# mips_mc_ctrl

**mips_mc_ctrl: port wiring**

Scale bar: 10 um.
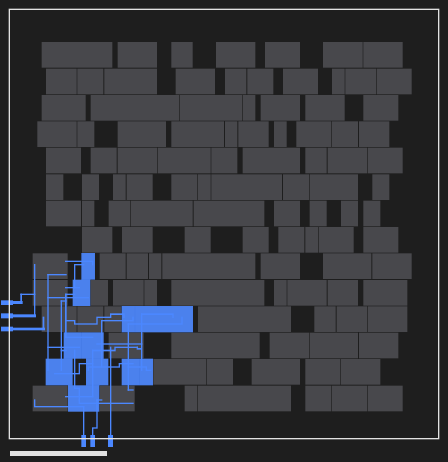
`src/rtl/mips_pkg.sv`:
```
// Shared tinymips encodings: opcodes, funct codes, ALU controls, control selects and FSM states.
// The ILLEGAL state exists only when MIPS_MC_ILLEGAL_TRAP_EN is defined.
package mips_pkg;

  localparam logic [5:0] OP_RTYPE = 6'b000000;
  localparam logic [5:0] OP_LW    = 6'b100011;
  localparam logic [5:0] OP_SW    = 6'b101011;
  localparam logic [5:0] OP_BEQ   = 6'b000100;
  localparam logic [5:0] OP_ADDI  = 6'b001000;
  localparam logic [5:0] OP_J     = 6'b000010;

  localparam logic [5:0] FN_ADD = 6'h20;
  localparam logic [5:0] FN_SUB = 6'h22;
  localparam logic [5:0] FN_AND = 6'h24;
  localparam logic [5:0] FN_OR  = 6'h25;
  localparam logic [5:0] FN_SLT = 6'h2A;

  localparam logic [2:0] ALU_ADD = 3'b010;
  localparam logic [2:0] ALU_SUB = 3'b110;
  localparam logic [2:0] ALU_AND = 3'b000;
  localparam logic [2:0] ALU_OR  = 3'b001;
  localparam logic [2:0] ALU_SLT = 3'b111;

  localparam logic [1:0] SRCB_RT    = 2'b00;
  localparam logic [1:0] SRCB_FOUR  = 2'b01;
  localparam logic [1:0] SRCB_IMM   = 2'b10;
  localparam logic [1:0] SRCB_IMMSH = 2'b11;

  localparam logic [1:0] PCSRC_ALU    = 2'b00;
  localparam logic [1:0] PCSRC_ALUOUT = 2'b01;
  localparam logic [1:0] PCSRC_JUMP   = 2'b10;

  typedef enum logic [1:0] {
    ALUOP_ADD   = 2'b00,
    ALUOP_SUB   = 2'b01,
    ALUOP_FUNCT = 2'b10
  } aluop_t;

  typedef enum logic [3:0] {
    S_FETCH   = 4'd0,
    S_DECODE  = 4'd1,
    S_MEMADR  = 4'd2,
    S_MEMRD   = 4'd3,
    S_MEMWB   = 4'd4,
    S_MEMWR   = 4'd5,
    S_RTYPEEX = 4'd6,
    S_RTYPEWB = 4'd7,
    S_BEQEX   = 4'd8,
    S_ADDIEX  = 4'd9,
    S_ADDIWB  = 4'd10,
    S_JEX     = 4'd11
`ifdef MIPS_MC_ILLEGAL_TRAP_EN
    ,
    S_ILLEGAL = 4'd12
`endif
  } state_t;

  typedef struct packed {
    logic       pcwrite;
    logic       branch;
    logic       iord;
    logic       memwrite;
    logic       irwrite;
    logic       regdst;
    logic       mem2reg;
    logic       regwrite;
    logic       alusrca;
    logic [1:0] alusrcb;
    logic [1:0] pcsrc;
    aluop_t     aluop;
  } ctrl_t;

  // State entered from DECODE; unknown opcodes either trap or fall back to FETCH as a NOP.
  function automatic state_t decode_target(input logic [5:0] op);
    case (op)
      OP_LW, OP_SW: decode_target = S_MEMADR;
      OP_RTYPE:     decode_target = S_RTYPEEX;
      OP_BEQ:       decode_target = S_BEQEX;
      OP_ADDI:      decode_target = S_ADDIEX;
      OP_J:         decode_target = S_JEX;
`ifdef MIPS_MC_ILLEGAL_TRAP_EN
      default:      decode_target = S_ILLEGAL;
`else
      default:      decode_target = S_FETCH;
`endif
    endcase
  endfunction

endpackage

```
`src/rtl/mips_alu_decoder.sv`:
```
// Maps (aluop, funct) to the 3-bit ALU operation; purely combinational, no handshake.
// Unrecognised funct codes fall back to add.
module mips_alu_decoder
  import mips_pkg::*;
(
  input  aluop_t     aluop,
  input  logic [5:0] funct,
  output logic [2:0] alu_control
);

  always_comb begin
    alu_control = ALU_ADD;
    case (aluop)
      ALUOP_SUB: alu_control = ALU_SUB;
      ALUOP_FUNCT: begin
        case (funct)
          FN_ADD:  alu_control = ALU_ADD;
          FN_SUB:  alu_control = ALU_SUB;
          FN_AND:  alu_control = ALU_AND;
          FN_OR:   alu_control = ALU_OR;
          FN_SLT:  alu_control = ALU_SLT;
          default: alu_control = ALU_ADD;
        endcase
      end
      default: alu_control = ALU_ADD;
    endcase
  end

endmodule

```
`src/rtl/mips_mc_ctrl.sv`:
```
// Multicycle tinymips controller: Moore FSM, outputs combinational from state (alu_control also from funct).
// Enables are gated off while RST_N is low; MIPS_MC_ILLEGAL_TRAP_EN adds a sticky ILLEGAL trap state.
module mips_mc_ctrl
  import mips_pkg::*;
(
  input  logic       CLK,
  input  logic       RST_N,
  input  logic [5:0] opcode,
  input  logic [5:0] funct,
  input  logic       zero,
  output logic       pc_en,
  output logic       iord,
  output logic       memwrite,
  output logic       irwrite,
  output logic       regdst,
  output logic       mem2reg,
  output logic       regwrite,
  output logic       alusrca,
  output logic [1:0] alusrcb,
  output logic [1:0] pcsrc,
  output logic [2:0] alu_control,
`ifdef MIPS_MC_ILLEGAL_TRAP_EN
  output logic       illegal_op,
`endif
  output logic [3:0] state
);

  state_t state_q;
  state_t state_d;
  logic   is_lw_q;
  ctrl_t  ctrl;

  // lw/sw choice is latched in DECODE so later opcode changes cannot redirect MEMADR.
  always_ff @(posedge CLK or negedge RST_N) begin
    if (!RST_N) begin
      state_q <= S_FETCH;
      is_lw_q <= 1'b0;
    end else begin
      state_q <= state_d;
      if (state_q == S_DECODE) begin
        is_lw_q <= (opcode == OP_LW);
      end
    end
  end

  always_comb begin
    state_d    = state_q;
    ctrl       = '0;
    ctrl.aluop = ALUOP_ADD;
    case (state_q)
      S_FETCH: begin
        ctrl.irwrite = 1'b1;
        ctrl.alusrcb = SRCB_FOUR;
        ctrl.pcsrc   = PCSRC_ALU;
        ctrl.pcwrite = 1'b1;
        state_d      = S_DECODE;
      end
      S_DECODE: begin
        ctrl.alusrcb = SRCB_IMMSH;
        state_d      = decode_target(opcode);
      end
      S_MEMADR: begin
        ctrl.alusrca = 1'b1;
        ctrl.alusrcb = SRCB_IMM;
        state_d      = is_lw_q ? S_MEMRD : S_MEMWR;
      end
      S_MEMRD: begin
        ctrl.iord = 1'b1;
        state_d   = S_MEMWB;
      end
      S_MEMWB: begin
        ctrl.mem2reg  = 1'b1;
        ctrl.regwrite = 1'b1;
        state_d       = S_FETCH;
      end
      S_MEMWR: begin
        ctrl.iord     = 1'b1;
        ctrl.memwrite = 1'b1;
        state_d       = S_FETCH;
      end
      S_RTYPEEX: begin
        ctrl.alusrca = 1'b1;
        ctrl.alusrcb = SRCB_RT;
        ctrl.aluop   = ALUOP_FUNCT;
        state_d      = S_RTYPEWB;
      end
      S_RTYPEWB: begin
        ctrl.regdst   = 1'b1;
        ctrl.regwrite = 1'b1;
        state_d       = S_FETCH;
      end
      S_BEQEX: begin
        ctrl.alusrca = 1'b1;
        ctrl.alusrcb = SRCB_RT;
        ctrl.aluop   = ALUOP_SUB;
        ctrl.pcsrc   = PCSRC_ALUOUT;
        ctrl.branch  = 1'b1;
        state_d      = S_FETCH;
      end
      S_ADDIEX: begin
        ctrl.alusrca = 1'b1;
        ctrl.alusrcb = SRCB_IMM;
        state_d      = S_ADDIWB;
      end
      S_ADDIWB: begin
        ctrl.regwrite = 1'b1;
        state_d       = S_FETCH;
      end
      S_JEX: begin
        ctrl.pcsrc   = PCSRC_JUMP;
        ctrl.pcwrite = 1'b1;
        state_d      = S_FETCH;
      end
`ifdef MIPS_MC_ILLEGAL_TRAP_EN
      S_ILLEGAL: state_d = S_ILLEGAL;
`endif
      default: state_d = S_FETCH;
    endcase
  end

  mips_alu_decoder u_alu_dec (
    .aluop       (ctrl.aluop),
    .funct       (funct),
    .alu_control (alu_control)
  );

  // Reset gating keeps a half-finished instruction from writing anything.
  assign pc_en    = RST_N & (ctrl.pcwrite | (ctrl.branch & zero));
  assign memwrite = RST_N & ctrl.memwrite;
  assign irwrite  = RST_N & ctrl.irwrite;
  assign regwrite = RST_N & ctrl.regwrite;
  assign iord     = ctrl.iord;
  assign regdst   = ctrl.regdst;
  assign mem2reg  = ctrl.mem2reg;
  assign alusrca  = ctrl.alusrca;
  assign alusrcb  = ctrl.alusrcb;
  assign pcsrc    = ctrl.pcsrc;
  assign state    = state_q;

`ifdef MIPS_MC_ILLEGAL_TRAP_EN
  assign illegal_op = RST_N & (state_q == S_ILLEGAL);
`endif

endmodule

```
`config.mk`:
```
export PLATFORM = sky130hd
export DESIGN_NAME = mips_mc_ctrl
export DESIGN_NICKNAME = d
export VERILOG_FILES = /design/src/rtl/mips_pkg.sv /design/src/rtl/mips_alu_decoder.sv /design/src/rtl/mips_mc_ctrl.sv
export SDC_FILE = /design/constraint.sdc
export NUM_CORES = 1
export LEC_CHECK = 0
export ABC_AREA = 0
export CAP_MARGIN = 20
export CORE_MARGIN = 2
export CORE_UTILIZATION = 36
export DETAILED_ROUTE_END_ITERATION = 6
export GPL_TIMING_DRIVEN = 0
export PLACE_DENSITY = 0.77
export SLEW_MARGIN = 30
export SYNTH_ARGS = -nofsm -noshare
export SYNTH_HDL_FRONTEND = slang
export SYNTH_SLANG_ARGS = --single-unit
```
`constraint.sdc`:
```
create_clock -name CLK -period 2 [get_ports CLK]
set_input_delay 0.4 -clock CLK [delete_from_list [all_inputs] [get_ports CLK]]
set_output_delay 0.4 -clock CLK [all_outputs]
set_load 0.05 [all_outputs]
```
==> qor.yml <==
postSynth.asyncResetShare_pct: 100.0
rsz_0062_raised_after_global_routing: "yes"
r2r-start: "state[0]"
timing.hold.ws_ps: 104.6
final-nonclk-buf-share_pct: 36.51
parity_gate_share_of_the_synthesized_area_counting_xor_and_xnor_cells_pct: 3.030
post_synth_net_total: 93
failed_checks: "negative setup slack"
clock.latency.late_pin_ps: 260
final_min_period_over_clock_period_pct: 122.9
inverters_excl_clock: 7
route.detailed.vias_per_inst: 5.551
drt_first_iter_violations: 11
finalWorstSetupSlack_ps: -457.3
largest_reg_flops: 4
setup-violations-final: 6
final_routed_wirelength_across_all_metal_layers_um: 2116
cts_resized: 78
dpl.cell_count: 125
run_status: "finished, violations left"
synth_stat.cells: 76
About 'port wiring' of mips_mc_ctrl:
Key: opcode = blue [bits 6, direction input, edge 3 left, 3 bottom, end cells 11, buffers 6, wire 160 um]
count of buffers from port buffering: 33
I/O pin count: 34


# control_unit

### src/rtl/control_unit.sv
// control_unit: multi-cycle FETCH/DECODE/EXECUTE sequencer strobing IR, PC, ACC, memory and flags enables
module control_unit #(
  parameter int OPCODE_WIDTH = 5,
  parameter bit CLEAR_FLAGS_ON_RESET = 1'b1
) (
  input  logic                    clock,
  input  logic                    control_reset,
  input  logic [OPCODE_WIDTH-1:0] opcode,
  input  logic                    mem_ready,
  input  logic                    flag_Z,
  input  logic                    flag_N,
  output logic                    ir_wr,
  output logic                    pc_wr,
  output logic                    pc_src,
  output logic                    acc_wr,
  output logic                    flags_wr,
  output logic                    flags_clear,
  output logic                    mem_wr,
  output logic                    operand_sel,
  output logic [1:0]              alu_op,
  output logic                    branch_taken,
  output logic                    halted
);
  typedef enum logic [2:0] {INIT, FETCH, DECODE, EXECUTE, HALT} state_t;
  state_t state;
  logic [3:0] op;
  logic go, dec, ex, done, bt;
  always_ff @(posedge clock)
    if (control_reset) state <= CLEAR_FLAGS_ON_RESET ? INIT : FETCH;
    else state <= state == INIT    ? FETCH :
                  state == FETCH   ? (mem_ready ? DECODE : FETCH) :
                  state == DECODE  ? (op == 4'h0 ? HALT : EXECUTE) :
                  state == EXECUTE ? (done ? FETCH : EXECUTE) : HALT;
  always_comb begin
    go = !control_reset;
    op = |(opcode >> 4) ? 4'hF : opcode[3:0];
    dec = go && state == DECODE;
    ex = go && state == EXECUTE;
    done = (op == 4'h1 || op == 4'h2) ? mem_ready : 1'b1;
    bt = op == 4'h8 ? flag_Z :
         op == 4'h9 ? !flag_Z :
         op == 4'hA ? !flag_Z && !flag_N :
         op == 4'hB ? !flag_N :
         op == 4'hC ? flag_N :
         op == 4'hD ? flag_Z || flag_N : op == 4'hE;
    branch_taken = (dec || ex) && bt;
    ir_wr = go && state == FETCH && mem_ready;
    pc_wr = ex && done;
    pc_src = pc_wr && bt;
    acc_wr = pc_wr && op >= 4'h2 && op <= 4'h7;
    flags_wr = acc_wr;
    flags_clear = go && state == INIT;
    mem_wr = ex && op == 4'h1;
    operand_sel = (dec || ex) && (op == 4'h3 || op == 4'h5 || op == 4'h7);
    alu_op = !(dec || ex) ? 2'b00 :
             (op == 4'h4 || op == 4'h5) ? 2'b01 :
             (op == 4'h6 || op == 4'h7) ? 2'b10 : 2'b00;
    halted = go && state == HALT;
  end
endmodule

### config.mk
export PLATFORM = sky130hd
export DESIGN_NAME = control_unit
export DESIGN_NICKNAME = d
export VERILOG_FILES = /design/src/rtl/control_unit.sv
export SDC_FILE = /design/constraint.sdc
export NUM_CORES = 1
export LEC_CHECK = 0
export CORE_AREA = 5 5 42 44
export DETAILED_ROUTE_END_ITERATION = 8
export DIE_AREA = 0 0 47 49
export PLACE_DENSITY = 0.66
export SLEW_MARGIN = 20
export SYNTH_ARGS = -nofsm -noshare
export SYNTH_HDL_FRONTEND = slang
export SYNTH_SLANG_ARGS = --single-unit
### constraint.sdc
create_clock -name clock -period 1.9 [get_ports clock]
set_clock_uncertainty 0.15 [all_clocks]
set_input_delay 0.38 -clock clock [delete_from_list [all_inputs] [get_ports clock]]
set_output_delay 0.38 -clock clock [all_outputs]
set_load 0.01 [all_outputs]
**control_unit: port wiring**

Scale bar: 10 um.
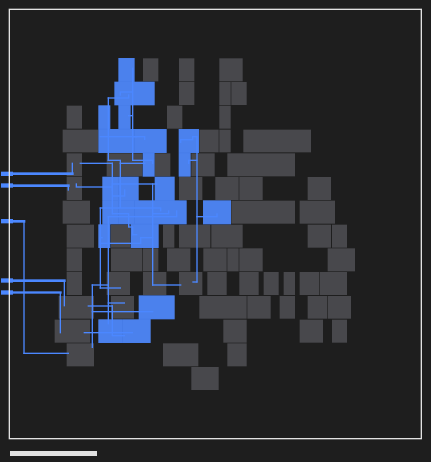
Key: opcode = blue [bits 5, direction input, edge left, end cells 21, buffers 9, wire 241 um]

**control_unit: the metal 1 layer**

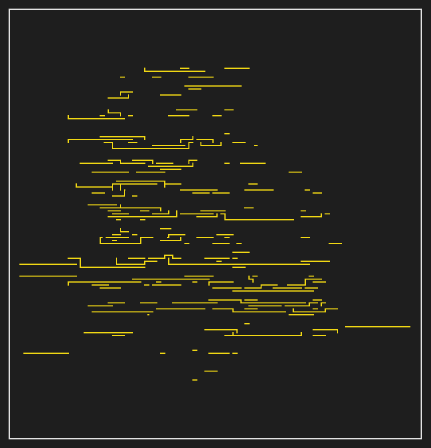
The layer holds 37% of the routed length. The longest straight run is 16.1 um. 83 nets have wire on it.

==> qor.yml <==
min-delay-path-class: "input port to flop"
crit_end: "pc_src"
post_synth_fa_ha_maj_area_fraction_pct: 0
worstPathArrival_ps: 1660
top_cells_by_area: "sky130_fd_sc_hd__dfxtp_1, sky130_fd_sc_hd__nor2_1, sky130_fd_sc_hd__nor3_1"
met2_usage_pct: 20.81
setup-violations-final: 8
run_status: "finished, violations left"
final_routed_wirelength_across_all_metal_layers_um: 1241
finalWorstSetupSlack_ps: -290.1
area_growth_pct: 98.90
post_synthesis_cells: 50
flop_area_um2: 62.56
inverters_excl_clock: 3
post_drt_wl_per_cell_um: 12.05
die_width_um: 47
final_layout_top_logic_cells: "sky130_fd_sc_hd__buf_4, sky130_fd_sc_hd__buf_2, sky130_fd_sc_hd__dlygate4sd2_1"
avgSynthCellArea_um2: 6.857
failed_checks: "negative setup slack"
detailroute.wirelength.met3_um: 96
power-top-group: "clock"
synth_sequential_area_ratio_pct: 17.52

# dmem_arbiter

**dmem_arbiter: hierarchy map of the flops**

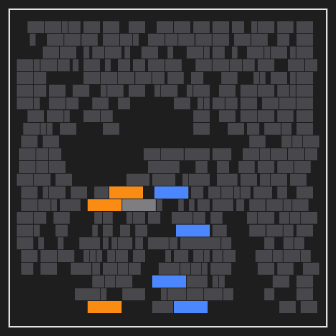
**dmem_arbiter: port wiring**

Scale bar: 20 um.
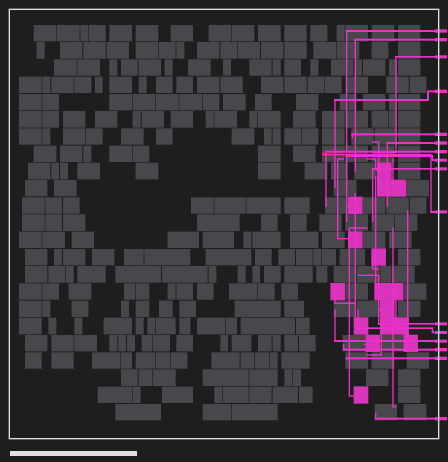
**dmem_arbiter: clock network drawn from the DEF**

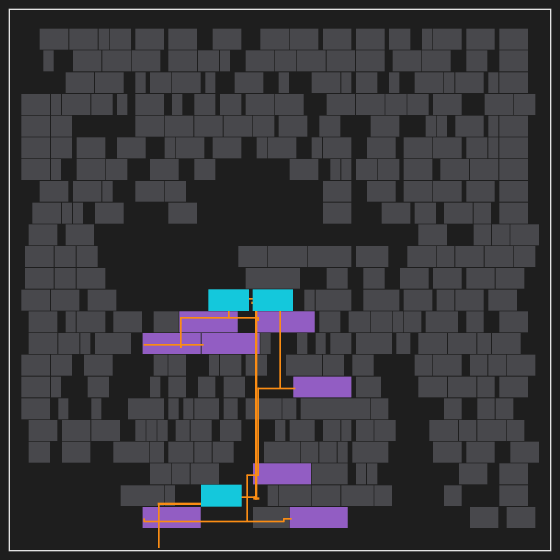
<file path="config.mk">
export PLATFORM = sky130hd
export DESIGN_NAME = dmem_arbiter
export DESIGN_NICKNAME = d
export VERILOG_FILES = /design/src/rtl/dmem_arb_pkg.sv /design/src/rtl/dmem_arbiter_sat_counter.sv /design/src/rtl/dmem_arbiter.sv
export SDC_FILE = /design/constraint.sdc
export NUM_CORES = 1
export LEC_CHECK = 0
export CORE_UTILIZATION = 27
export CTS_BUF_LIST = sky130_fd_sc_hd__clkbuf_8
export CTS_CLUSTER_DIAMETER = 60
export DETAILED_ROUTE_END_ITERATION = 8
export PLACE_DENSITY = 0.93
export SYNTH_ARGS = -nofsm -noshare
export SYNTH_HDL_FRONTEND = slang
export SYNTH_SLANG_ARGS = --single-unit
</file>
<file path="constraint.sdc">
create_clock -name clk -period 3.82 [get_ports clk]
set_input_delay 0.764 -clock clk [delete_from_list [all_inputs] [get_ports clk]]
set_output_delay 0.764 -clock clk [all_outputs]
set_load 0.005 [all_outputs]
</file>
<file path="src/rtl/dmem_arb_pkg.sv">
// Shared types for the data-memory arbiter: FSM states, memory request
// bundle and grant-mux select.
package dmem_arb_pkg;

  // Widths of the request bundle; ports narrower than this are zero-extended.
  localparam int ARB_ADDR_W = 16;
  localparam int ARB_DATA_W = 16;

  // Width of the optional performance counters.
  localparam int PERF_W = 16;

  typedef enum logic {
    IDLE     = 1'b0,
    P1_BURST = 1'b1
  } arb_state_e;

  typedef enum logic [1:0] {
    SEL_NONE = 2'd0,
    SEL_P0   = 2'd1,
    SEL_P1   = 2'd2
  } grant_sel_e;

  typedef struct packed {
    logic                  we;
    logic [ARB_ADDR_W-1:0] addr;
    logic [ARB_DATA_W-1:0] wdata;
  } mem_req_t;

endpackage

</file>
<file path="src/rtl/dmem_arbiter_sat_counter.sv">
// Saturating up-counter with synchronous clear. A cycle with both clr and
// inc lands on 1, which is how a fresh burst loads its first beat.
module arb_sat_counter #(
  parameter int WIDTH = 4,
  parameter int MAX   = 8
) (
  input  logic             clk,
  input  logic             reset,
  input  logic             inc,
  input  logic             clr,
  output logic [WIDTH-1:0] count,
  output logic             at_max
);

  localparam logic [WIDTH-1:0] MaxVal = WIDTH'(MAX);

  logic [WIDTH-1:0] countReg;
  logic [WIDTH-1:0] countNext;

  // Clear first, then a saturating increment on top of the cleared value.
  always_comb begin
    countNext = countReg;
    if (clr) begin
      countNext = '0;
    end
    if (inc && (countNext != MaxVal)) begin
      countNext = countNext + 1'b1;
    end
  end

  // Count register.
  always_ff @(posedge clk) begin
    if (reset) begin
      countReg <= '0;
    end else begin
      countReg <= countNext;
    end
  end

  assign count  = countReg;
  assign at_max = (countReg == MaxVal);

endmodule

</file>
<file path="src/rtl/dmem_arbiter.sv">
// Two-port arbiter in front of the single data memory. Port 0 (pipeline MEM
// stage) has fixed priority; port 1 (loader/debug DMA) is protected from
// starvation by an aging counter and may hold the memory for a locked burst.
// Optional macro DMEM_ARB_PERF_EN adds saturating performance counters.
module dmem_arbiter
  import dmem_arb_pkg::*;
#(
  parameter int ADDR_W       = 16,
  parameter int DATA_W       = 16,
  parameter int STARVE_LIMIT = 8,
  parameter int MAX_BURST    = 4
) (
  input  logic              clk,
  input  logic              reset,
  input  logic              p0_req,
  input  logic              p0_we,
  input  logic [ADDR_W-1:0] p0_addr,
  input  logic [DATA_W-1:0] p0_wdata,
  output logic              p0_gnt,
  output logic              p0_stall,
  input  logic              p1_req,
  input  logic              p1_we,
  input  logic              p1_lock,
  input  logic [ADDR_W-1:0] p1_addr,
  input  logic [DATA_W-1:0] p1_wdata,
  output logic              p1_gnt,
  output logic [DATA_W-1:0] rdata,
  output logic [ADDR_W-1:0] mem_addr,
  output logic              mem_we,
  output logic              mem_re,
  output logic [DATA_W-1:0] mem_wdata,
  input  logic [DATA_W-1:0] mem_rdata
`ifdef DMEM_ARB_PERF_EN
  ,
  output logic [PERF_W-1:0] perf_conflict,
  output logic [PERF_W-1:0] perf_p0_stall,
  output logic [PERF_W-1:0] perf_forced
`endif
);

  localparam int STARVE_W = $clog2(STARVE_LIMIT + 1);
  localparam int BEAT_W   = $clog2(MAX_BURST + 1);

  arb_state_e          stateReg;
  arb_state_e          stateNext;
  grant_sel_e          grantSel;
  logic [STARVE_W-1:0] starveCnt;
  logic                starveAtMax;
  logic [BEAT_W-1:0]   beatCnt;
  logic                beatAtMax;
  logic                lastBeat;
  logic                p1Gnt;
  logic                enterBurst;
  mem_req_t            p0Bus;
  mem_req_t            p1Bus;
  mem_req_t            memBus;

  // beatCnt holds beats already granted in this burst, so the beat granted
  // while it reads MAX_BURST-1 is the final one.
  assign lastBeat = (beatCnt == BEAT_W'(MAX_BURST - 1));

  // Grant decision and next state; nothing is granted while reset is high.
  always_comb begin
    grantSel  = SEL_NONE;
    stateNext = stateReg;
    if (!reset) begin
      case (stateReg)
        IDLE: begin
          if (p0_req && !(p1_req && starveAtMax)) begin
            grantSel = SEL_P0;
          end else if (p1_req) begin
            grantSel = SEL_P1;
            // A one-beat burst limit means a locked beat is already the last.
            if (p1_lock && (MAX_BURST > 1)) begin
              stateNext = P1_BURST;
            end
          end
        end
        P1_BURST: begin
          if (p1_req) begin
            grantSel = SEL_P1;
            if (!p1_lock || lastBeat) begin
              stateNext = IDLE;
            end
          end else begin
            stateNext = IDLE;
          end
        end
        default: stateNext = IDLE;
      endcase
    end
  end

  // State register; reset abandons any burst in progress.
  always_ff @(posedge clk) begin
    if (reset) begin
      stateReg <= IDLE;
    end else begin
      stateReg <= stateNext;
    end
  end

  assign p1Gnt      = (grantSel == SEL_P1);
  assign enterBurst = (stateReg == IDLE) && (stateNext == P1_BURST);

  arb_sat_counter #(.WIDTH(STARVE_W), .MAX(STARVE_LIMIT)) uStarve (
    .clk    (clk),
    .reset  (reset),
    .inc    (p1_req & ~p1Gnt),
    .clr    (p1Gnt),
    .count  (starveCnt),
    .at_max (starveAtMax)
  );

  arb_sat_counter #(.WIDTH(BEAT_W), .MAX(MAX_BURST)) uBeat (
    .clk    (clk),
    .reset  (reset),
    .inc    (p1Gnt & p1_lock),
    .clr    (enterBurst),
    .count  (beatCnt),
    .at_max (beatAtMax)
  );

  assign p0Bus = '{we: p0_we, addr: ARB_ADDR_W'(p0_addr), wdata: ARB_DATA_W'(p0_wdata)};
  assign p1Bus = '{we: p1_we, addr: ARB_ADDR_W'(p1_addr), wdata: ARB_DATA_W'(p1_wdata)};

  // Memory-side mux; the bus is all zeros when nobody is granted.
  always_comb begin
    memBus = '0;
    case (grantSel)
      SEL_P0:  memBus = p0Bus;
      SEL_P1:  memBus = p1Bus;
      default: memBus = '0;
    endcase
  end

  assign p0_gnt    = (grantSel == SEL_P0);
  assign p1_gnt    = p1Gnt;
  assign p0_stall  = p0_req & ~p0_gnt & ~reset;
  assign mem_addr  = ADDR_W'(memBus.addr);
  assign mem_wdata = DATA_W'(memBus.wdata);
  assign mem_we    = (grantSel != SEL_NONE) & memBus.we;
  assign mem_re    = (grantSel != SEL_NONE) & ~memBus.we;
  assign rdata     = mem_re ? mem_rdata : '0;

`ifdef DMEM_ARB_PERF_EN
  logic forcedGrant;
  logic conflictSat;
  logic stallSat;
  logic forcedSat;
  logic unusedBits;

  // A p1 grant in IDLE while p0 is asking can only come from the aging override.
  assign forcedGrant = p1Gnt & p0_req & (stateReg == IDLE);

  arb_sat_counter #(.WIDTH(PERF_W), .MAX(65535)) uPerfConflict (
    .clk (clk), .reset (reset), .inc (p0_req & p1_req), .clr (1'b0),
    .count (perf_conflict), .at_max (conflictSat)
  );
  arb_sat_counter #(.WIDTH(PERF_W), .MAX(65535)) uPerfStall (
    .clk (clk), .reset (reset), .inc (p0_stall), .clr (1'b0),
    .count (perf_p0_stall), .at_max (stallSat)
  );
  arb_sat_counter #(.WIDTH(PERF_W), .MAX(65535)) uPerfForced (
    .clk (clk), .reset (reset), .inc (forcedGrant), .clr (1'b0),
    .count (perf_forced), .at_max (forcedSat)
  );

  // Counter outputs this block has no use for.
  assign unusedBits = &{1'b0, starveCnt, beatAtMax, conflictSat, stallSat, forcedSat};
`else
  logic unusedBits;

  // Counter outputs this block has no use for.
  assign unusedBits = &{1'b0, starveCnt, beatAtMax};
`endif

endmodule

</file>
==> qor.yml <==
start_point_of_the_worst_hold_path: "uBeat.count[2]"
final.signal_buffer_count: 153
num_io_pins: 140
placement_setup_slack_ps: -75.18
post_drt_wl_per_cell_um: 13.68
flop-count: 8
placement.cell_area_um2: 2639
run_status: "completed"
place.detailed.hpwl_um: 3904
synth-main-ff-cell: "sky130_fd_sc_hd__dfxtp_1"
pg_seq_w: 0.0000905
synth.top_cells.by_count: "sky130_fd_sc_hd__nor2_1, sky130_fd_sc_hd__a22oi_1, sky130_fd_sc_hd__and2_1"
flop_area_um2: 160.2
first_global_vias: 1567
post_synth_fa_ha_maj_area_fraction_pct: 7.543
swShare_pct: 27.43
cts_resized: 5
grt_max_degree: 35
total_power_w: 0.0004289
About 'hierarchy map of the flops' of dmem_arbiter:
Key: uStarve = blue [flops 4, where bottom middle]; uBeat = orange [flops 3]
Chip Area: 4566 um2
Layout Cells excl Fill: 359
Post-Route Utilization: 67.35%

About 'port wiring' of dmem_arbiter:
Key: mem_rdata = magenta [bits 16, direction input, edge right, end cells 16, buffers 16, wire 519 um]

About 'clock network drawn from the DEF' of dmem_arbiter:
Key: clock drivers = cyan [count 3]; clock wires = orange [length 124 um]; flip-flops = purple [count 8]
There are 4 routed clock nets.


# pipelined_hybrid_adder

**pipelined_hybrid_adder: register map, names as in the netlist**

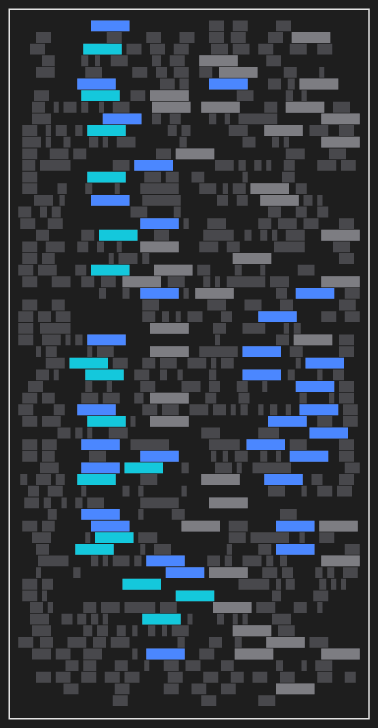
$ cat config.mk
export PLATFORM = sky130hd
export DESIGN_NAME = pipelined_hybrid_adder
export DESIGN_NICKNAME = d
export VERILOG_FILES = /design/src/rtl/pipelined_hybrid_adder_pkg.sv /design/src/rtl/pipelined_hybrid_adder_cla_block.sv /design/src/rtl/pipelined_hybrid_adder.sv
export SDC_FILE = /design/constraint.sdc
export NUM_CORES = 1
export LEC_CHECK = 0
export CAP_MARGIN = 20
export CELL_PAD_IN_SITES_DETAIL_PLACEMENT = 1
export CELL_PAD_IN_SITES_GLOBAL_PLACEMENT = 2
export CORE_ASPECT_RATIO = 2
export CORE_UTILIZATION = 35
export DETAILED_ROUTE_END_ITERATION = 6
export PLACE_DENSITY_LB_ADDON = 0.05
export SETUP_SLACK_MARGIN = 0.3
export SYNTH_ARGS = -nofsm -noshare
export SYNTH_HDL_FRONTEND = slang
export SYNTH_SLANG_ARGS = --single-unit
$ cat constraint.sdc
create_clock -name clk -period 11.49 [get_ports clk]
set_input_delay 1.149 -clock clk [delete_from_list [all_inputs] [get_ports clk]]
set_output_delay 1.149 -clock clk [all_outputs]
set_load 0.03 [all_outputs]
$ cat src/rtl/pipelined_hybrid_adder_pkg.sv
`default_nettype none
// ============================================================================
// Module      : hybrid_adder_pkg
// Description : Shared constants and types for the pipelined hybrid adder.
//               Holds the default geometry (WIDTH / BLK / STAGES) and a
//               record describing one pipeline stage slot in the default
//               configuration.
// Revision    : 1.0 - initial release
// ============================================================================
package hybrid_adder_pkg;

    localparam int c_DEF_WIDTH  = 32;
    localparam int c_DEF_BLK    = 4;
    localparam int c_DEF_STAGES = 2;

    // One in-flight operation as it sits in a stage register: remaining
    // operand bits, the sum bits produced so far and the carry to pass on.
    typedef struct packed {
        logic                   valid;
        logic                   sub;
        logic                   carry;
        logic [c_DEF_WIDTH-1:0] opa;
        logic [c_DEF_WIDTH-1:0] opb;
        logic [c_DEF_WIDTH-1:0] psum;
    } stage_rec_t;

endpackage
`default_nettype wire

$ cat src/rtl/pipelined_hybrid_adder_cla_block.sv
`default_nettype none
// ============================================================================
// Module      : cla_block
// Description : Combinational BLK-bit carry-lookahead adder block. Every
//               internal carry is formed directly from generate/propagate
//               terms and the block carry-in.
// Ports       : a, b   - BLK-bit operands
//               cin    - carry into bit 0
//               s      - BLK-bit sum
//               cout   - carry out of bit BLK-1
//               c_msb  - carry into bit BLK-1 (used for signed overflow)
// Revision    : 1.0 - initial release
// ============================================================================
module cla_block
    import hybrid_adder_pkg::*;
#(
    parameter int BLK = c_DEF_BLK
) (
    input  logic [BLK-1:0] a,
    input  logic [BLK-1:0] b,
    input  logic           cin,
    output logic [BLK-1:0] s,
    output logic           cout,
    output logic           c_msb
);

    logic [BLK-1:0] w_g;
    logic [BLK-1:0] w_p;
    logic [BLK:0]   w_c;

    // Carry into bit n as a flat sum of products:
    //   c[n] = g[n-1] | p[n-1]g[n-2] | ... | p[n-1..0]cin
    function automatic logic lookahead(input logic [BLK-1:0] g,
                                       input logic [BLK-1:0] p,
                                       input logic           ci,
                                       input int             n);
        logic term;
        logic acc;
        term = ci;
        for (int k = 0; k < n; k++) term = term & p[k];
        acc = term;
        for (int j = 0; j < n; j++) begin
            term = g[j];
            for (int k = j + 1; k < n; k++) term = term & p[k];
            acc = acc | term;
        end
        return acc;
    endfunction

    always_comb begin
        w_g = a & b;
        w_p = a ^ b;
        w_c = '0;
        for (int i = 0; i <= BLK; i++) w_c[i] = lookahead(w_g, w_p, cin, i);
    end

    assign s     = w_p ^ w_c[BLK-1:0];
    assign cout  = w_c[BLK];
    assign c_msb = w_c[BLK-1];

endmodule
`default_nettype wire

$ cat src/rtl/pipelined_hybrid_adder.sv
`default_nettype none
// ============================================================================
// Module      : pipelined_hybrid_adder
// Description : WIDTH-bit add/subtract built from BLK-bit carry-lookahead
//               blocks rippled together and cut into STAGES register stages.
//               Stage s adds slice [s*W/S +: W/S]; upper operand bits travel
//               forward with the operation, lower sum bits accumulate so the
//               full result lines up in the last stage. valid/ready handshake
//               with full backpressure, one operation per cycle.
// Ports       : clk, rst_n           - clock, async active-low reset
//               in_valid / in_ready  - input handshake
//               a, b, cy_in, sub     - operands, carry-in, subtract select
//               out_valid / out_ready- output handshake
//               sum, cy_out, ovf,zero- registered result and flags
// Revision    : 1.0 - initial release
// ============================================================================
module pipelined_hybrid_adder
    import hybrid_adder_pkg::*;
#(
    parameter int WIDTH  = c_DEF_WIDTH,
    parameter int BLK    = c_DEF_BLK,
    parameter int STAGES = c_DEF_STAGES
) (
    input  logic             clk,
    input  logic             rst_n,
    input  logic             in_valid,
    output logic             in_ready,
    input  logic [WIDTH-1:0] a,
    input  logic [WIDTH-1:0] b,
    input  logic             cy_in,
    input  logic             sub,
    output logic             out_valid,
    input  logic             out_ready,
    output logic [WIDTH-1:0] sum,
    output logic             cy_out,
    output logic             ovf,
    output logic             zero
);

    localparam int c_SW = WIDTH / STAGES;   // bits added per stage
    localparam int c_NB = c_SW / BLK;       // CLA blocks per stage

    if ((STAGES < 1) || (BLK < 1) || ((WIDTH % (BLK * STAGES)) != 0)) begin : g_cfg_check
        $error("pipelined_hybrid_adder: WIDTH must be a multiple of BLK*STAGES");
    end

    logic [STAGES-1:0] valid_d;
    logic [STAGES-1:0] valid_q;
    logic [STAGES-1:0] w_en;     // stage register may take new content
    logic [STAGES-1:0] w_vin;    // valid presented to each stage register
    logic [STAGES-1:0] w_load;   // a real operation enters the stage
    logic              w_cmsb;
    logic              w_last_ovf;
    logic              w_last_zero;
    logic              ovf_d;
    logic              ovf_q;
    logic              zero_d;
    logic              zero_q;

    // A stage can take new content when any slot from it to the output is
    // empty, or the output is being drained. Written in closed form so the
    // enables depend only on flops and out_ready.
    for (genvar s = 0; s < STAGES; s++) begin : g_en
        assign w_en[s] = out_ready || !(&valid_q[STAGES-1:s]);
    end

    always_comb begin
        w_vin   = STAGES'({valid_q, in_valid});
        w_load  = w_en & w_vin;
        valid_d = (w_en & w_vin) | (~w_en & valid_q);
    end

    always_ff @(posedge clk or negedge rst_n) begin
        if (!rst_n) valid_q <= '0;
        else        valid_q <= valid_d;
    end

    for (genvar s = 0; s < STAGES; s++) begin : g_stage
        localparam int c_LO  = s * c_SW;        // lowest bit added here
        localparam int c_REM = WIDTH - c_LO;    // operand bits still pending

        logic [c_REM-1:0]     w_opa;
        logic [c_REM-1:0]     w_opb;
        logic                 w_cin;
        logic [c_SW-1:0]      w_slice;
        logic [c_LO+c_SW-1:0] w_full;
        logic                 w_cout;
        logic [c_LO+c_SW-1:0] sum_d;
        logic [c_LO+c_SW-1:0] sum_q;
        logic                 carry_d;
        logic                 carry_q;

        // Stage 0 takes the raw operands (b inverted for subtract); later
        // stages take what the previous stage register carried forward.
        if (s == 0) begin : g_src
            assign w_opa  = a;
            assign w_opb  = b ^ {WIDTH{sub}};
            assign w_cin  = sub | cy_in;
            assign w_full = w_slice;
        end else begin : g_src
            assign w_opa  = g_stage[s-1].g_fwd.opa_q;
            assign w_opb  = g_stage[s-1].g_fwd.opb_q;
            assign w_cin  = g_stage[s-1].carry_q;
            assign w_full = {w_slice, g_stage[s-1].sum_q};
        end

        for (genvar j = 0; j < c_NB; j++) begin : g_blk
            logic w_ci;
            logic w_co;
            logic w_cm;

            if (j == 0) begin : g_ci
                assign w_ci = w_cin;
            end else begin : g_ci
                assign w_ci = g_blk[j-1].w_co;
            end

            cla_block #(
                .BLK (BLK)
            ) u_cla (
                .a     (w_opa[j*BLK +: BLK]),
                .b     (w_opb[j*BLK +: BLK]),
                .cin   (w_ci),
                .s     (w_slice[j*BLK +: BLK]),
                .cout  (w_co),
                .c_msb (w_cm)
            );

            // Only the very top block's carry-into-MSB matters (overflow).
            if ((s == STAGES - 1) && (j == c_NB - 1)) begin : g_msb
                assign w_cmsb = w_cm;
            end else begin : g_msb
                logic w_unused_cm;
                assign w_unused_cm = w_cm;
            end
        end

        assign w_cout = g_blk[c_NB-1].w_co;

        always_comb begin
            sum_d   = sum_q;
            carry_d = carry_q;
            if (w_load[s]) begin
                sum_d   = w_full;
                carry_d = w_cout;
            end
        end

        always_ff @(posedge clk or negedge rst_n) begin
            if (!rst_n) begin
                sum_q   <= '0;
                carry_q <= 1'b0;
            end else begin
                sum_q   <= sum_d;
                carry_q <= carry_d;
            end
        end

        // Operand bits above this stage's slice ride along to the next stage.
        if (c_REM > c_SW) begin : g_fwd
            logic [c_REM-c_SW-1:0] opa_d;
            logic [c_REM-c_SW-1:0] opa_q;
            logic [c_REM-c_SW-1:0] opb_d;
            logic [c_REM-c_SW-1:0] opb_q;

            always_comb begin
                opa_d = opa_q;
                opb_d = opb_q;
                if (w_load[s]) begin
                    opa_d = w_opa[c_REM-1:c_SW];
                    opb_d = w_opb[c_REM-1:c_SW];
                end
            end

            always_ff @(posedge clk or negedge rst_n) begin
                if (!rst_n) begin
                    opa_q <= '0;
                    opb_q <= '0;
                end else begin
                    opa_q <= opa_d;
                    opb_q <= opb_d;
                end
            end
        end

        if (s == STAGES - 1) begin : g_last
            assign w_last_ovf  = w_cout ^ w_cmsb;
            assign w_last_zero = ~|w_full;
        end
    end

    always_comb begin
        ovf_d  = ovf_q;
        zero_d = zero_q;
        if (w_load[STAGES-1]) begin
            ovf_d  = w_last_ovf;
            zero_d = w_last_zero;
        end
    end

    always_ff @(posedge clk or negedge rst_n) begin
        if (!rst_n) begin
            ovf_q  <= 1'b0;
            zero_q <= 1'b0;
        end else begin
            ovf_q  <= ovf_d;
            zero_q <= zero_d;
        end
    end

    assign in_ready  = w_en[0];
    assign out_valid = valid_q[STAGES-1];
    assign sum       = g_stage[STAGES-1].sum_q;
    assign cy_out    = g_stage[STAGES-1].carry_q;
    assign ovf       = ovf_q;
    assign zero      = zero_q;

endmodule
`default_nettype wire
==> qor.yml <==
run_status: "completed"
hold_viol: 0
number_of_remaining_drc_errors: 0
critPathRequiredTime_ps: 11670
worst_setup_path_start_kind: "input port"
final.signal_buffer_count: 109
mappedNetlistArea_um2: 4681
cell_taking_the_most_area_after_synthesis: "sky130_fd_sc_hd__dfrtp_1"
flop_area_um2: 2152
clock_power_share_pct: 21.2
path_delay_family: "AND-OR/OR-AND gates"
leakage_nw: 2.746
total_power_w: 0.001210
ys_sh_mux_pct: 9.596
comb_area_share_pct: 39.21
min-delay-path-class: "flop to flop"
drt_first_iter_violations: 49
synth.top_cells.by_count: "sky130_fd_sc_hd__dfrtp_1, sky130_fd_sc_hd__nand2_1, sky130_fd_sc_hd__o21ai_0"
power_clock_w: 0.000257
gp_congestion: 0.7234
fin_crit_ps: 5726
post_synth_main_logic_family: "adder cells"
antenna_found_initial: 0
layout.core_utilization_pct: 47.28
synthDominantCellAreaShare_pct: 45.98
About 'register map, names as in the netlist' of pipelined_hybrid_adder:
Key: g_stage.sum_q = cyan [flops 16]; sum = blue [flops 32]


# net_packet_rx

--- config.mk ---
export PLATFORM = sky130hd
export DESIGN_NAME = net_packet_rx
export DESIGN_NICKNAME = d
export VERILOG_FILES = /design/src/rtl/net_packet_rx_pkg.sv /design/src/rtl/net_packet_rx_reg_write_fifo.sv /design/src/rtl/net_packet_rx.sv
export SDC_FILE = /design/constraint.sdc
export NUM_CORES = 1
export LEC_CHECK = 0
export ABC_CLOCK_PERIOD_IN_PS = 8990
export CAP_MARGIN = 40
export CORE_MARGIN = 1.5
export CORE_UTILIZATION = 55
export CTS_CLUSTER_SIZE = 20
export DETAILED_ROUTE_END_ITERATION = 7
export PLACE_DENSITY_LB_ADDON = 0.25
export RECOVER_POWER = 50
export SETUP_SLACK_MARGIN = 0.3
export SLEW_MARGIN = 20
export SYNTH_ARGS = -nofsm -noshare
export SYNTH_HDL_FRONTEND = slang
export SYNTH_HIERARCHICAL = 1
export SYNTH_SLANG_ARGS = --single-unit
--- constraint.sdc ---
create_clock -name clk -period 8.99 [get_ports clk]
set_input_delay 0.899 -clock clk [delete_from_list [all_inputs] [get_ports clk]]
set_output_delay 0.899 -clock clk [all_outputs]
set_load 0.005 [all_outputs]
--- src/rtl/net_packet_rx_pkg.sv ---
// Shared definitions for the core-side network packet receiver: packet and
// instruction formats, net_op encoding and the receiver FSM state type.
package net_packet_rx_pkg;

    localparam int net_id_width_gp   = 10;
    localparam int net_addr_width_gp = 10;
    localparam int net_data_width_gp = 32;
    localparam int rs_imm_size_gp    = 5;
    localparam int mask_length_gp    = 3;

    // One REG-write buffer entry is {register address, register data}.
    localparam int net_rx_fifo_width_gp = rs_imm_size_gp + net_data_width_gp;

    typedef enum logic [2:0] {
        NULL  = 3'd0,
        INSTR = 3'd1,
        REG   = 3'd2,
        PC    = 3'd3,
        BAR   = 3'd4
    } net_op_e;

    typedef struct packed {
        logic [5:0]                opcode;
        logic [rs_imm_size_gp-1:0] rd;
        logic [rs_imm_size_gp-1:0] rs_imm;
    } instruction_s;

    typedef struct packed {
        logic [net_id_width_gp-1:0]   ID;
        net_op_e                      net_op;
        logic [3:0]                   reserved;
        logic [net_data_width_gp-1:0] net_data;
        logic [net_addr_width_gp-1:0] net_addr;
    } net_packet_s;

    typedef enum logic [1:0] {
        HALT = 2'd0,
        PEND = 2'd1,
        RUN  = 2'd2
    } net_rx_state_e;

    // A packet is ours when it carries our node ID and a non-NULL opcode.
    function automatic logic pkt_accept(input net_packet_s pkt,
                                        input logic [net_id_width_gp-1:0] node_id);
        return (pkt.ID == node_id) && (pkt.net_op != NULL);
    endfunction

endpackage

--- src/rtl/net_packet_rx_reg_write_fifo.sv ---
// Synchronous FIFO buffering register-file writes until the core grants the
// write port. DEPTH_P must be a power of two and at least 2.
module reg_write_fifo #(
    parameter int WIDTH_P = 37,
    parameter int DEPTH_P = 4
) (
    input  logic               clk,
    input  logic               reset,
    input  logic               push_i,
    input  logic [WIDTH_P-1:0] data_i,
    input  logic               pop_i,
    output logic [WIDTH_P-1:0] data_o,
    output logic               full_o,
    output logic               empty_o
);

    localparam int AW = $clog2(DEPTH_P);
    localparam logic [AW:0] PTR_ONE = 1;

    logic [WIDTH_P-1:0] mem_q [DEPTH_P];
    logic [AW:0]        wptr_q, wptr_d;
    logic [AW:0]        rptr_q, rptr_d;
    logic               push_ok;
    logic               pop_ok;

    // Pointers carry one extra wrap bit so full and empty are distinguishable.
    assign empty_o = (wptr_q == rptr_q);
    assign full_o  = (wptr_q[AW] != rptr_q[AW]) &&
                     (wptr_q[AW-1:0] == rptr_q[AW-1:0]);

    assign pop_ok  = pop_i && !empty_o;
    assign push_ok = push_i && (!full_o || pop_ok);

    assign data_o  = empty_o ? '0 : mem_q[rptr_q[AW-1:0]];

    always_comb begin
        wptr_d = wptr_q;
        rptr_d = rptr_q;
        if (push_ok) begin
            wptr_d = wptr_q + PTR_ONE;
        end
        if (pop_ok) begin
            rptr_d = rptr_q + PTR_ONE;
        end
    end

    always_ff @(posedge clk) begin
        if (!reset) begin
            wptr_q <= '0;
            rptr_q <= '0;
        end else begin
            wptr_q <= wptr_d;
            rptr_q <= rptr_d;
        end
    end

    always_ff @(posedge clk) begin
        if (push_ok) begin
            mem_q[wptr_q[AW-1:0]] <= data_i;
        end
    end

endmodule

--- src/rtl/net_packet_rx.sv ---
// Core-side network packet receiver: imem loads, buffered register writes,
// barrier mask and PC start control. Optional accepted-packet counter: NET_RX_PKT_COUNT_EN.
module net_packet_rx
    import net_packet_rx_pkg::*;
#(
    parameter logic [net_id_width_gp-1:0] ID_P         = 10'b0000000001,
    parameter int                         FIFO_DEPTH_P = 4
) (
    input  logic                          clk,
    input  logic                          reset,
    input  net_packet_s                   net_packet_i,
    output logic                          imem_wen_o,
    output logic [net_addr_width_gp-1:0]  imem_addr_o,
    output instruction_s                  imem_data_o,
    input  logic                          rf_gnt_i,
    output logic                          rf_wen_o,
    output logic [rs_imm_size_gp-1:0]     rf_addr_o,
    output logic [net_data_width_gp-1:0]  rf_data_o,
    output logic                          pc_wen_o,
    output logic [net_addr_width_gp-1:0]  pc_o,
    output logic [mask_length_gp-1:0]     barrier_o,
    output logic [mask_length_gp-1:0]     barrier_mask_o,
    output logic                          core_run_o,
    output logic                          overflow_o,
    output logic [31:0]                   pkt_count_o
);

    localparam int INSTR_W = $bits(instruction_s);
    localparam int FIFO_W  = net_rx_fifo_width_gp;

    logic accept;
    logic is_instr;
    logic is_reg;
    logic is_pc;
    logic is_bar;

    logic              fifo_push;
    logic              fifo_pop;
    logic              fifo_full;
    logic              fifo_empty;
    logic [FIFO_W-1:0] fifo_wdata;
    logic [FIFO_W-1:0] fifo_rdata;

    logic                         imem_wen_q;
    logic [net_addr_width_gp-1:0] imem_addr_q;
    instruction_s                 imem_data_q;
    logic [mask_length_gp-1:0]    barrier_mask_q;
    logic                         overflow_q;

    net_rx_state_e                state_q;
    logic                         pc_wen_q;
    logic                         core_run_q;
    logic [net_addr_width_gp-1:0] pc_q;
    logic [mask_length_gp-1:0]    barrier_q;

    logic unused_reserved;

    assign accept   = pkt_accept(net_packet_i, ID_P);
    assign is_instr = accept && (net_packet_i.net_op == INSTR);
    assign is_reg   = accept && (net_packet_i.net_op == REG);
    assign is_pc    = accept && (net_packet_i.net_op == PC);
    assign is_bar   = accept && (net_packet_i.net_op == BAR);

    assign unused_reserved = ^net_packet_i.reserved;

    // RF write handshake: rf_wen_o = head valid & rf_gnt_i; the head is
    // written and popped on the same edge, and a full FIFO still takes a
    // push in a cycle that pops.
    assign fifo_pop   = !fifo_empty && rf_gnt_i;
    assign fifo_push  = is_reg && (!fifo_full || fifo_pop);
    assign fifo_wdata = {net_packet_i.net_addr[rs_imm_size_gp-1:0], net_packet_i.net_data};

    reg_write_fifo #(
        .WIDTH_P (FIFO_W),
        .DEPTH_P (FIFO_DEPTH_P)
    ) u_reg_write_fifo (
        .clk     (clk),
        .reset   (reset),
        .push_i  (fifo_push),
        .data_i  (fifo_wdata),
        .pop_i   (fifo_pop),
        .data_o  (fifo_rdata),
        .full_o  (fifo_full),
        .empty_o (fifo_empty)
    );

    assign rf_wen_o  = fifo_pop;
    assign rf_addr_o = fifo_rdata[FIFO_W-1:net_data_width_gp];
    assign rf_data_o = fifo_rdata[net_data_width_gp-1:0];

    always_ff @(posedge clk) begin
        if (!reset) begin
            imem_wen_q     <= 1'b0;
            imem_addr_q    <= '0;
            imem_data_q    <= '0;
            barrier_mask_q <= '0;
            overflow_q     <= 1'b0;
        end else begin
            imem_wen_q <= is_instr;
            if (is_instr) begin
                imem_addr_q <= net_packet_i.net_addr;
                imem_data_q <= instruction_s'(net_packet_i.net_data[INSTR_W-1:0]);
            end
            if (is_bar) begin
                barrier_mask_q <= net_packet_i.net_data[mask_length_gp-1:0];
            end
            if (is_reg && fifo_full && !fifo_pop) begin
                overflow_q <= 1'b1;
            end
        end
    end

    // The PC load is held in PEND until every buffered register write has
    // drained and no new REG packet is arriving, so the core never starts
    // with stale registers.
    always_ff @(posedge clk) begin
        if (!reset) begin
            state_q    <= HALT;
            pc_wen_q   <= 1'b0;
            core_run_q <= 1'b0;
            pc_q       <= '0;
            barrier_q  <= '0;
        end else begin
            pc_wen_q <= 1'b0;
            if (is_pc) begin
                pc_q       <= net_packet_i.net_addr;
                barrier_q  <= net_packet_i.net_data[mask_length_gp-1:0];
                core_run_q <= 1'b0;
                state_q    <= PEND;
            end else begin
                case (state_q)
                    HALT: begin
                        core_run_q <= 1'b0;
                    end
                    PEND: begin
                        if (fifo_empty && !is_reg) begin
                            pc_wen_q   <= 1'b1;
                            core_run_q <= 1'b1;
                            state_q    <= RUN;
                        end
                    end
                    RUN: begin
                        core_run_q <= 1'b1;
                    end
                    default: begin
                        core_run_q <= 1'b0;
                        state_q    <= HALT;
                    end
                endcase
            end
        end
    end

    assign imem_wen_o     = imem_wen_q;
    assign imem_addr_o    = imem_addr_q;
    assign imem_data_o    = imem_data_q;
    assign barrier_mask_o = barrier_mask_q;
    assign overflow_o     = overflow_q;
    assign pc_wen_o       = pc_wen_q;
    assign core_run_o     = core_run_q;
    assign pc_o           = pc_q;
    assign barrier_o      = barrier_q;

`ifdef NET_RX_PKT_COUNT_EN
    // Dropped REG packets were still accepted, so they count too.
    logic [31:0] pkt_count_q;

    always_ff @(posedge clk) begin
        if (!reset) begin
            pkt_count_q <= '0;
        end else if (accept) begin
            pkt_count_q <= pkt_count_q + 32'd1;
        end
    end

    assign pkt_count_o = pkt_count_q;
`else
    assign pkt_count_o = '0;
`endif

endmodule

**net_packet_rx: register map, names as in the netlist**

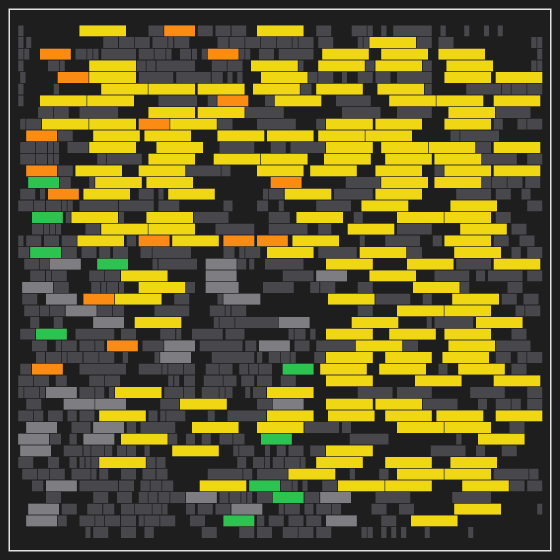
Key: imem_data_o = orange [flops 16]; u_reg_write_fifo/mem_q = yellow [flops 148, where all over the die]; imem_addr_o = green [flops 10]
Another 30 sequential cells are not colored.
Sequential Power: 0.00101 W
sequential cell area in the final layout: 5570 um2
sequential portion of the cell area: 52.63%
Post-Route Utilization: 72.27%

==> qor.yml <==
run_status: "finished, violations left"
failed_checks: "design-rule violations"
synth.distinct_cells: 40
register_to_register_path_depth: 8
cts_resized: 0
final-nonclk-buf-share_pct: 14.95
count_of_buffers_from_port_buffering: 141
start_point_of_the_worst_hold_path: "imem_data_o[15]"
placement.cell_area_um2: 9878
synth-edff-count: 148
ys_sh_mux_pct: 12.80
final_min_period_over_clock_period_pct: 39.93
final.setup_skew_ps: 16.25
maxCapViolations: 0
p_comb_share_pct: 2.4
crit_path_end_kind: "flop"
synth_sequential_area_ratio_pct: 67.00
core-area_um2: 14640
yosysWarningCount: 6
place.detailed.hpwl_um: 10750
cp.buffers_inverters: 2
detailedRoute.firstPassIterationCount: 6
power_report.internal_total_w: 0.001556
worst_setup_path_start_kind: "input port"
path_max_fanout: 19
grt_use_met1_pct: 26.84
top_cells_by_area: "sky130_fd_sc_hd__edfxtp_1, sky130_fd_sc_hd__dfxtp_1, sky130_fd_sc_hd__mux4_2"
die_width_um: 125.9
number_of_remaining_drc_errors: 24

# alu_cmd_sequencer

**alu_cmd_sequencer: register map, names as in the netlist**

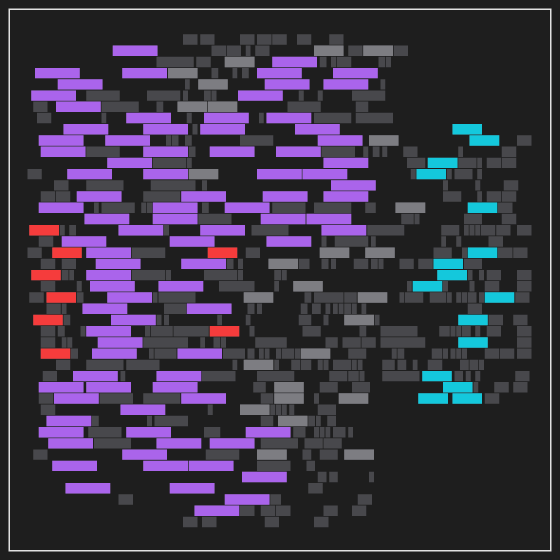
**alu_cmd_sequencer: routing congestion**

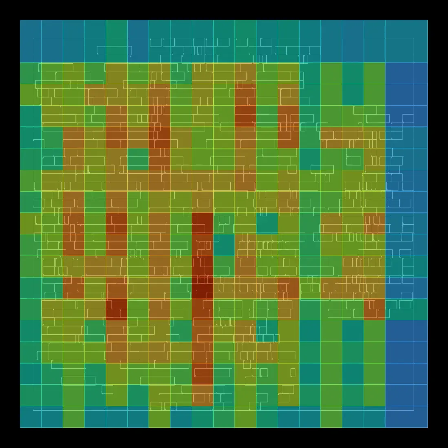
**alu_cmd_sequencer: port wiring**

Scale bar: 50 um.
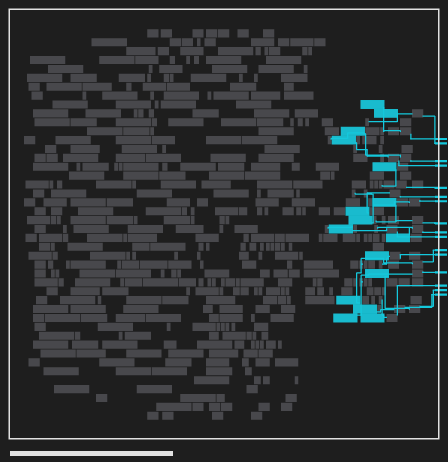
**src/rtl/alu_cmd_sequencer.sv**
```systemverilog
// Command front-end for alu_top: FIFO-buffered ALU commands, one in flight, tagged responses.
// Optional WAIT-state timeout is compiled in when ALU_TIMEOUT_EN is defined.
//
// state  | meaning
// IDLE   | waiting for a buffered command; pops it into the head register
// ISSUE  | one-cycle alu_start pulse
// WAIT   | waiting for alu_done (or timeout)
// RESP   | response held until rsp_ready
module alu_cmd_sequencer #(
    parameter int CMD_DEPTH      = 4,
    parameter int TAG_W          = 4,
    parameter int TIMEOUT_CYCLES = 64
) (
    input  logic             clk,
    input  logic             reset,
    input  logic             cmd_valid,
    output logic             cmd_ready,
    input  logic [1:0]       cmd_op,
    input  logic [7:0]       cmd_a,
    input  logic [7:0]       cmd_b,
    input  logic [TAG_W-1:0] cmd_tag,
    output logic             alu_start,
    output logic [1:0]       alu_op_code,
    output logic [7:0]       alu_operand_A,
    output logic [7:0]       alu_operand_B,
    input  logic [15:0]      alu_result,
    input  logic             alu_done,
    output logic             rsp_valid,
    input  logic             rsp_ready,
    output logic [15:0]      rsp_result,
    output logic [1:0]       rsp_op,
    output logic [TAG_W-1:0] rsp_tag,
    output logic             rsp_err
);

    localparam int PTR_W = $clog2(CMD_DEPTH);
    localparam int CNT_W = PTR_W + 1;
    localparam logic [CNT_W-1:0] FULL_CNT = CNT_W'(CMD_DEPTH);

    typedef struct packed {
        logic [1:0]       op;
        logic [7:0]       a;
        logic [7:0]       b;
        logic [TAG_W-1:0] tag;
    } cmd_t;

    typedef enum logic [1:0] {S_IDLE, S_ISSUE, S_WAIT, S_RESP} state_t;

    cmd_t             mem_q [CMD_DEPTH];
    logic [PTR_W-1:0] wr_ptr_q, rd_ptr_q;
    logic [CNT_W-1:0] count_q;
    cmd_t             head_q;
    cmd_t             fifo_out;
    logic [15:0]      res_q;
    logic             err_q;
    state_t           state_q, state_d;
    logic             push, pop, head_div0, tmo_hit;

    assign cmd_ready = (count_q != FULL_CNT);
    assign push      = cmd_valid && cmd_ready;
    assign pop       = (state_q == S_IDLE) && (count_q != '0);
    assign fifo_out  = mem_q[rd_ptr_q];
    assign head_div0 = (fifo_out.op == 2'b11) && (fifo_out.b == 8'h00);

    always_ff @(posedge clk) begin
        if (push) begin
            mem_q[wr_ptr_q] <= '{op: cmd_op, a: cmd_a, b: cmd_b, tag: cmd_tag};
        end
    end

    always_ff @(posedge clk) begin
        if (reset) begin
            wr_ptr_q <= '0;
            rd_ptr_q <= '0;
            count_q  <= '0;
        end else begin
            if (push) wr_ptr_q <= wr_ptr_q + PTR_W'(1);
            if (pop)  rd_ptr_q <= rd_ptr_q + PTR_W'(1);
            case ({push, pop})
                2'b10:   count_q <= count_q + CNT_W'(1);
                2'b01:   count_q <= count_q - CNT_W'(1);
                default: count_q <= count_q;
            endcase
        end
    end

`ifdef ALU_TIMEOUT_EN
    localparam int TMO_W = ($clog2(TIMEOUT_CYCLES + 1) > 8) ? $clog2(TIMEOUT_CYCLES + 1) : 8;
    logic [TMO_W-1:0] tmo_cnt_q;

    // Hit on the last permitted WAIT cycle; a coincident alu_done takes priority.
    assign tmo_hit = (state_q == S_WAIT) && !alu_done &&
                     (tmo_cnt_q == TMO_W'(TIMEOUT_CYCLES - 1));

    always_ff @(posedge clk) begin
        if (reset || state_q == S_ISSUE) begin
            tmo_cnt_q <= '0;
        end else if (state_q == S_WAIT && !alu_done) begin
            tmo_cnt_q <= tmo_cnt_q + TMO_W'(1);
        end
    end
`else
    localparam int unused_tmo_cycles = TIMEOUT_CYCLES;
    assign tmo_hit = 1'b0;
`endif

    always_ff @(posedge clk) begin
        if (reset) state_q <= S_IDLE;
        else       state_q <= state_d;
    end

    always_comb begin
        state_d = state_q;
        case (state_q)
            S_IDLE:  if (pop) state_d = head_div0 ? S_RESP : S_ISSUE;
            S_ISSUE: state_d = S_WAIT;
            S_WAIT:  if (alu_done || tmo_hit) state_d = S_RESP;
            S_RESP:  if (rsp_ready) state_d = S_IDLE;
            default: state_d = S_IDLE;
        endcase
    end

    always_comb begin
        alu_start = (state_q == S_ISSUE);
        rsp_valid = (state_q == S_RESP);
    end

    always_ff @(posedge clk) begin
        if (reset) begin
            head_q <= '0;
            res_q  <= '0;
            err_q  <= 1'b0;
        end else if (pop) begin
            head_q <= fifo_out;
            if (head_div0) begin
                res_q <= 16'hFFFF;
                err_q <= 1'b1;
            end
        end else if (state_q == S_WAIT && alu_done) begin
            res_q <= alu_result;
            err_q <= 1'b0;
        end else if (tmo_hit) begin
            res_q <= 16'h0000;
            err_q <= 1'b1;
        end
    end

    assign alu_op_code   = head_q.op;
    assign alu_operand_A = head_q.a;
    assign alu_operand_B = head_q.b;
    assign rsp_result    = res_q;
    assign rsp_op        = head_q.op;
    assign rsp_tag       = head_q.tag;
    assign rsp_err       = err_q;

endmodule

```
**config.mk**
```make
export PLATFORM = sky130hd
export DESIGN_NAME = alu_cmd_sequencer
export DESIGN_NICKNAME = d
export VERILOG_FILES = /design/src/rtl/alu_cmd_sequencer.sv
export SDC_FILE = /design/constraint.sdc
export NUM_CORES = 1
export LEC_CHECK = 0
export CAP_MARGIN = 20
export CORE_MARGIN = 4
export CORE_UTILIZATION = 35
export CTS_BUF_LIST = sky130_fd_sc_hd__clkbuf_16
export CTS_CLUSTER_SIZE = 16
export DETAILED_ROUTE_END_ITERATION = 8
export GPL_TIMING_DRIVEN = 0
export HOLD_SLACK_MARGIN = 0.15
export PLACE_DENSITY = 0.57
export SYNTH_ARGS = -nofsm -noshare
export SYNTH_HDL_FRONTEND = slang
export SYNTH_SLANG_ARGS = --single-unit
```
**constraint.sdc**
```tcl
create_clock -name clk -period 2.9 [get_ports clk]
set_input_delay 0.435 -clock clk [delete_from_list [all_inputs] [get_ports clk]]
set_output_delay 0.435 -clock clk [all_outputs]
set_load 0.005 [all_outputs]
```
==> qor.yml <==
die_h_um: 130.9
finalNetCount: 520
run_status: "completed"
ctsRootBufferMaster: "sky130_fd_sc_hd__clkbuf_16"
cts_buffer_depth: 2
top_cells_by_area: "sky130_fd_sc_hd__edfxtp_1, sky130_fd_sc_hd__dfxtp_1, sky130_fd_sc_hd__mux4_2"
critPathRequiredTime_ps: 3250
final-nonclk-buf-share_pct: 14.29
crit_end: "count_q[2]"
area_growth_pct: 32.61
clock_area_share_pct: 8.369
r2r-start: "state_q[1]"
clock.fmax_ghz: 0.4021
floorplan.rows: 44
yosysWarningCount: 0
detailedRoute.firstPassIterationCount: 4
synthSimpleGateAreaFrac_pct: 9.063
power_report.internal_total_w: 0.004708
## Picture notes: 'register map, names as in the netlist' of alu_cmd_sequencer
Key: alu_operand_B = red [flops 8]; rsp_result = cyan [flops 16, where right middle]; mem_q = purple [flops 88]
Another 26 sequential cells are not colored.

## Picture notes: 'routing congestion' of alu_cmd_sequencer
busiest layer in global routing: met2
met2 track demand over resource: 22.70%

## Picture notes: 'port wiring' of alu_cmd_sequencer
Key: rsp_result = cyan [bits 16, direction output, edge right, end cells 16, buffers 16, wire 430 um]
count of buffers from port buffering: 85
I/O pin count: 87


# mmio_input_port

`src/rtl/mmio_input_port.sv`:
```
// Memory-mapped switch/button input port: synchronizes pins, debounces the button and latches
// the switch byte on each confirmed press. Optional press-pending irq under MMIO_INPUT_IRQ_EN.
module mmio_input_port #(
  parameter int unsigned DEBOUNCE_CYCLES = 3,
  parameter int unsigned CNT_W           = 16
) (
  input  logic        clk,
  input  logic        rst,
  input  logic [7:0]  Switches,
  input  logic        Button,
  input  logic        io_rd,
  input  logic [1:0]  io_addr,
  output logic [31:0] io_rdata,
  output logic        io_rvalid,
  output logic        irq
);

  typedef enum logic [1:0] {StIdle, StCheck, StCommit} db_state_e;

  localparam logic [CNT_W-1:0] DbTarget = CNT_W'(DEBOUNCE_CYCLES);

  logic [7:0]       sw_meta_q, sw_s;
  logic             btn_meta_q, btn_s;
  db_state_e        state_q;
  logic [CNT_W-1:0] cnt_q;
  logic             btn_state_q;
  logic             press_evt;
  logic [7:0]       latched_q, latched_d;
  logic             pending_q, pending_d;
  logic             overflow_q, overflow_d;
  logic             rd_clr;
  logic [31:0]      rdata_q, rdata_d;
  logic             rvalid_q;

  always_ff @(posedge clk or negedge rst) begin
    if (!rst) begin
      sw_meta_q  <= '0;
      sw_s       <= '0;
      btn_meta_q <= 1'b0;
      btn_s      <= 1'b0;
    end else begin
      sw_meta_q  <= Switches;
      sw_s       <= sw_meta_q;
      btn_meta_q <= Button;
      btn_s      <= btn_meta_q;
    end
  end

  always_ff @(posedge clk or negedge rst) begin
    if (!rst) begin
      state_q     <= StIdle;
      cnt_q       <= '0;
      btn_state_q <= 1'b0;
    end else begin
      case (state_q)
        StIdle: begin
          if (btn_s != btn_state_q) begin
            state_q <= StCheck;
            cnt_q   <= CNT_W'(1);
          end
        end
        StCheck: begin
          if (btn_s == btn_state_q) begin
            state_q <= StIdle;
            cnt_q   <= '0;
          end else if (cnt_q == DbTarget) begin
            state_q <= StCommit;
          end else begin
            cnt_q <= cnt_q + CNT_W'(1);
          end
        end
        StCommit: begin
          btn_state_q <= ~btn_state_q;
          cnt_q       <= '0;
          state_q     <= StIdle;
        end
        default: begin
          state_q <= StIdle;
          cnt_q   <= '0;
        end
      endcase
    end
  end

  // Only the rising commit (old state 0) is a press; releases are silent.
  assign press_evt = (state_q == StCommit) && !btn_state_q;
  assign rd_clr    = io_rd && (io_addr == 2'd1);

  always_comb begin
    latched_d  = latched_q;
    pending_d  = pending_q;
    overflow_d = overflow_q;
    if (rd_clr) begin
      pending_d  = 1'b0;
      overflow_d = 1'b0;
    end
    // A press colliding with the clearing read wins but starts a fresh, non-overflowed record.
    if (press_evt) begin
      latched_d = sw_s;
      pending_d = 1'b1;
      if (pending_q && !rd_clr) overflow_d = 1'b1;
    end
  end

  always_comb begin
    rdata_d = rdata_q;
    if (io_rd) begin
      case (io_addr)
        2'd0:    rdata_d = {24'b0, sw_s};
        2'd1:    rdata_d = {24'b0, latched_q};
        2'd2:    rdata_d = {30'b0, overflow_q, pending_q};
        default: rdata_d = 32'b0;
      endcase
    end
  end

  always_ff @(posedge clk or negedge rst) begin
    if (!rst) begin
      latched_q  <= '0;
      pending_q  <= 1'b0;
      overflow_q <= 1'b0;
      rdata_q    <= '0;
      rvalid_q   <= 1'b0;
    end else begin
      latched_q  <= latched_d;
      pending_q  <= pending_d;
      overflow_q <= overflow_d;
      rdata_q    <= rdata_d;
      rvalid_q   <= io_rd;
    end
  end

  assign io_rdata  = rdata_q;
  assign io_rvalid = rvalid_q;

`ifdef MMIO_INPUT_IRQ_EN
  logic irq_q;

  always_ff @(posedge clk or negedge rst) begin
    if (!rst) irq_q <= 1'b0;
    else      irq_q <= pending_q;
  end

  assign irq = irq_q;
`else
  assign irq = 1'b0;
`endif

endmodule
```
`config.mk`:
```
export PLATFORM = sky130hd
export DESIGN_NAME = mmio_input_port
export DESIGN_NICKNAME = d
export VERILOG_FILES = /design/src/rtl/mmio_input_port.sv
export SDC_FILE = /design/constraint.sdc
export NUM_CORES = 1
export LEC_CHECK = 0
export CORE_ASPECT_RATIO = 0.5
export CORE_MARGIN = 2
export CORE_UTILIZATION = 32
export DETAILED_ROUTE_END_ITERATION = 6
export PLACE_DENSITY = 0.59
export SETUP_SLACK_MARGIN = 0.4
export SYNTH_ARGS = -nofsm -noshare
export SYNTH_HDL_FRONTEND = slang
export SYNTH_SLANG_ARGS = --single-unit
```
`constraint.sdc`:
```
create_clock -name clk -period 2.1 [get_ports clk]
set_clock_uncertainty 0.1 [all_clocks]
set_input_delay 0.525 -clock clk [delete_from_list [all_inputs] [get_ports clk]]
set_output_delay 0.525 -clock clk [all_outputs]
set_load 0.02 [all_outputs]
```
**mmio_input_port: clock network drawn from the DEF**

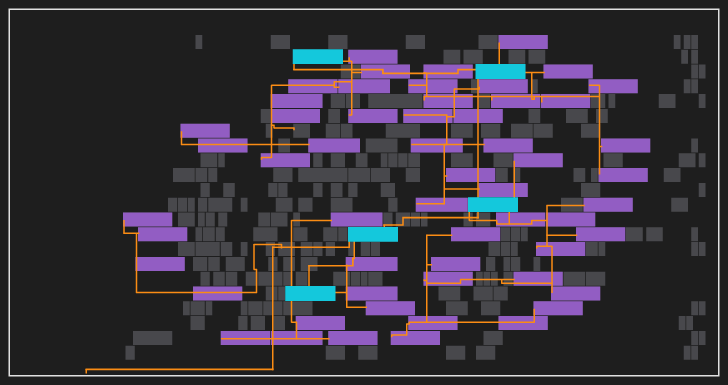
Key: clock wires = orange [length 666 um]; flip-flops = purple [count 56]; clock drivers = cyan [count 5]
There are 6 routed clock nets.

**mmio_input_port: port wiring**

Scale bar: 50 um.
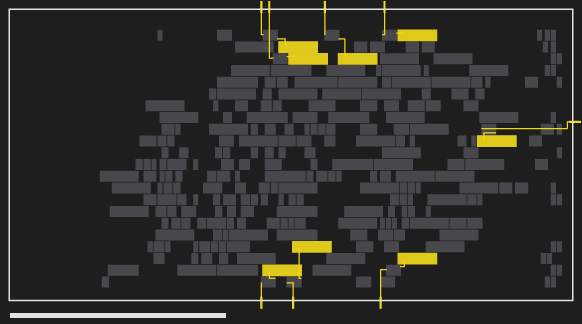
Key: Switches = yellow [bits 8, direction input, edge 4 top, 3 bottom, 1 right, end cells 8, buffers 8, wire 97.7 um]

==> qor.yml <==
maxCapViolations: 0
synth.distinct_cells: 47
setup-violations-final: 0
first_pass_grt_wire_length_um: 7569
post-route-cell-area_um2: 3070
run_status: "completed"
comb_area_share_pct: 34.07
post_synthesis_cells: 233
cts_post_setup_buffers_inserted: 0
worst_setup_path_start_kind: "flop"
timing.critical_path.cells: "ha_4 -> nor4b_2 -> nand4_1 -> and3_1 -> o21ai_1"
most_used_standard_cell_by_instance_count_after_synthesis: "sky130_fd_sc_hd__dfrtp_1"
final_layout_size_suffix_gt1_share_pct: 19.39
fin_crit_ps: 1685
crit_path_top_delay_cell: "sky130_fd_sc_hd__dfrtp_1"
final.signal_buffer_count: 31
critPathRequiredTime_ps: 2210
drt_first_iter_violations: 163
path_max_fanout: 6
track_usage_pct: 11.44
core_util_floorplan_pct: 33.87

# cpu_uart_mmio

**cpu_uart_mmio: port wiring**

Scale bar: 50 um.
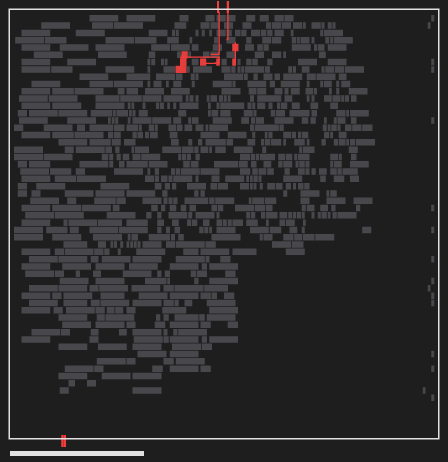
$ cat src/rtl/cpu_uart_mmio.sv
`default_nettype none
// ============================================================================
//  Module      : cpu_uart_mmio
//  Description : Memory-mapped 8N1 UART on the CPU data port, with a TX FIFO
//                and an optional receiver (enabled by defining UART_RX_EN).
//  Revision    : 1.0 - initial release
// ============================================================================
module cpu_uart_mmio #(
    parameter int CLK_DIV    = 868,
    parameter int FIFO_DEPTH = 16
) (
    input  logic        clk,
    input  logic        rst,
    input  logic        sel,
    input  logic [3:0]  data_addr,
    input  logic [31:0] data_wdata,
    input  logic [3:0]  data_wenable,
    output logic [31:0] data_rdata,
    output logic        tx,
    input  logic        rx
);

    localparam int c_aw = $clog2(FIFO_DEPTH);

    typedef enum logic [1:0] {TX_IDLE, TX_START, TX_DATA, TX_STOP} tx_state_t;

    logic [1:0]   w_word;
    logic         w_txdata_wr;
    logic         w_status_wr;
    logic         w_div_lo_wr;
    logic         w_div_hi_wr;
    logic         w_rxack_wr;
    logic         w_push;
    logic         w_pop;
    logic         w_full;
    logic         w_empty;
    logic         w_tx_busy;
    logic [15:0]  w_div_eff;
    logic [7:0]   w_head;

    logic [7:0]   r_mem [FIFO_DEPTH];
    logic [c_aw:0] r_wptr;
    logic [c_aw:0] r_rptr;
    logic         r_ovf;
    logic [15:0]  r_div;

    tx_state_t    r_tx_state;
    logic [15:0]  r_baud;
    logic [7:0]   r_tx_shift;
    logic [2:0]   r_tx_bit;
    logic         r_tx;

    logic [7:0]   w_rx_byte;
    logic         w_rx_valid;
    logic         w_rx_overrun;
    logic         w_rx_ferr;

    assign w_word      = data_addr[3:2];
    assign w_txdata_wr = sel && (w_word == 2'd0) && data_wenable[0];
    assign w_status_wr = sel && (w_word == 2'd1) && data_wenable[0];
    assign w_div_lo_wr = sel && (w_word == 2'd2) && data_wenable[0];
    assign w_div_hi_wr = sel && (w_word == 2'd2) && data_wenable[1];
    assign w_rxack_wr  = sel && (w_word == 2'd3) && data_wenable[0];

    assign w_empty   = (r_wptr == r_rptr);
    assign w_full    = (r_wptr[c_aw] != r_rptr[c_aw]) &&
                       (r_wptr[c_aw-1:0] == r_rptr[c_aw-1:0]);
    assign w_head    = r_mem[r_rptr[c_aw-1:0]];
    assign w_push    = w_txdata_wr && !w_full;
    assign w_div_eff = (r_div == 16'd0) ? 16'd1 : r_div;
    assign w_tx_busy = (r_tx_state != TX_IDLE);

    // The shifter takes a byte when idle, or at the last stop-bit cycle for gapless frames
    assign w_pop = !w_empty &&
                   ((r_tx_state == TX_IDLE) ||
                    ((r_tx_state == TX_STOP) && (r_baud == 16'd1)));

    assign tx = r_tx;

    always_ff @(posedge clk) begin
        if (w_push) begin
            r_mem[r_wptr[c_aw-1:0]] <= data_wdata[7:0];
        end
    end

    always_ff @(posedge clk) begin
        if (rst) begin
            r_wptr <= '0;
            r_rptr <= '0;
            r_ovf  <= 1'b0;
            r_div  <= 16'(CLK_DIV);
        end else begin
            if (w_push) r_wptr <= r_wptr + 1'b1;
            if (w_pop)  r_rptr <= r_rptr + 1'b1;
            if (w_status_wr && data_wdata[3]) r_ovf <= 1'b0;
            if (w_txdata_wr && w_full)        r_ovf <= 1'b1;
            if (w_div_lo_wr) r_div[7:0]  <= data_wdata[7:0];
            if (w_div_hi_wr) r_div[15:8] <= data_wdata[15:8];
        end
    end

    always_ff @(posedge clk) begin
        if (rst) begin
            r_tx_state <= TX_IDLE;
            r_tx       <= 1'b1;
            r_baud     <= 16'd0;
            r_tx_shift <= 8'd0;
            r_tx_bit   <= 3'd0;
        end else begin
            case (r_tx_state)
                TX_IDLE: begin
                    r_tx <= 1'b1;
                    if (w_pop) begin
                        r_tx_shift <= w_head;
                        r_tx       <= 1'b0;
                        r_baud     <= w_div_eff;
                        r_tx_state <= TX_START;
                    end
                end
                TX_START: begin
                    if (r_baud == 16'd1) begin
                        r_tx       <= r_tx_shift[0];
                        r_tx_shift <= {1'b0, r_tx_shift[7:1]};
                        r_tx_bit   <= 3'd0;
                        r_baud     <= w_div_eff;
                        r_tx_state <= TX_DATA;
                    end else begin
                        r_baud <= r_baud - 16'd1;
                    end
                end
                TX_DATA: begin
                    if (r_baud == 16'd1) begin
                        r_baud <= w_div_eff;
                        if (r_tx_bit == 3'd7) begin
                            r_tx       <= 1'b1;
                            r_tx_state <= TX_STOP;
                        end else begin
                            r_tx       <= r_tx_shift[0];
                            r_tx_shift <= {1'b0, r_tx_shift[7:1]};
                            r_tx_bit   <= r_tx_bit + 3'd1;
                        end
                    end else begin
                        r_baud <= r_baud - 16'd1;
                    end
                end
                TX_STOP: begin
                    if (r_baud == 16'd1) begin
                        if (w_pop) begin
                            r_tx_shift <= w_head;
                            r_tx       <= 1'b0;
                            r_baud     <= w_div_eff;
                            r_tx_state <= TX_START;
                        end else begin
                            r_tx_state <= TX_IDLE;
                        end
                    end else begin
                        r_baud <= r_baud - 16'd1;
                    end
                end
                default: begin
                    r_tx       <= 1'b1;
                    r_tx_state <= TX_IDLE;
                end
            endcase
        end
    end

`ifdef UART_RX_EN
    typedef enum logic [1:0] {RX_IDLE, RX_START, RX_DATA, RX_STOP} rx_state_t;

    rx_state_t    r_rx_state;
    logic         r_rx_s1;
    logic         r_rx_s2;
    logic         r_rx_d;
    logic [15:0]  r_rx_cnt;
    logic [2:0]   r_rx_bit;
    logic [7:0]   r_rx_shift;
    logic [7:0]   r_rx_byte;
    logic         r_rx_valid;
    logic         r_rx_overrun;
    logic         r_rx_ferr;
    logic [15:0]  w_half;
    logic         w_unused;

    assign w_half = (w_div_eff[15:1] == 15'd0) ? 16'd1 : {1'b0, w_div_eff[15:1]};

    // Event flags are written after the software clears so a same-cycle event wins
    always_ff @(posedge clk) begin
        if (rst) begin
            r_rx_state   <= RX_IDLE;
            r_rx_s1      <= 1'b1;
            r_rx_s2      <= 1'b1;
            r_rx_d       <= 1'b1;
            r_rx_cnt     <= 16'd0;
            r_rx_bit     <= 3'd0;
            r_rx_shift   <= 8'd0;
            r_rx_byte    <= 8'd0;
            r_rx_valid   <= 1'b0;
            r_rx_overrun <= 1'b0;
            r_rx_ferr    <= 1'b0;
        end else begin
            r_rx_s1 <= rx;
            r_rx_s2 <= r_rx_s1;
            r_rx_d  <= r_rx_s2;
            if (w_rxack_wr) r_rx_valid <= 1'b0;
            if (w_status_wr && data_wdata[5]) r_rx_overrun <= 1'b0;
            if (w_status_wr && data_wdata[6]) r_rx_ferr    <= 1'b0;
            case (r_rx_state)
                RX_IDLE: begin
                    if (r_rx_d && !r_rx_s2) begin
                        r_rx_cnt   <= w_half;
                        r_rx_state <= RX_START;
                    end
                end
                RX_START: begin
                    if (r_rx_cnt == 16'd1) begin
                        if (r_rx_s2) begin
                            r_rx_state <= RX_IDLE;
                        end else begin
                            r_rx_cnt   <= w_div_eff;
                            r_rx_bit   <= 3'd0;
                            r_rx_state <= RX_DATA;
                        end
                    end else begin
                        r_rx_cnt <= r_rx_cnt - 16'd1;
                    end
                end
                RX_DATA: begin
                    if (r_rx_cnt == 16'd1) begin
                        r_rx_shift <= {r_rx_s2, r_rx_shift[7:1]};
                        r_rx_cnt   <= w_div_eff;
                        r_rx_bit   <= r_rx_bit + 3'd1;
                        if (r_rx_bit == 3'd7) r_rx_state <= RX_STOP;
                    end else begin
                        r_rx_cnt <= r_rx_cnt - 16'd1;
                    end
                end
                RX_STOP: begin
                    if (r_rx_cnt == 16'd1) begin
                        r_rx_state <= RX_IDLE;
                        if (r_rx_s2) begin
                            r_rx_byte  <= r_rx_shift;
                            r_rx_valid <= 1'b1;
                            if (r_rx_valid) r_rx_overrun <= 1'b1;
                        end else begin
                            r_rx_ferr <= 1'b1;
                        end
                    end else begin
                        r_rx_cnt <= r_rx_cnt - 16'd1;
                    end
                end
                default: r_rx_state <= RX_IDLE;
            endcase
        end
    end

    assign w_rx_byte    = r_rx_byte;
    assign w_rx_valid   = r_rx_valid;
    assign w_rx_overrun = r_rx_overrun;
    assign w_rx_ferr    = r_rx_ferr;
    assign w_unused     = &{1'b0, data_addr[1:0], data_wdata[31:16], data_wenable[3:2]};
`else
    logic w_unused;

    assign w_rx_byte    = 8'd0;
    assign w_rx_valid   = 1'b0;
    assign w_rx_overrun = 1'b0;
    assign w_rx_ferr    = 1'b0;
    assign w_unused     = &{1'b0, rx, w_rxack_wr, data_addr[1:0],
                            data_wdata[31:16], data_wenable[3:2]};
`endif

    always_comb begin
        data_rdata = 32'd0;
        if (sel) begin
            case (w_word)
                2'd0:    data_rdata = {24'd0, w_rx_byte};
                2'd1:    data_rdata = {25'd0, w_rx_ferr, w_rx_overrun, w_rx_valid,
                                       r_ovf, w_tx_busy, w_empty, w_full};
                2'd2:    data_rdata = {16'd0, r_div};
                default: data_rdata = 32'd0;
            endcase
        end
    end

endmodule
`default_nettype wire

$ cat config.mk
export PLATFORM = sky130hd
export DESIGN_NAME = cpu_uart_mmio
export DESIGN_NICKNAME = d
export VERILOG_FILES = /design/src/rtl/cpu_uart_mmio.sv
export SDC_FILE = /design/constraint.sdc
export NUM_CORES = 1
export LEC_CHECK = 0
export CAP_MARGIN = 40
export CORE_UTILIZATION = 35
export DETAILED_ROUTE_END_ITERATION = 8
export PLACE_DENSITY = 0.65
export SLEW_MARGIN = 20
export SYNTH_ARGS = -nofsm -noshare
export SYNTH_HDL_FRONTEND = slang
export SYNTH_SLANG_ARGS = --single-unit
$ cat constraint.sdc
create_clock -name clk -period 5.9 [get_ports clk]
set_input_delay 1.18 -clock clk [delete_from_list [all_inputs] [get_ports clk]]
set_output_delay 1.18 -clock clk [all_outputs]
set_load 0.05 [all_outputs]
==> qor.yml <==
cts-hold-fix-buffers: 0
power_report.internal_total_w: 0.002674
avgSynthCellArea_um2: 12.33
drt_first_iter_violations: 390
number_of_remaining_drc_errors: 0
synth-edff-count: 128
min-delay-path-class: "flop to flop"
cts_resized: 0
path_delay_family: "buffers and inverters"
flop-count: 189
critical-path-top-cell-by-count: "sky130_fd_sc_hd__clkdlybuf4s50_1"
logic_depth_of_the_worst_setup_path_including_buffers: 6
yosys_register_bits: 189
comb_area_share_pct: 33.62
largest_reg_flops: 128
path_max_fanout: 19
slew_headroom_pct: 44.93
pg_seq_w: 0.00157
ys_sh_mux_pct: 11.52
whs_path_depth: 2
num-fill-cells: 2233
power_clock_w: 0.00114
vias_after_detailed_routing: 5497
ctsRootBufferMaster: "sky130_fd_sc_hd__clkbuf_16"
run_status: "completed"
synth.cellmix.compoundShare_pct: 8.562
worst_setup_hold_path_clk_slew_ps: 70
cts_tree: "yes"
core-area_um2: 24320
cts_max_level: 4
Notes on 'port wiring' of cpu_uart_mmio above:
Key: data_wenable = red [bits 4, direction input, edge 2 top, 2 bottom, end cells 7, buffers 2, wire 67.6 um]


# multicycle_controller

[src/rtl/ctrl_pkg.sv]
// Shared types and encodings for the CA_P2 multi-cycle control unit:
// FSM states, decoded operation kinds, opcode field values and select codes.
package ctrl_pkg;

  typedef enum logic [2:0] {
    ST_INIT,
    ST_FETCH,
    ST_DECODE,
    ST_EXEC,
    ST_MEM,
    ST_WB,
    ST_HALT,
    ST_ERROR
  } state_e;

  typedef enum logic [3:0] {
    OP_RALU,
    OP_IALU,
    OP_SHIFT,
    OP_LDM,
    OP_STM,
    OP_BRANCH,
    OP_JMP,
    OP_HALT,
    OP_ILLEGAL
  } op_e;

  localparam logic [1:0] CLS_RALU   = 2'b00;
  localparam logic [1:0] CLS_IALU   = 2'b01;

  localparam logic [2:0] SUB_MEM    = 3'b100;
  localparam logic [2:0] SUB_BRANCH = 3'b101;
  localparam logic [2:0] SUB_SHIFT  = 3'b110;
  localparam logic [2:0] SUB_CTRL   = 3'b111;

  localparam logic [1:0] FN2_LDM    = 2'b00;
  localparam logic [1:0] FN2_STM    = 2'b01;
  localparam logic [1:0] FN2_JMP    = 2'b00;
  localparam logic [1:0] FN2_HALT   = 2'b11;

  localparam logic [1:0] BR_Z       = 2'b00;
  localparam logic [1:0] BR_NZ      = 2'b01;
  localparam logic [1:0] BR_C       = 2'b10;
  localparam logic [1:0] BR_NC      = 2'b11;

  localparam logic [1:0] WSRC_ALU   = 2'b00;
  localparam logic [1:0] WSRC_IMM   = 2'b01;
  localparam logic [1:0] WSRC_SHIFT = 2'b10;
  localparam logic [1:0] WSRC_MEM   = 2'b11;

  localparam logic [1:0] ARG_REG    = 2'b00;
  localparam logic [1:0] ARG_IMM    = 2'b01;

  function automatic logic branchTaken(input logic [1:0] cond,
                                       input logic zeroFlag,
                                       input logic carryFlag);
    logic taken;
    case (cond)
      BR_Z:    taken = zeroFlag;
      BR_NZ:   taken = ~zeroFlag;
      BR_C:    taken = carryFlag;
      BR_NC:   taken = ~carryFlag;
      default: taken = 1'b0;
    endcase
    return taken;
  endfunction

endpackage

[src/rtl/ctrl_decode.sv]
// Combinational opcode decoder: classifies the top five instruction bits,
// flags illegal encodings and resolves branch conditions against the flags.
module ctrl_decode
  import ctrl_pkg::*;
(
  input  logic [4:0] opField_i,
  input  logic       zero_flag_i,
  input  logic       carry_flag_i,
  output op_e        op_o,
  output logic       illegal_o,
  output logic       taken_o
);

  logic [1:0] cls;
  logic [2:0] sub;
  logic [1:0] fn2;

  assign cls = opField_i[4:3];
  assign sub = opField_i[4:2];
  assign fn2 = opField_i[1:0];

  always_comb begin
    op_o    = OP_ILLEGAL;
    taken_o = 1'b0;
    if (cls == CLS_RALU) begin
      op_o = OP_RALU;
    end else if (cls == CLS_IALU) begin
      op_o = OP_IALU;
    end else begin
      case (sub)
        SUB_SHIFT:  op_o = OP_SHIFT;
        SUB_MEM: begin
          if (fn2 == FN2_LDM)      op_o = OP_LDM;
          else if (fn2 == FN2_STM) op_o = OP_STM;
        end
        SUB_BRANCH: begin
          op_o    = OP_BRANCH;
          taken_o = branchTaken(fn2, zero_flag_i, carry_flag_i);
        end
        SUB_CTRL: begin
          if (fn2 == FN2_JMP)       op_o = OP_JMP;
          else if (fn2 == FN2_HALT) op_o = OP_HALT;
        end
        default: op_o = OP_ILLEGAL;
      endcase
    end
  end

  assign illegal_o = (op_o == OP_ILLEGAL);

endmodule

[src/rtl/multicycle_controller.sv]
// Multi-cycle FSM sequencing fetch/decode/execute/memory/write-back for CA_P2.
// Define CTRL_TIMEOUT_EN to add a memory-wait watchdog that traps into ERROR.
module multicycle_controller
  import ctrl_pkg::*;
#(
  parameter int IW      = 19,
  parameter int TIMEOUT = 255
) (
  input  logic          clock,
  input  logic          rst,
  input  logic [IW-1:0] instr,
  input  logic          zero_flag,
  input  logic          carry_flag,
  input  logic          mem_ready,
  output logic          mem_req,
  output logic          mem_read,
  output logic          mem_write,
  output logic          sel_addr,
  output logic          ir_load,
  output logic          pc_en,
  output logic          pc_sel,
  output logic          rst_pc,
  output logic          rst_zero,
  output logic          rst_carry,
  output logic [2:0]    alu_fn,
  output logic [1:0]    sh_ro_fn,
  output logic [1:0]    sel_alu_arg,
  output logic          sel_r2,
  output logic [1:0]    sel_to_write,
  output logic          reg_write,
  output logic          zero_en,
  output logic          carry_en,
  output logic          illegal,
  output logic          halted,
  output logic          err
);

  state_e     state_q, state_d;
  op_e        opDec;
  logic       illegalDec;
  logic       takenDec;
  logic [2:0] fn3;
  logic [1:0] fn2;
  logic       unusedInstr;

  assign fn3         = instr[IW-3:IW-5];
  assign fn2         = instr[IW-4:IW-5];
  assign unusedInstr = ^instr[IW-6:0];

  ctrl_decode u_decode (
    .opField_i    (instr[IW-1:IW-5]),
    .zero_flag_i  (zero_flag),
    .carry_flag_i (carry_flag),
    .op_o         (opDec),
    .illegal_o    (illegalDec),
    .taken_o      (takenDec)
  );

`ifdef CTRL_TIMEOUT_EN
  localparam int TW = ($clog2(TIMEOUT + 1) > 8) ? $clog2(TIMEOUT + 1) : 8;

  logic [TW-1:0] waitCnt_q, waitCnt_d;
  logic          timeoutHit;

  // Counts consecutive unanswered memory cycles; any other state or a ready clears it.
  always_comb begin
    waitCnt_d  = '0;
    timeoutHit = 1'b0;
    if ((state_q == ST_FETCH || state_q == ST_MEM) && !mem_ready) begin
      waitCnt_d  = waitCnt_q + TW'(1);
      timeoutHit = (waitCnt_d == TW'(TIMEOUT));
    end
  end

  always_ff @(posedge clock) begin
    if (rst) waitCnt_q <= '0;
    else     waitCnt_q <= waitCnt_d;
  end
`else
  localparam int unusedTimeout = TIMEOUT;
`endif

  always_ff @(posedge clock) begin
    if (rst) state_q <= ST_INIT;
    else     state_q <= state_d;
  end

  always_comb begin
    state_d      = state_q;
    mem_req      = 1'b0;
    mem_read     = 1'b0;
    mem_write    = 1'b0;
    sel_addr     = 1'b0;
    ir_load      = 1'b0;
    pc_en        = 1'b0;
    pc_sel       = 1'b0;
    rst_pc       = 1'b0;
    rst_zero     = 1'b0;
    rst_carry    = 1'b0;
    alu_fn       = 3'b000;
    sh_ro_fn     = 2'b00;
    sel_alu_arg  = ARG_REG;
    sel_r2       = 1'b0;
    sel_to_write = WSRC_ALU;
    reg_write    = 1'b0;
    zero_en      = 1'b0;
    carry_en     = 1'b0;
    illegal      = 1'b0;
    halted       = 1'b0;
    err          = 1'b0;

    case (state_q)
      ST_INIT: begin
        rst_pc    = 1'b1;
        rst_zero  = 1'b1;
        rst_carry = 1'b1;
        state_d   = ST_FETCH;
      end

      ST_FETCH: begin
        mem_req  = 1'b1;
        mem_read = 1'b1;
        if (mem_ready) begin
          ir_load = 1'b1;
          pc_en   = 1'b1;
          state_d = ST_DECODE;
        end
`ifdef CTRL_TIMEOUT_EN
        else if (timeoutHit) state_d = ST_ERROR;
`endif
      end

      // Branches and jumps retire here; their target is written through pc_sel.
      ST_DECODE: begin
        state_d = ST_FETCH;
        case (opDec)
          OP_RALU, OP_IALU, OP_SHIFT: state_d = ST_EXEC;
          OP_LDM, OP_STM:             state_d = ST_MEM;
          OP_BRANCH: begin
            pc_sel = 1'b1;
            pc_en  = takenDec;
          end
          OP_JMP: begin
            pc_sel = 1'b1;
            pc_en  = 1'b1;
          end
          OP_HALT: state_d = ST_HALT;
          default: illegal = illegalDec;
        endcase
      end

      ST_EXEC: begin
        reg_write = 1'b1;
        zero_en   = 1'b1;
        alu_fn    = fn3;
        sh_ro_fn  = fn2;
        state_d   = ST_FETCH;
        case (opDec)
          OP_RALU: begin
            sel_to_write = WSRC_ALU;
            carry_en     = 1'b1;
          end
          OP_IALU: begin
            sel_to_write = WSRC_IMM;
            sel_alu_arg  = ARG_IMM;
            carry_en     = 1'b1;
          end
          OP_SHIFT: sel_to_write = WSRC_SHIFT;
          default:  sel_to_write = WSRC_ALU;
        endcase
      end

      ST_MEM: begin
        mem_req  = 1'b1;
        sel_addr = 1'b1;
        if (opDec == OP_LDM) begin
          mem_read = 1'b1;
        end else begin
          mem_write = 1'b1;
          sel_r2    = 1'b1;
        end
        if (mem_ready) begin
          state_d = (opDec == OP_LDM) ? ST_WB : ST_FETCH;
        end
`ifdef CTRL_TIMEOUT_EN
        else if (timeoutHit) state_d = ST_ERROR;
`endif
      end

      ST_WB: begin
        reg_write    = 1'b1;
        sel_to_write = WSRC_MEM;
        state_d      = ST_FETCH;
      end

      ST_HALT: halted = 1'b1;

      ST_ERROR: begin
`ifdef CTRL_TIMEOUT_EN
        err = 1'b1;
`endif
      end

      default: state_d = ST_INIT;
    endcase
  end

endmodule

[config.mk]
export PLATFORM = sky130hd
export DESIGN_NAME = multicycle_controller
export DESIGN_NICKNAME = d
export VERILOG_FILES = /design/src/rtl/ctrl_pkg.sv /design/src/rtl/ctrl_decode.sv /design/src/rtl/multicycle_controller.sv
export SDC_FILE = /design/constraint.sdc
export NUM_CORES = 1
export LEC_CHECK = 0
export ABC_AREA = 0
export CAP_MARGIN = 20
export CORE_MARGIN = 3
export CORE_UTILIZATION = 36
export CTS_CLUSTER_SIZE = 20
export DETAILED_ROUTE_END_ITERATION = 10
export HOLD_SLACK_MARGIN = 0.12
export PLACE_DENSITY = 0.93
export SLEW_MARGIN = 20
export SYNTH_ARGS = -nofsm -noshare
export SYNTH_HDL_FRONTEND = slang
export SYNTH_SLANG_ARGS = --single-unit
[constraint.sdc]
create_clock -name clock -period 4.45 [get_ports clock]
set_clock_uncertainty 0.1 [all_clocks]
set_input_delay 0.445 -clock clock [delete_from_list [all_inputs] [get_ports clock]]
set_output_delay 0.445 -clock clock [all_outputs]
set_load 0.005 [all_outputs]
**multicycle_controller: clock network drawn from the DEF**

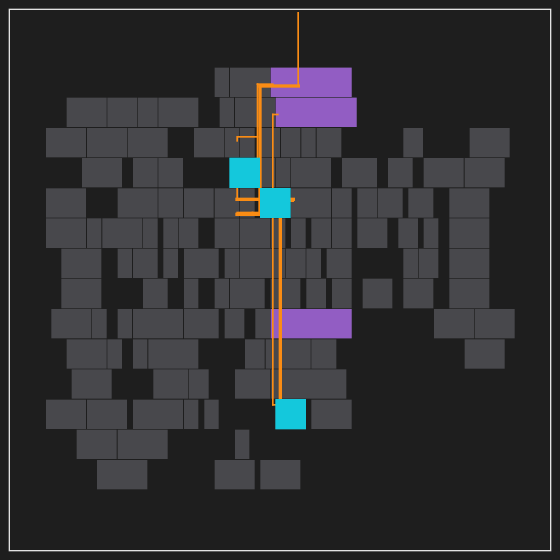
Key: clock wires = orange [length 96.5 um]; flip-flops = purple [count 3]; clock drivers = cyan [count 3]
There are 4 routed clock nets.

==> qor.yml <==
avgSynthCellArea_um2: 6.759
yosysWarningCount: 0
crit_path_end_kind: "output port"
cts_max_level: 1
count_of_buffers_from_port_buffering: 33
most_used_standard_cell_by_instance_count_after_synthesis: "sky130_fd_sc_hd__nor2_1"
top_cells_by_area: "sky130_fd_sc_hd__ha_1, sky130_fd_sc_hd__dfxtp_1, sky130_fd_sc_hd__buf_4"
total_switching_power_w: 0.00004781
path_max_fanout: 6
r2r-start: "state_q[0]"
track_usage_pct: 15.22
ir_worst_vdd_uv: 63.45
global_route.peak_usage_layer: "met2"
final_layout_size_suffix_gt1_share_pct: 5.738
worst_setup_path_start_kind: "input port"
detailroute.wirelength.met3_um: 150
first_global_vias: 731
critical_path.startpoint: "instr[14]"
critical-path-top-cell-by-count: "sky130_fd_sc_hd__clkdlybuf4s50_1"
run_status: "completed"
mappedNetlistArea_um2: 655.6
largest_reg_flops: 3
post-route-cell-area_um2: 954.7
finalWorstSetupSlack_ps: 1159
openroad.warnings: 44
whs_path_depth: 2
ys_sh_mux_pct: 0
finalNetCount: 152
timing.hold.ws_ps: 532.8
final_min_period_over_clock_period_pct: 73.95

# bcd_alu_seq_flat

**bcd_alu_seq_flat: clock network drawn from the DEF**

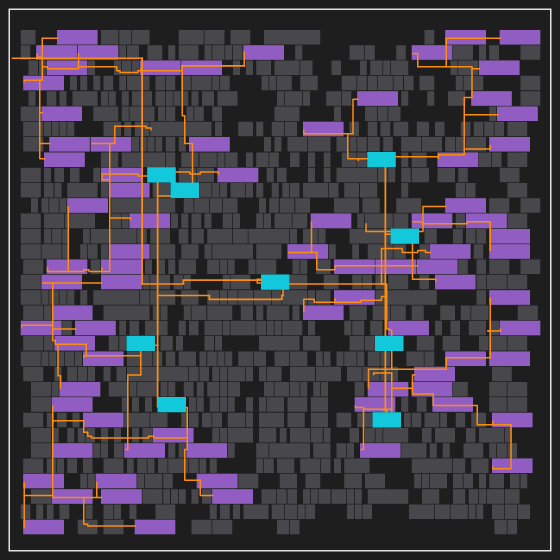
**bcd_alu_seq_flat: register map, names as in the netlist**

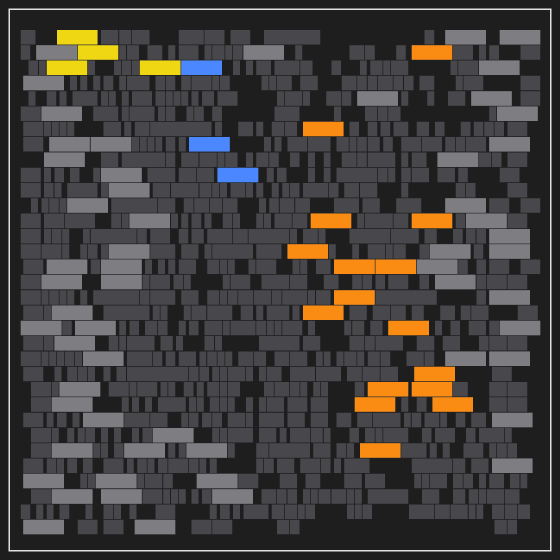
**src/rtl/bcd_alu_seq_if.sv**
```systemverilog
// Request/response bundle for the sequential BCD ALU.
//   start/num1/num2/op          : request side (driven by the master)
//   busy/isValid/res/neg/
//   overflow/err                : response side (driven by the ALU)
interface bcd_alu_seq_if #(
  parameter int DIGITS = 4
);
  localparam int W = 4 * DIGITS;

  logic         start;
  logic [W-1:0] num1;
  logic [W-1:0] num2;
  logic [1:0]   op;
  logic         busy;
  logic         isValid;
  logic [W-1:0] res;
  logic         neg;
  logic         overflow;
  logic         err;

  modport master (
    output start, num1, num2, op,
    input  busy, isValid, res, neg, overflow, err
  );

  modport slave (
    input  start, num1, num2, op,
    output busy, isValid, res, neg, overflow, err
  );
endinterface

```
**src/rtl/bcd_alu_seq.sv**
```systemverilog
// Sequential packed-BCD ALU: add, subtract (sign-magnitude) and multiply
// (shift-and-repeated-add) built around one shared DIGITS-wide BCD adder.
// Ports:
//   clk   : clock, all state on rising edge
//   reset : synchronous active-high reset, aborts any operation
//   bus   : bcd_alu_seq_if.slave (start/num1/num2/op in,
//           busy/isValid/res/neg/overflow/err out)
module bcd_alu_seq #(
  parameter int DIGITS = 4
) (
  input logic          clk,
  input logic          reset,
  bcd_alu_seq_if.slave bus
);
  localparam int W  = 4 * DIGITS;
  localparam int KW = $clog2(DIGITS);

  typedef enum logic [2:0] {
    S_IDLE, S_CHECK, S_ADD, S_SUB, S_NEGATE, S_MSHIFT, S_MADD
  } state_t;

  state_t        r_state, w_next;
  logic [W-1:0]  r_n1, r_n2, r_acc, r_res;
  logic [1:0]    r_op;
  logic [3:0]    r_cnt;
  logic [KW-1:0] r_k;
  logic          r_ovf, r_neg, r_ovf_o, r_err, r_valid;

  logic [W-1:0]  w_a, w_b, w_sum, w_shift;
  logic          w_cin, w_cout, w_bad;
  logic [3:0]    w_digit;
  logic          w_ovf_ms, w_ovf_ma;

  function automatic logic [W-1:0] nines(input logic [W-1:0] v);
    logic [W-1:0] r;
    r = '0;
    for (int unsigned i = 0; i < DIGITS; i++) r[4*i +: 4] = 4'd9 - v[4*i +: 4];
    return r;
  endfunction

  always_comb begin : bad_check
    w_bad = (r_op == 2'b11);
    for (int unsigned i = 0; i < DIGITS; i++)
      if (r_n1[4*i +: 4] > 4'd9 || r_n2[4*i +: 4] > 4'd9) w_bad = 1'b1;
  end

  // Shared ripple BCD adder with per-digit +6 correction.
  always_comb begin : adder
    logic [4:0] s;
    logic       c;
    s     = '0;
    c     = w_cin;
    w_sum = '0;
    for (int unsigned i = 0; i < DIGITS; i++) begin
      s = {1'b0, w_a[4*i +: 4]} + {1'b0, w_b[4*i +: 4]} + {4'b0, c};
      if (s > 5'd9) begin
        s = s + 5'd6;
        c = 1'b1;
      end else begin
        c = 1'b0;
      end
      w_sum[4*i +: 4] = s[3:0];
    end
    w_cout = c;
  end

  assign w_digit  = r_n2[4*r_k +: 4];
  assign w_shift  = {r_acc[W-5:0], 4'h0};
  assign w_ovf_ms = r_ovf | (r_acc[W-1:W-4] != 4'h0);
  assign w_ovf_ma = r_ovf | w_cout;

  // State register
  always_ff @(posedge clk) begin
    if (reset) r_state <= S_IDLE;
    else       r_state <= w_next;
  end

  // Next-state logic
  always_comb begin
    w_next = r_state;
    case (r_state)
      S_IDLE:   if (bus.start) w_next = S_CHECK;
      S_CHECK: begin
        if (w_bad)              w_next = S_IDLE;
        else if (r_op == 2'b00) w_next = S_ADD;
        else if (r_op == 2'b01) w_next = S_SUB;
        else                    w_next = S_MSHIFT;
      end
      S_ADD:    w_next = S_IDLE;
      S_SUB:    w_next = w_cout ? S_IDLE : S_NEGATE;
      S_NEGATE: w_next = S_IDLE;
      S_MSHIFT: begin
        if (w_digit != 4'd0)   w_next = S_MADD;
        else if (r_k == '0)    w_next = S_IDLE;
      end
      S_MADD: begin
        if (r_cnt == 4'd1) w_next = (r_k == '0) ? S_IDLE : S_MSHIFT;
      end
      default:  w_next = S_IDLE;
    endcase
  end

  // Output / adder-operand logic
  always_comb begin
    w_a   = '0;
    w_b   = '0;
    w_cin = 1'b0;
    case (r_state)
      S_ADD:    begin w_a = r_n1;         w_b = r_n2;        end
      S_SUB:    begin w_a = r_n1;         w_b = nines(r_n2); w_cin = 1'b1; end
      S_NEGATE: begin w_a = nines(r_acc);                    w_cin = 1'b1; end
      S_MADD:   begin w_a = r_acc;        w_b = r_n1;        end
      default:  ;
    endcase
  end

  assign bus.busy     = (r_state != S_IDLE);
  assign bus.isValid  = r_valid;
  assign bus.res      = r_res;
  assign bus.neg      = r_neg;
  assign bus.overflow = r_ovf_o;
  assign bus.err      = r_err;

  // Datapath: visible outputs only change on a result edge.
  always_ff @(posedge clk) begin
    if (reset) begin
      r_n1 <= '0; r_n2 <= '0; r_op <= '0; r_acc <= '0;
      r_cnt <= '0; r_k <= '0; r_ovf <= 1'b0;
      r_res <= '0; r_neg <= 1'b0; r_ovf_o <= 1'b0; r_err <= 1'b0;
      r_valid <= 1'b0;
    end else begin
      r_valid <= 1'b0;
      case (r_state)
        S_IDLE: if (bus.start) begin
          r_n1 <= bus.num1; r_n2 <= bus.num2; r_op <= bus.op;
        end
        S_CHECK: begin
          r_acc <= '0;
          r_ovf <= 1'b0;
          r_k   <= KW'(DIGITS - 1);
          if (w_bad) begin
            r_res <= '0; r_neg <= 1'b0; r_ovf_o <= 1'b0; r_err <= 1'b1;
            r_valid <= 1'b1;
          end
        end
        S_ADD: begin
          r_res <= w_sum; r_neg <= 1'b0; r_ovf_o <= w_cout; r_err <= 1'b0;
          r_valid <= 1'b1;
        end
        S_SUB: begin
          r_acc <= w_sum;
          if (w_cout) begin
            r_res <= w_sum; r_neg <= 1'b0; r_ovf_o <= 1'b0; r_err <= 1'b0;
            r_valid <= 1'b1;
          end
        end
        S_NEGATE: begin
          r_res <= w_sum; r_neg <= 1'b1; r_ovf_o <= 1'b0; r_err <= 1'b0;
          r_valid <= 1'b1;
        end
        S_MSHIFT: begin
          r_acc <= w_shift;
          r_ovf <= w_ovf_ms;
          r_cnt <= w_digit;
          if (w_digit == 4'd0) begin
            if (r_k == '0) begin
              // Zero LSD: the shifted accumulator is the final product.
              r_res <= w_shift; r_neg <= 1'b0; r_ovf_o <= w_ovf_ms; r_err <= 1'b0;
              r_valid <= 1'b1;
            end else begin
              r_k <= r_k - 1'b1;
            end
          end
        end
        S_MADD: begin
          r_acc <= w_sum;
          r_ovf <= w_ovf_ma;
          r_cnt <= r_cnt - 4'd1;
          if (r_cnt == 4'd1) begin
            if (r_k == '0) begin
              r_res <= w_sum; r_neg <= 1'b0; r_ovf_o <= w_ovf_ma; r_err <= 1'b0;
              r_valid <= 1'b1;
            end else begin
              r_k <= r_k - 1'b1;
            end
          end
        end
        default: ;
      endcase
    end
  end
endmodule

```
**src/flat_wrapper.sv**
```systemverilog
// flat-port wrapper written by rule: the top's interface ports become plain ports
module bcd_alu_seq_flat 
#(
  parameter int DIGITS = 4
)
  (clk, reset, bus_start, bus_num1, bus_num2, bus_op, bus_busy, bus_isValid, bus_res, bus_neg, bus_overflow, bus_err);
  bcd_alu_seq_if #(.DIGITS(DIGITS)) bus_i ();
  input logic clk;
  input logic reset;
  input wire logic [$bits(bus_i.start)-1:0] bus_start;
  input wire logic [$bits(bus_i.num1)-1:0] bus_num1;
  input wire logic [$bits(bus_i.num2)-1:0] bus_num2;
  input wire logic [$bits(bus_i.op)-1:0] bus_op;
  output wire logic [$bits(bus_i.busy)-1:0] bus_busy;
  output wire logic [$bits(bus_i.isValid)-1:0] bus_isValid;
  output wire logic [$bits(bus_i.res)-1:0] bus_res;
  output wire logic [$bits(bus_i.neg)-1:0] bus_neg;
  output wire logic [$bits(bus_i.overflow)-1:0] bus_overflow;
  output wire logic [$bits(bus_i.err)-1:0] bus_err;
  assign bus_i.start = bus_start;
  assign bus_i.num1 = bus_num1;
  assign bus_i.num2 = bus_num2;
  assign bus_i.op = bus_op;
  assign bus_busy = bus_i.busy;
  assign bus_isValid = bus_i.isValid;
  assign bus_res = bus_i.res;
  assign bus_neg = bus_i.neg;
  assign bus_overflow = bus_i.overflow;
  assign bus_err = bus_i.err;
  bcd_alu_seq #(.DIGITS(DIGITS)) u_core (.clk(clk), .reset(reset), .bus(bus_i));
endmodule
```
**config.mk**
```make
export PLATFORM = sky130hd
export DESIGN_NAME = bcd_alu_seq_flat
export DESIGN_NICKNAME = d
export VERILOG_FILES = /design/src/rtl/bcd_alu_seq_if.sv /design/src/rtl/bcd_alu_seq.sv /design/src/flat_wrapper.sv
export SDC_FILE = /design/constraint.sdc
export NUM_CORES = 1
export LEC_CHECK = 0
export CAP_MARGIN = 40
export CORE_MARGIN = 1.5
export CORE_UTILIZATION = 62
export CTS_CLUSTER_DIAMETER = 200
export DETAILED_ROUTE_END_ITERATION = 7
export HOLD_SLACK_MARGIN = 0.05
export PLACE_DENSITY_LB_ADDON = 0.08
export REMOVE_ABC_BUFFERS = 1
export SLEW_MARGIN = 20
export SYNTH_ARGS = -nofsm -noshare
export SYNTH_HDL_FRONTEND = slang
export SYNTH_SLANG_ARGS = --single-unit
```
**constraint.sdc**
```tcl
create_clock -name clk -period 26.6 [get_ports clk]
set_clock_uncertainty 0.2 [all_clocks]
set_input_delay 5.32 -clock clk [delete_from_list [all_inputs] [get_ports clk]]
set_output_delay 5.32 -clock clk [all_outputs]
set_load 0.005 [all_outputs]
```
==> qor.yml <==
avgSynthCellArea_um2: 7.512
cell_taking_the_most_area_after_synthesis: "sky130_fd_sc_hd__dfxtp_1"
synth-edff-count: 0
cts-hold-fix-buffers: 0
cts_made_buffers: 9
cts_buffer_depth: 2
run_status: "completed"
global_route.peak_usage_layer: "met2"
num_io_pins: 58
cts_max_level: 3
floorplan.rows: 33
ctsRootBufferMaster: "sky130_fd_sc_hd__clkbuf_8"
critical-path-top-cell-by-count: "sky130_fd_sc_hd__fa_1"
antenna_found_initial: 0
synthSimpleGateAreaFrac_pct: 22.56
crit_path_end_kind: "flop"
power.sequential.fraction_pct: 39.7
met2_usage_pct: 55.46
synth.top_cells.by_count: "sky130_fd_sc_hd__nand2_1, sky130_fd_sc_hd__a21oi_1, sky130_fd_sc_hd__dfxtp_1"
whs_path_depth: 2
slew_headroom_pct: 44.24
synthDominantCellAreaShare_pct: 29.90
core_util_floorplan_pct: 64.54
post_synth_fa_ha_maj_area_fraction_pct: 9.484
most_used_standard_cell_by_instance_count_after_synthesis: "sky130_fd_sc_hd__nand2_1"
Notes on 'clock network drawn from the DEF' of bcd_alu_seq_flat above:
Key: clock wires = orange [length 970 um]; flip-flops = purple [count 80]; clock drivers = cyan [count 9]
There are 10 routed clock nets.
power of the clock network: 0.000110 W
fraction of power consumed by the clock network: 31.0%
insertion delay of the later-clocked pin in the worst-skew pair: 350 ps

Notes on 'register map, names as in the netlist' of bcd_alu_seq_flat above:
Key: u_core.r_state = blue [flops 3]; u_core.r_acc = orange [flops 16]; u_core.r_cnt = yellow [flops 4, where top left]
Sequential Power: 0.000141 W
sequential cell area in the final layout: 1602 um2
Post-Route Utilization: 75.61%
sequential portion of the cell area: 25.52%


# regfile_writeback_unit

**regfile_writeback_unit: the metal 1 layer**

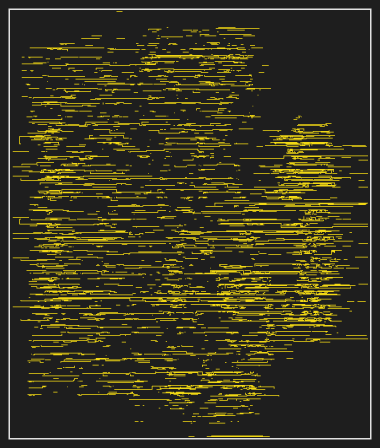
**regfile_writeback_unit: clock network drawn from the DEF**

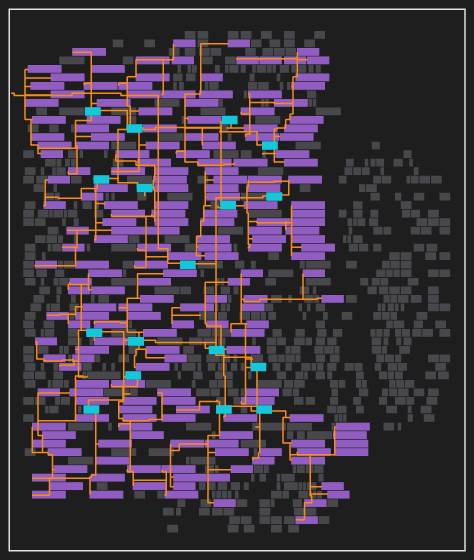
`config.mk`:
```
export PLATFORM = sky130hd
export DESIGN_NAME = regfile_writeback_unit
export DESIGN_NICKNAME = d
export VERILOG_FILES = /design/src/rtl/regfile_writeback_unit_pkg.sv /design/src/rtl/regfile_writeback_unit_kill_queue.sv /design/src/rtl/regfile_writeback_unit.sv
export SDC_FILE = /design/constraint.sdc
export NUM_CORES = 1
export LEC_CHECK = 0
export CORE_ASPECT_RATIO = 1.2
export CORE_MARGIN = 4
export CORE_UTILIZATION = 40
export CTS_BUF_LIST = sky130_fd_sc_hd__clkbuf_8
export CTS_CLUSTER_DIAMETER = 80
export DETAILED_ROUTE_END_ITERATION = 12
export PLACE_DENSITY = 0.63
export SYNTH_ARGS = -nofsm -noshare
export SYNTH_HDL_FRONTEND = slang
export SYNTH_SLANG_ARGS = --single-unit
```
`constraint.sdc`:
```
create_clock -name clk -period 6.38 [get_ports clk]
set_input_delay 1.276 -clock clk [delete_from_list [all_inputs] [get_ports clk]]
set_output_delay 1.276 -clock clk [all_outputs]
set_load 0.1 [all_outputs]
```
`src/rtl/regfile_writeback_unit_pkg.sv`:
```
// Shared widths and the queued write-back entry type for the register-file writer.
package regfile_writeback_unit_pkg;
  localparam int unsigned DATA_W   = 32;
  localparam int unsigned ADDR_W   = 5;
  localparam int unsigned REG_N    = 2 ** ADDR_W;
  localparam logic [ADDR_W-1:0] ZERO_REG = '0;

  typedef struct packed {
    logic [ADDR_W-1:0] addr;
    logic [DATA_W-1:0] data;
    logic              live;
  } wb_entry_t;

  typedef enum logic [1:0] {
    SEL_NONE  = 2'd0,
    SEL_ALU   = 2'd1,
    SEL_QUEUE = 2'd2
  } wb_sel_e;
endpackage

```
`src/rtl/regfile_writeback_unit_kill_queue.sv`:
```
// Circular FIFO of pending long-latency writes; entries can be killed by destination address.
module wb_kill_queue
  import regfile_writeback_unit_pkg::*;
#(
  parameter int unsigned Q_DEPTH = 4,
  localparam int unsigned PTR_W  = $clog2(Q_DEPTH),
  localparam int unsigned CNT_W  = $clog2(Q_DEPTH + 1)
) (
  input  logic              clk,
  input  logic              rst,
  input  logic              i_push,
  input  logic [ADDR_W-1:0] i_push_addr,
  input  logic [DATA_W-1:0] i_push_data,
  input  logic              i_pop,
  input  logic              i_kill,
  input  logic [ADDR_W-1:0] i_kill_addr,
  output logic [ADDR_W-1:0] o_head_addr,
  output logic [DATA_W-1:0] o_head_data,
  output logic              o_head_live,
  output logic [CNT_W-1:0]  o_count,
  output logic [REG_N-1:0]  o_live_mask
);
  wb_entry_t        r_mem [Q_DEPTH];
  logic [PTR_W-1:0] r_head;
  logic [PTR_W-1:0] r_tail;
  logic [CNT_W-1:0] r_count;
  logic             w_push_live;

  // A same-cycle kill to the pushed address makes the new entry dead on arrival.
  assign w_push_live = !(i_kill && (i_kill_addr == i_push_addr));

  always_ff @(posedge clk) begin
    if (rst) begin
      r_head  <= '0;
      r_tail  <= '0;
      r_count <= '0;
      for (int unsigned i = 0; i < Q_DEPTH; i++) r_mem[i].live <= 1'b0;
    end else begin
      for (int unsigned i = 0; i < Q_DEPTH; i++) begin
        if (i_kill && (r_mem[i].addr == i_kill_addr)) r_mem[PTR_W'(i)].live <= 1'b0;
      end
      if (i_pop) begin
        r_mem[r_head].live <= 1'b0;
        r_head             <= r_head + 1'b1;
      end
      if (i_push) begin
        r_mem[r_tail] <= '{addr: i_push_addr, data: i_push_data, live: w_push_live};
        r_tail        <= r_tail + 1'b1;
      end
      r_count <= r_count + CNT_W'(i_push) - CNT_W'(i_pop);
    end
  end

  // Freed slots have live cleared, so OR-ing over every slot gives the outstanding set.
  always_comb begin
    o_live_mask = '0;
    for (int unsigned i = 0; i < Q_DEPTH; i++) begin
      if (r_mem[i].live) o_live_mask[r_mem[i].addr] = 1'b1;
    end
  end

  assign o_head_addr = r_mem[r_head].addr;
  assign o_head_data = r_mem[r_head].data;
  assign o_head_live = r_mem[r_head].live;
  assign o_count     = r_count;
endmodule

```
`src/rtl/regfile_writeback_unit.sv`:
```
// Register-file write port arbiter: ALU results take priority over queued long-latency results.
module regfile_writeback_unit
  import regfile_writeback_unit_pkg::*;
#(
  parameter int unsigned Q_DEPTH = 4,
  localparam int unsigned CNT_W  = $clog2(Q_DEPTH + 1)
) (
  input  logic              clk,
  input  logic              rst,
  input  logic              alu_valid,
  input  logic [ADDR_W-1:0] alu_addr,
  input  logic [DATA_W-1:0] alu_data,
  input  logic              mem_valid,
  output logic              mem_ready,
  input  logic [ADDR_W-1:0] mem_addr,
  input  logic [DATA_W-1:0] mem_data,
  output logic              writeEnable,
  output logic [ADDR_W-1:0] addressWrite,
  output logic [DATA_W-1:0] dataWrite,
  output logic [REG_N-1:0]  pending_mask,
  output logic [CNT_W-1:0]  q_count
);
  logic              w_alu_wr;
  logic              w_push;
  logic              w_pop;
  wb_sel_e           w_sel;
  logic [ADDR_W-1:0] w_head_addr;
  logic [DATA_W-1:0] w_head_data;
  logic              w_head_live;
  logic [CNT_W-1:0]  w_count;
  logic              r_we;
  logic [ADDR_W-1:0] r_addr;
  logic [DATA_W-1:0] r_data;

  assign w_alu_wr  = alu_valid && (alu_addr != ZERO_REG);
  assign mem_ready = !rst && (w_count < CNT_W'(Q_DEPTH));
  assign w_push    = mem_valid && mem_ready && (mem_addr != ZERO_REG);
  assign w_pop     = (w_sel == SEL_QUEUE);

  always_comb begin
    w_sel = SEL_NONE;
    if (w_alu_wr)           w_sel = SEL_ALU;
    else if (w_count != '0) w_sel = SEL_QUEUE;
  end

  wb_kill_queue #(.Q_DEPTH(Q_DEPTH)) u_queue (
    .clk         (clk),
    .rst         (rst),
    .i_push      (w_push),
    .i_push_addr (mem_addr),
    .i_push_data (mem_data),
    .i_pop       (w_pop),
    .i_kill      (w_alu_wr),
    .i_kill_addr (alu_addr),
    .o_head_addr (w_head_addr),
    .o_head_data (w_head_data),
    .o_head_live (w_head_live),
    .o_count     (w_count),
    .o_live_mask (pending_mask)
  );

  always_ff @(posedge clk) begin
    if (rst) begin
      r_we   <= 1'b0;
      r_addr <= '0;
      r_data <= '0;
    end else begin
      r_we <= 1'b0;
      case (w_sel)
        SEL_ALU: begin
          r_we   <= 1'b1;
          r_addr <= alu_addr;
          r_data <= alu_data;
        end
        SEL_QUEUE: begin
          if (w_head_live) begin
            r_we   <= 1'b1;
            r_addr <= w_head_addr;
            r_data <= w_head_data;
          end
        end
        default: ;
      endcase
    end
  end

  assign writeEnable  = r_we;
  assign addressWrite = r_addr;
  assign dataWrite    = r_data;
  assign q_count      = w_count;
endmodule

```
==> qor.yml <==
number_of_remaining_drc_errors: 0
grt_max_degree: 52
power-top-group: "sequential cells"
crit_path_top_delay_cell: "sky130_fd_sc_hd__clkdlybuf4s50_1"
synth-edff-count: 152
first_pass_grt_wire_length_um: 37040
swShare_pct: 39.07
synth.cellmix.compoundShare_pct: 9.989
flop_area_um2: 5508
cts_resized: 0
detailroute.wirelength.met3_um: 1940
vias_after_detailed_routing: 6438
critical_path.startpoint: "u_queue.r_mem[0][33]"
total_power_w: 0.003825
post_synth_fa_ha_maj_area_fraction_pct: 1.609
grt_use_met3_pct: 5.400
run_status: "completed"
whs_path_depth: 2
antenna_found_initial: 2
synth-main-ff-cell: "sky130_fd_sc_hd__edfxtp_1"
slew_headroom_pct: 11.97
## Picture notes: 'the metal 1 layer' of regfile_writeback_unit
The layer holds 40% of the routed length. 785 nets have wire on it. The longest straight run is 70.4 um. The layer carries 9820 um of wire.

## Picture notes: 'clock network drawn from the DEF' of regfile_writeback_unit
Key: clock wires = orange [length 1990 um]; clock drivers = cyan [count 17]; flip-flops = purple [count 199]
There are 18 routed clock nets.
clk_skew: 17.29 ps
fraction of power consumed by the clock network: 22.0%
insertion delay of the later-clocked pin in the worst-skew pair: 460 ps
power of the clock network: 0.000842 W



==> notes/layouts.md <==
Pictures saved along the way, in no particular order.

Routing congestion.
image #1
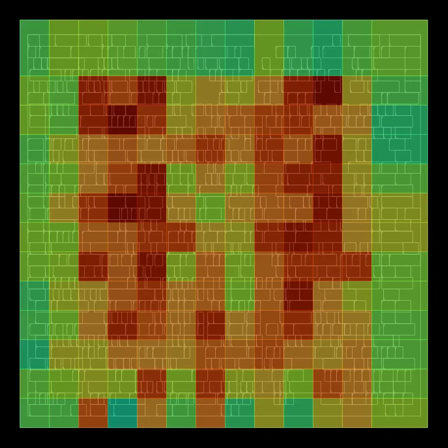
image #2
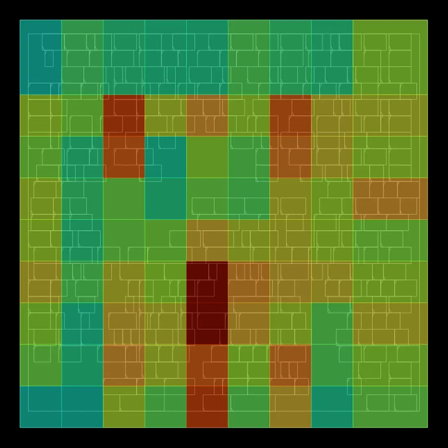
image #3
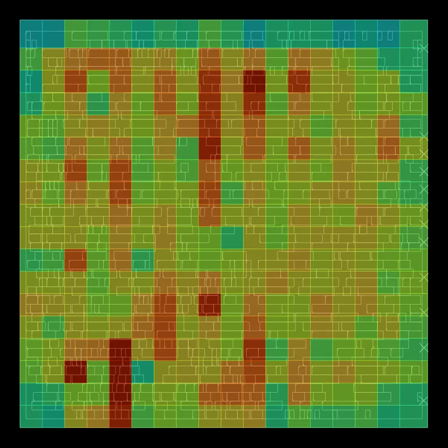
image #4
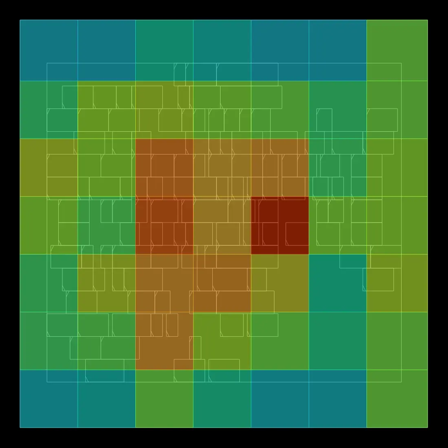
image #5
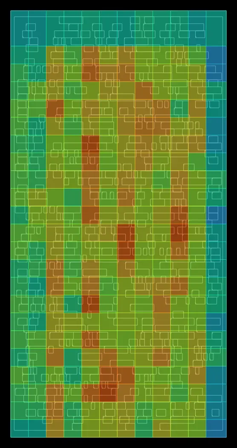
image #6
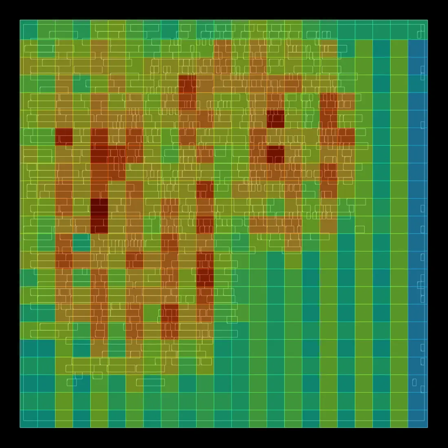
The one with the highest track usage is image #1.
The one with the lowest utilization is image #6.
For multicycle_controller, see image #4.
For bcd_alu_seq_flat, see image #1.
For dmem_arbiter, see image #2.
For pipelined_hybrid_adder, see image #5.
For cpu_uart_mmio, see image #6.
For net_packet_rx, see image #3.


==> screenshots <==
The metal 1 layer.
picture 1
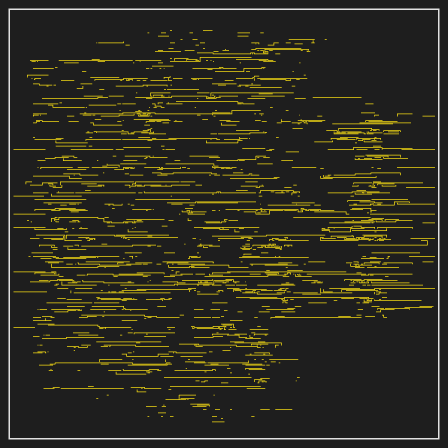
picture 2
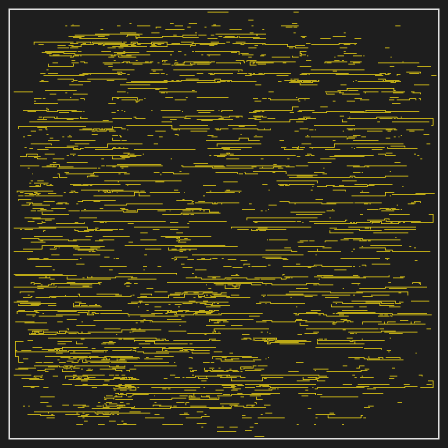
picture 3
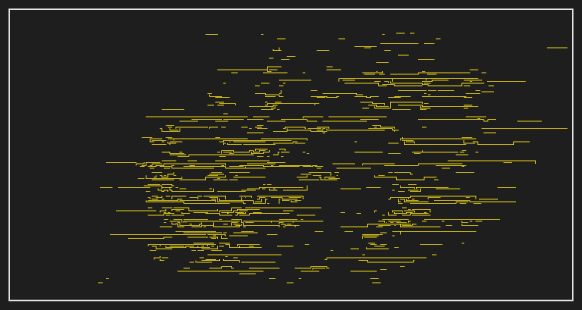
picture 4
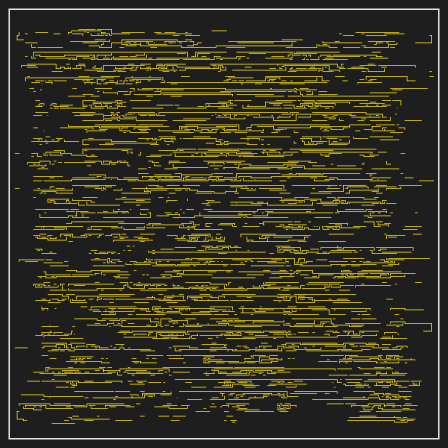
picture 5
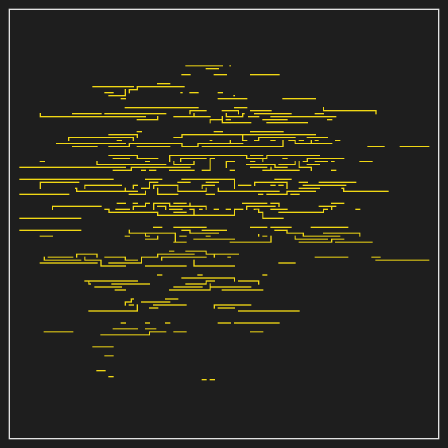
picture 6
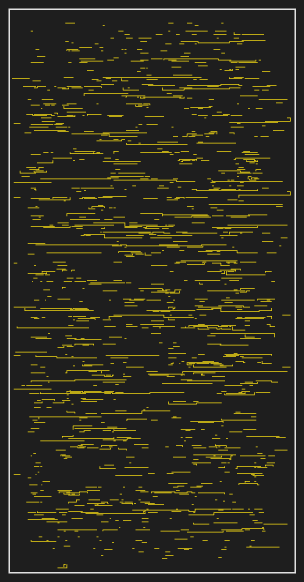
| from | picture |
|---|---|
| mmio_input_port | picture 3 |
| bcd_alu_seq_flat | picture 4 |
| pipelined_hybrid_adder | picture 6 |
| net_packet_rx | picture 2 |
| alu_cmd_sequencer | picture 1 |
| multicycle_controller | picture 5 |

Key to picture 1:
The layer holds 44% of the routed length. The layer carries 5090 um of wire. The wires run mostly horizontal.

Power figures rest on the tool's default switching activity, not on a simulated workload.
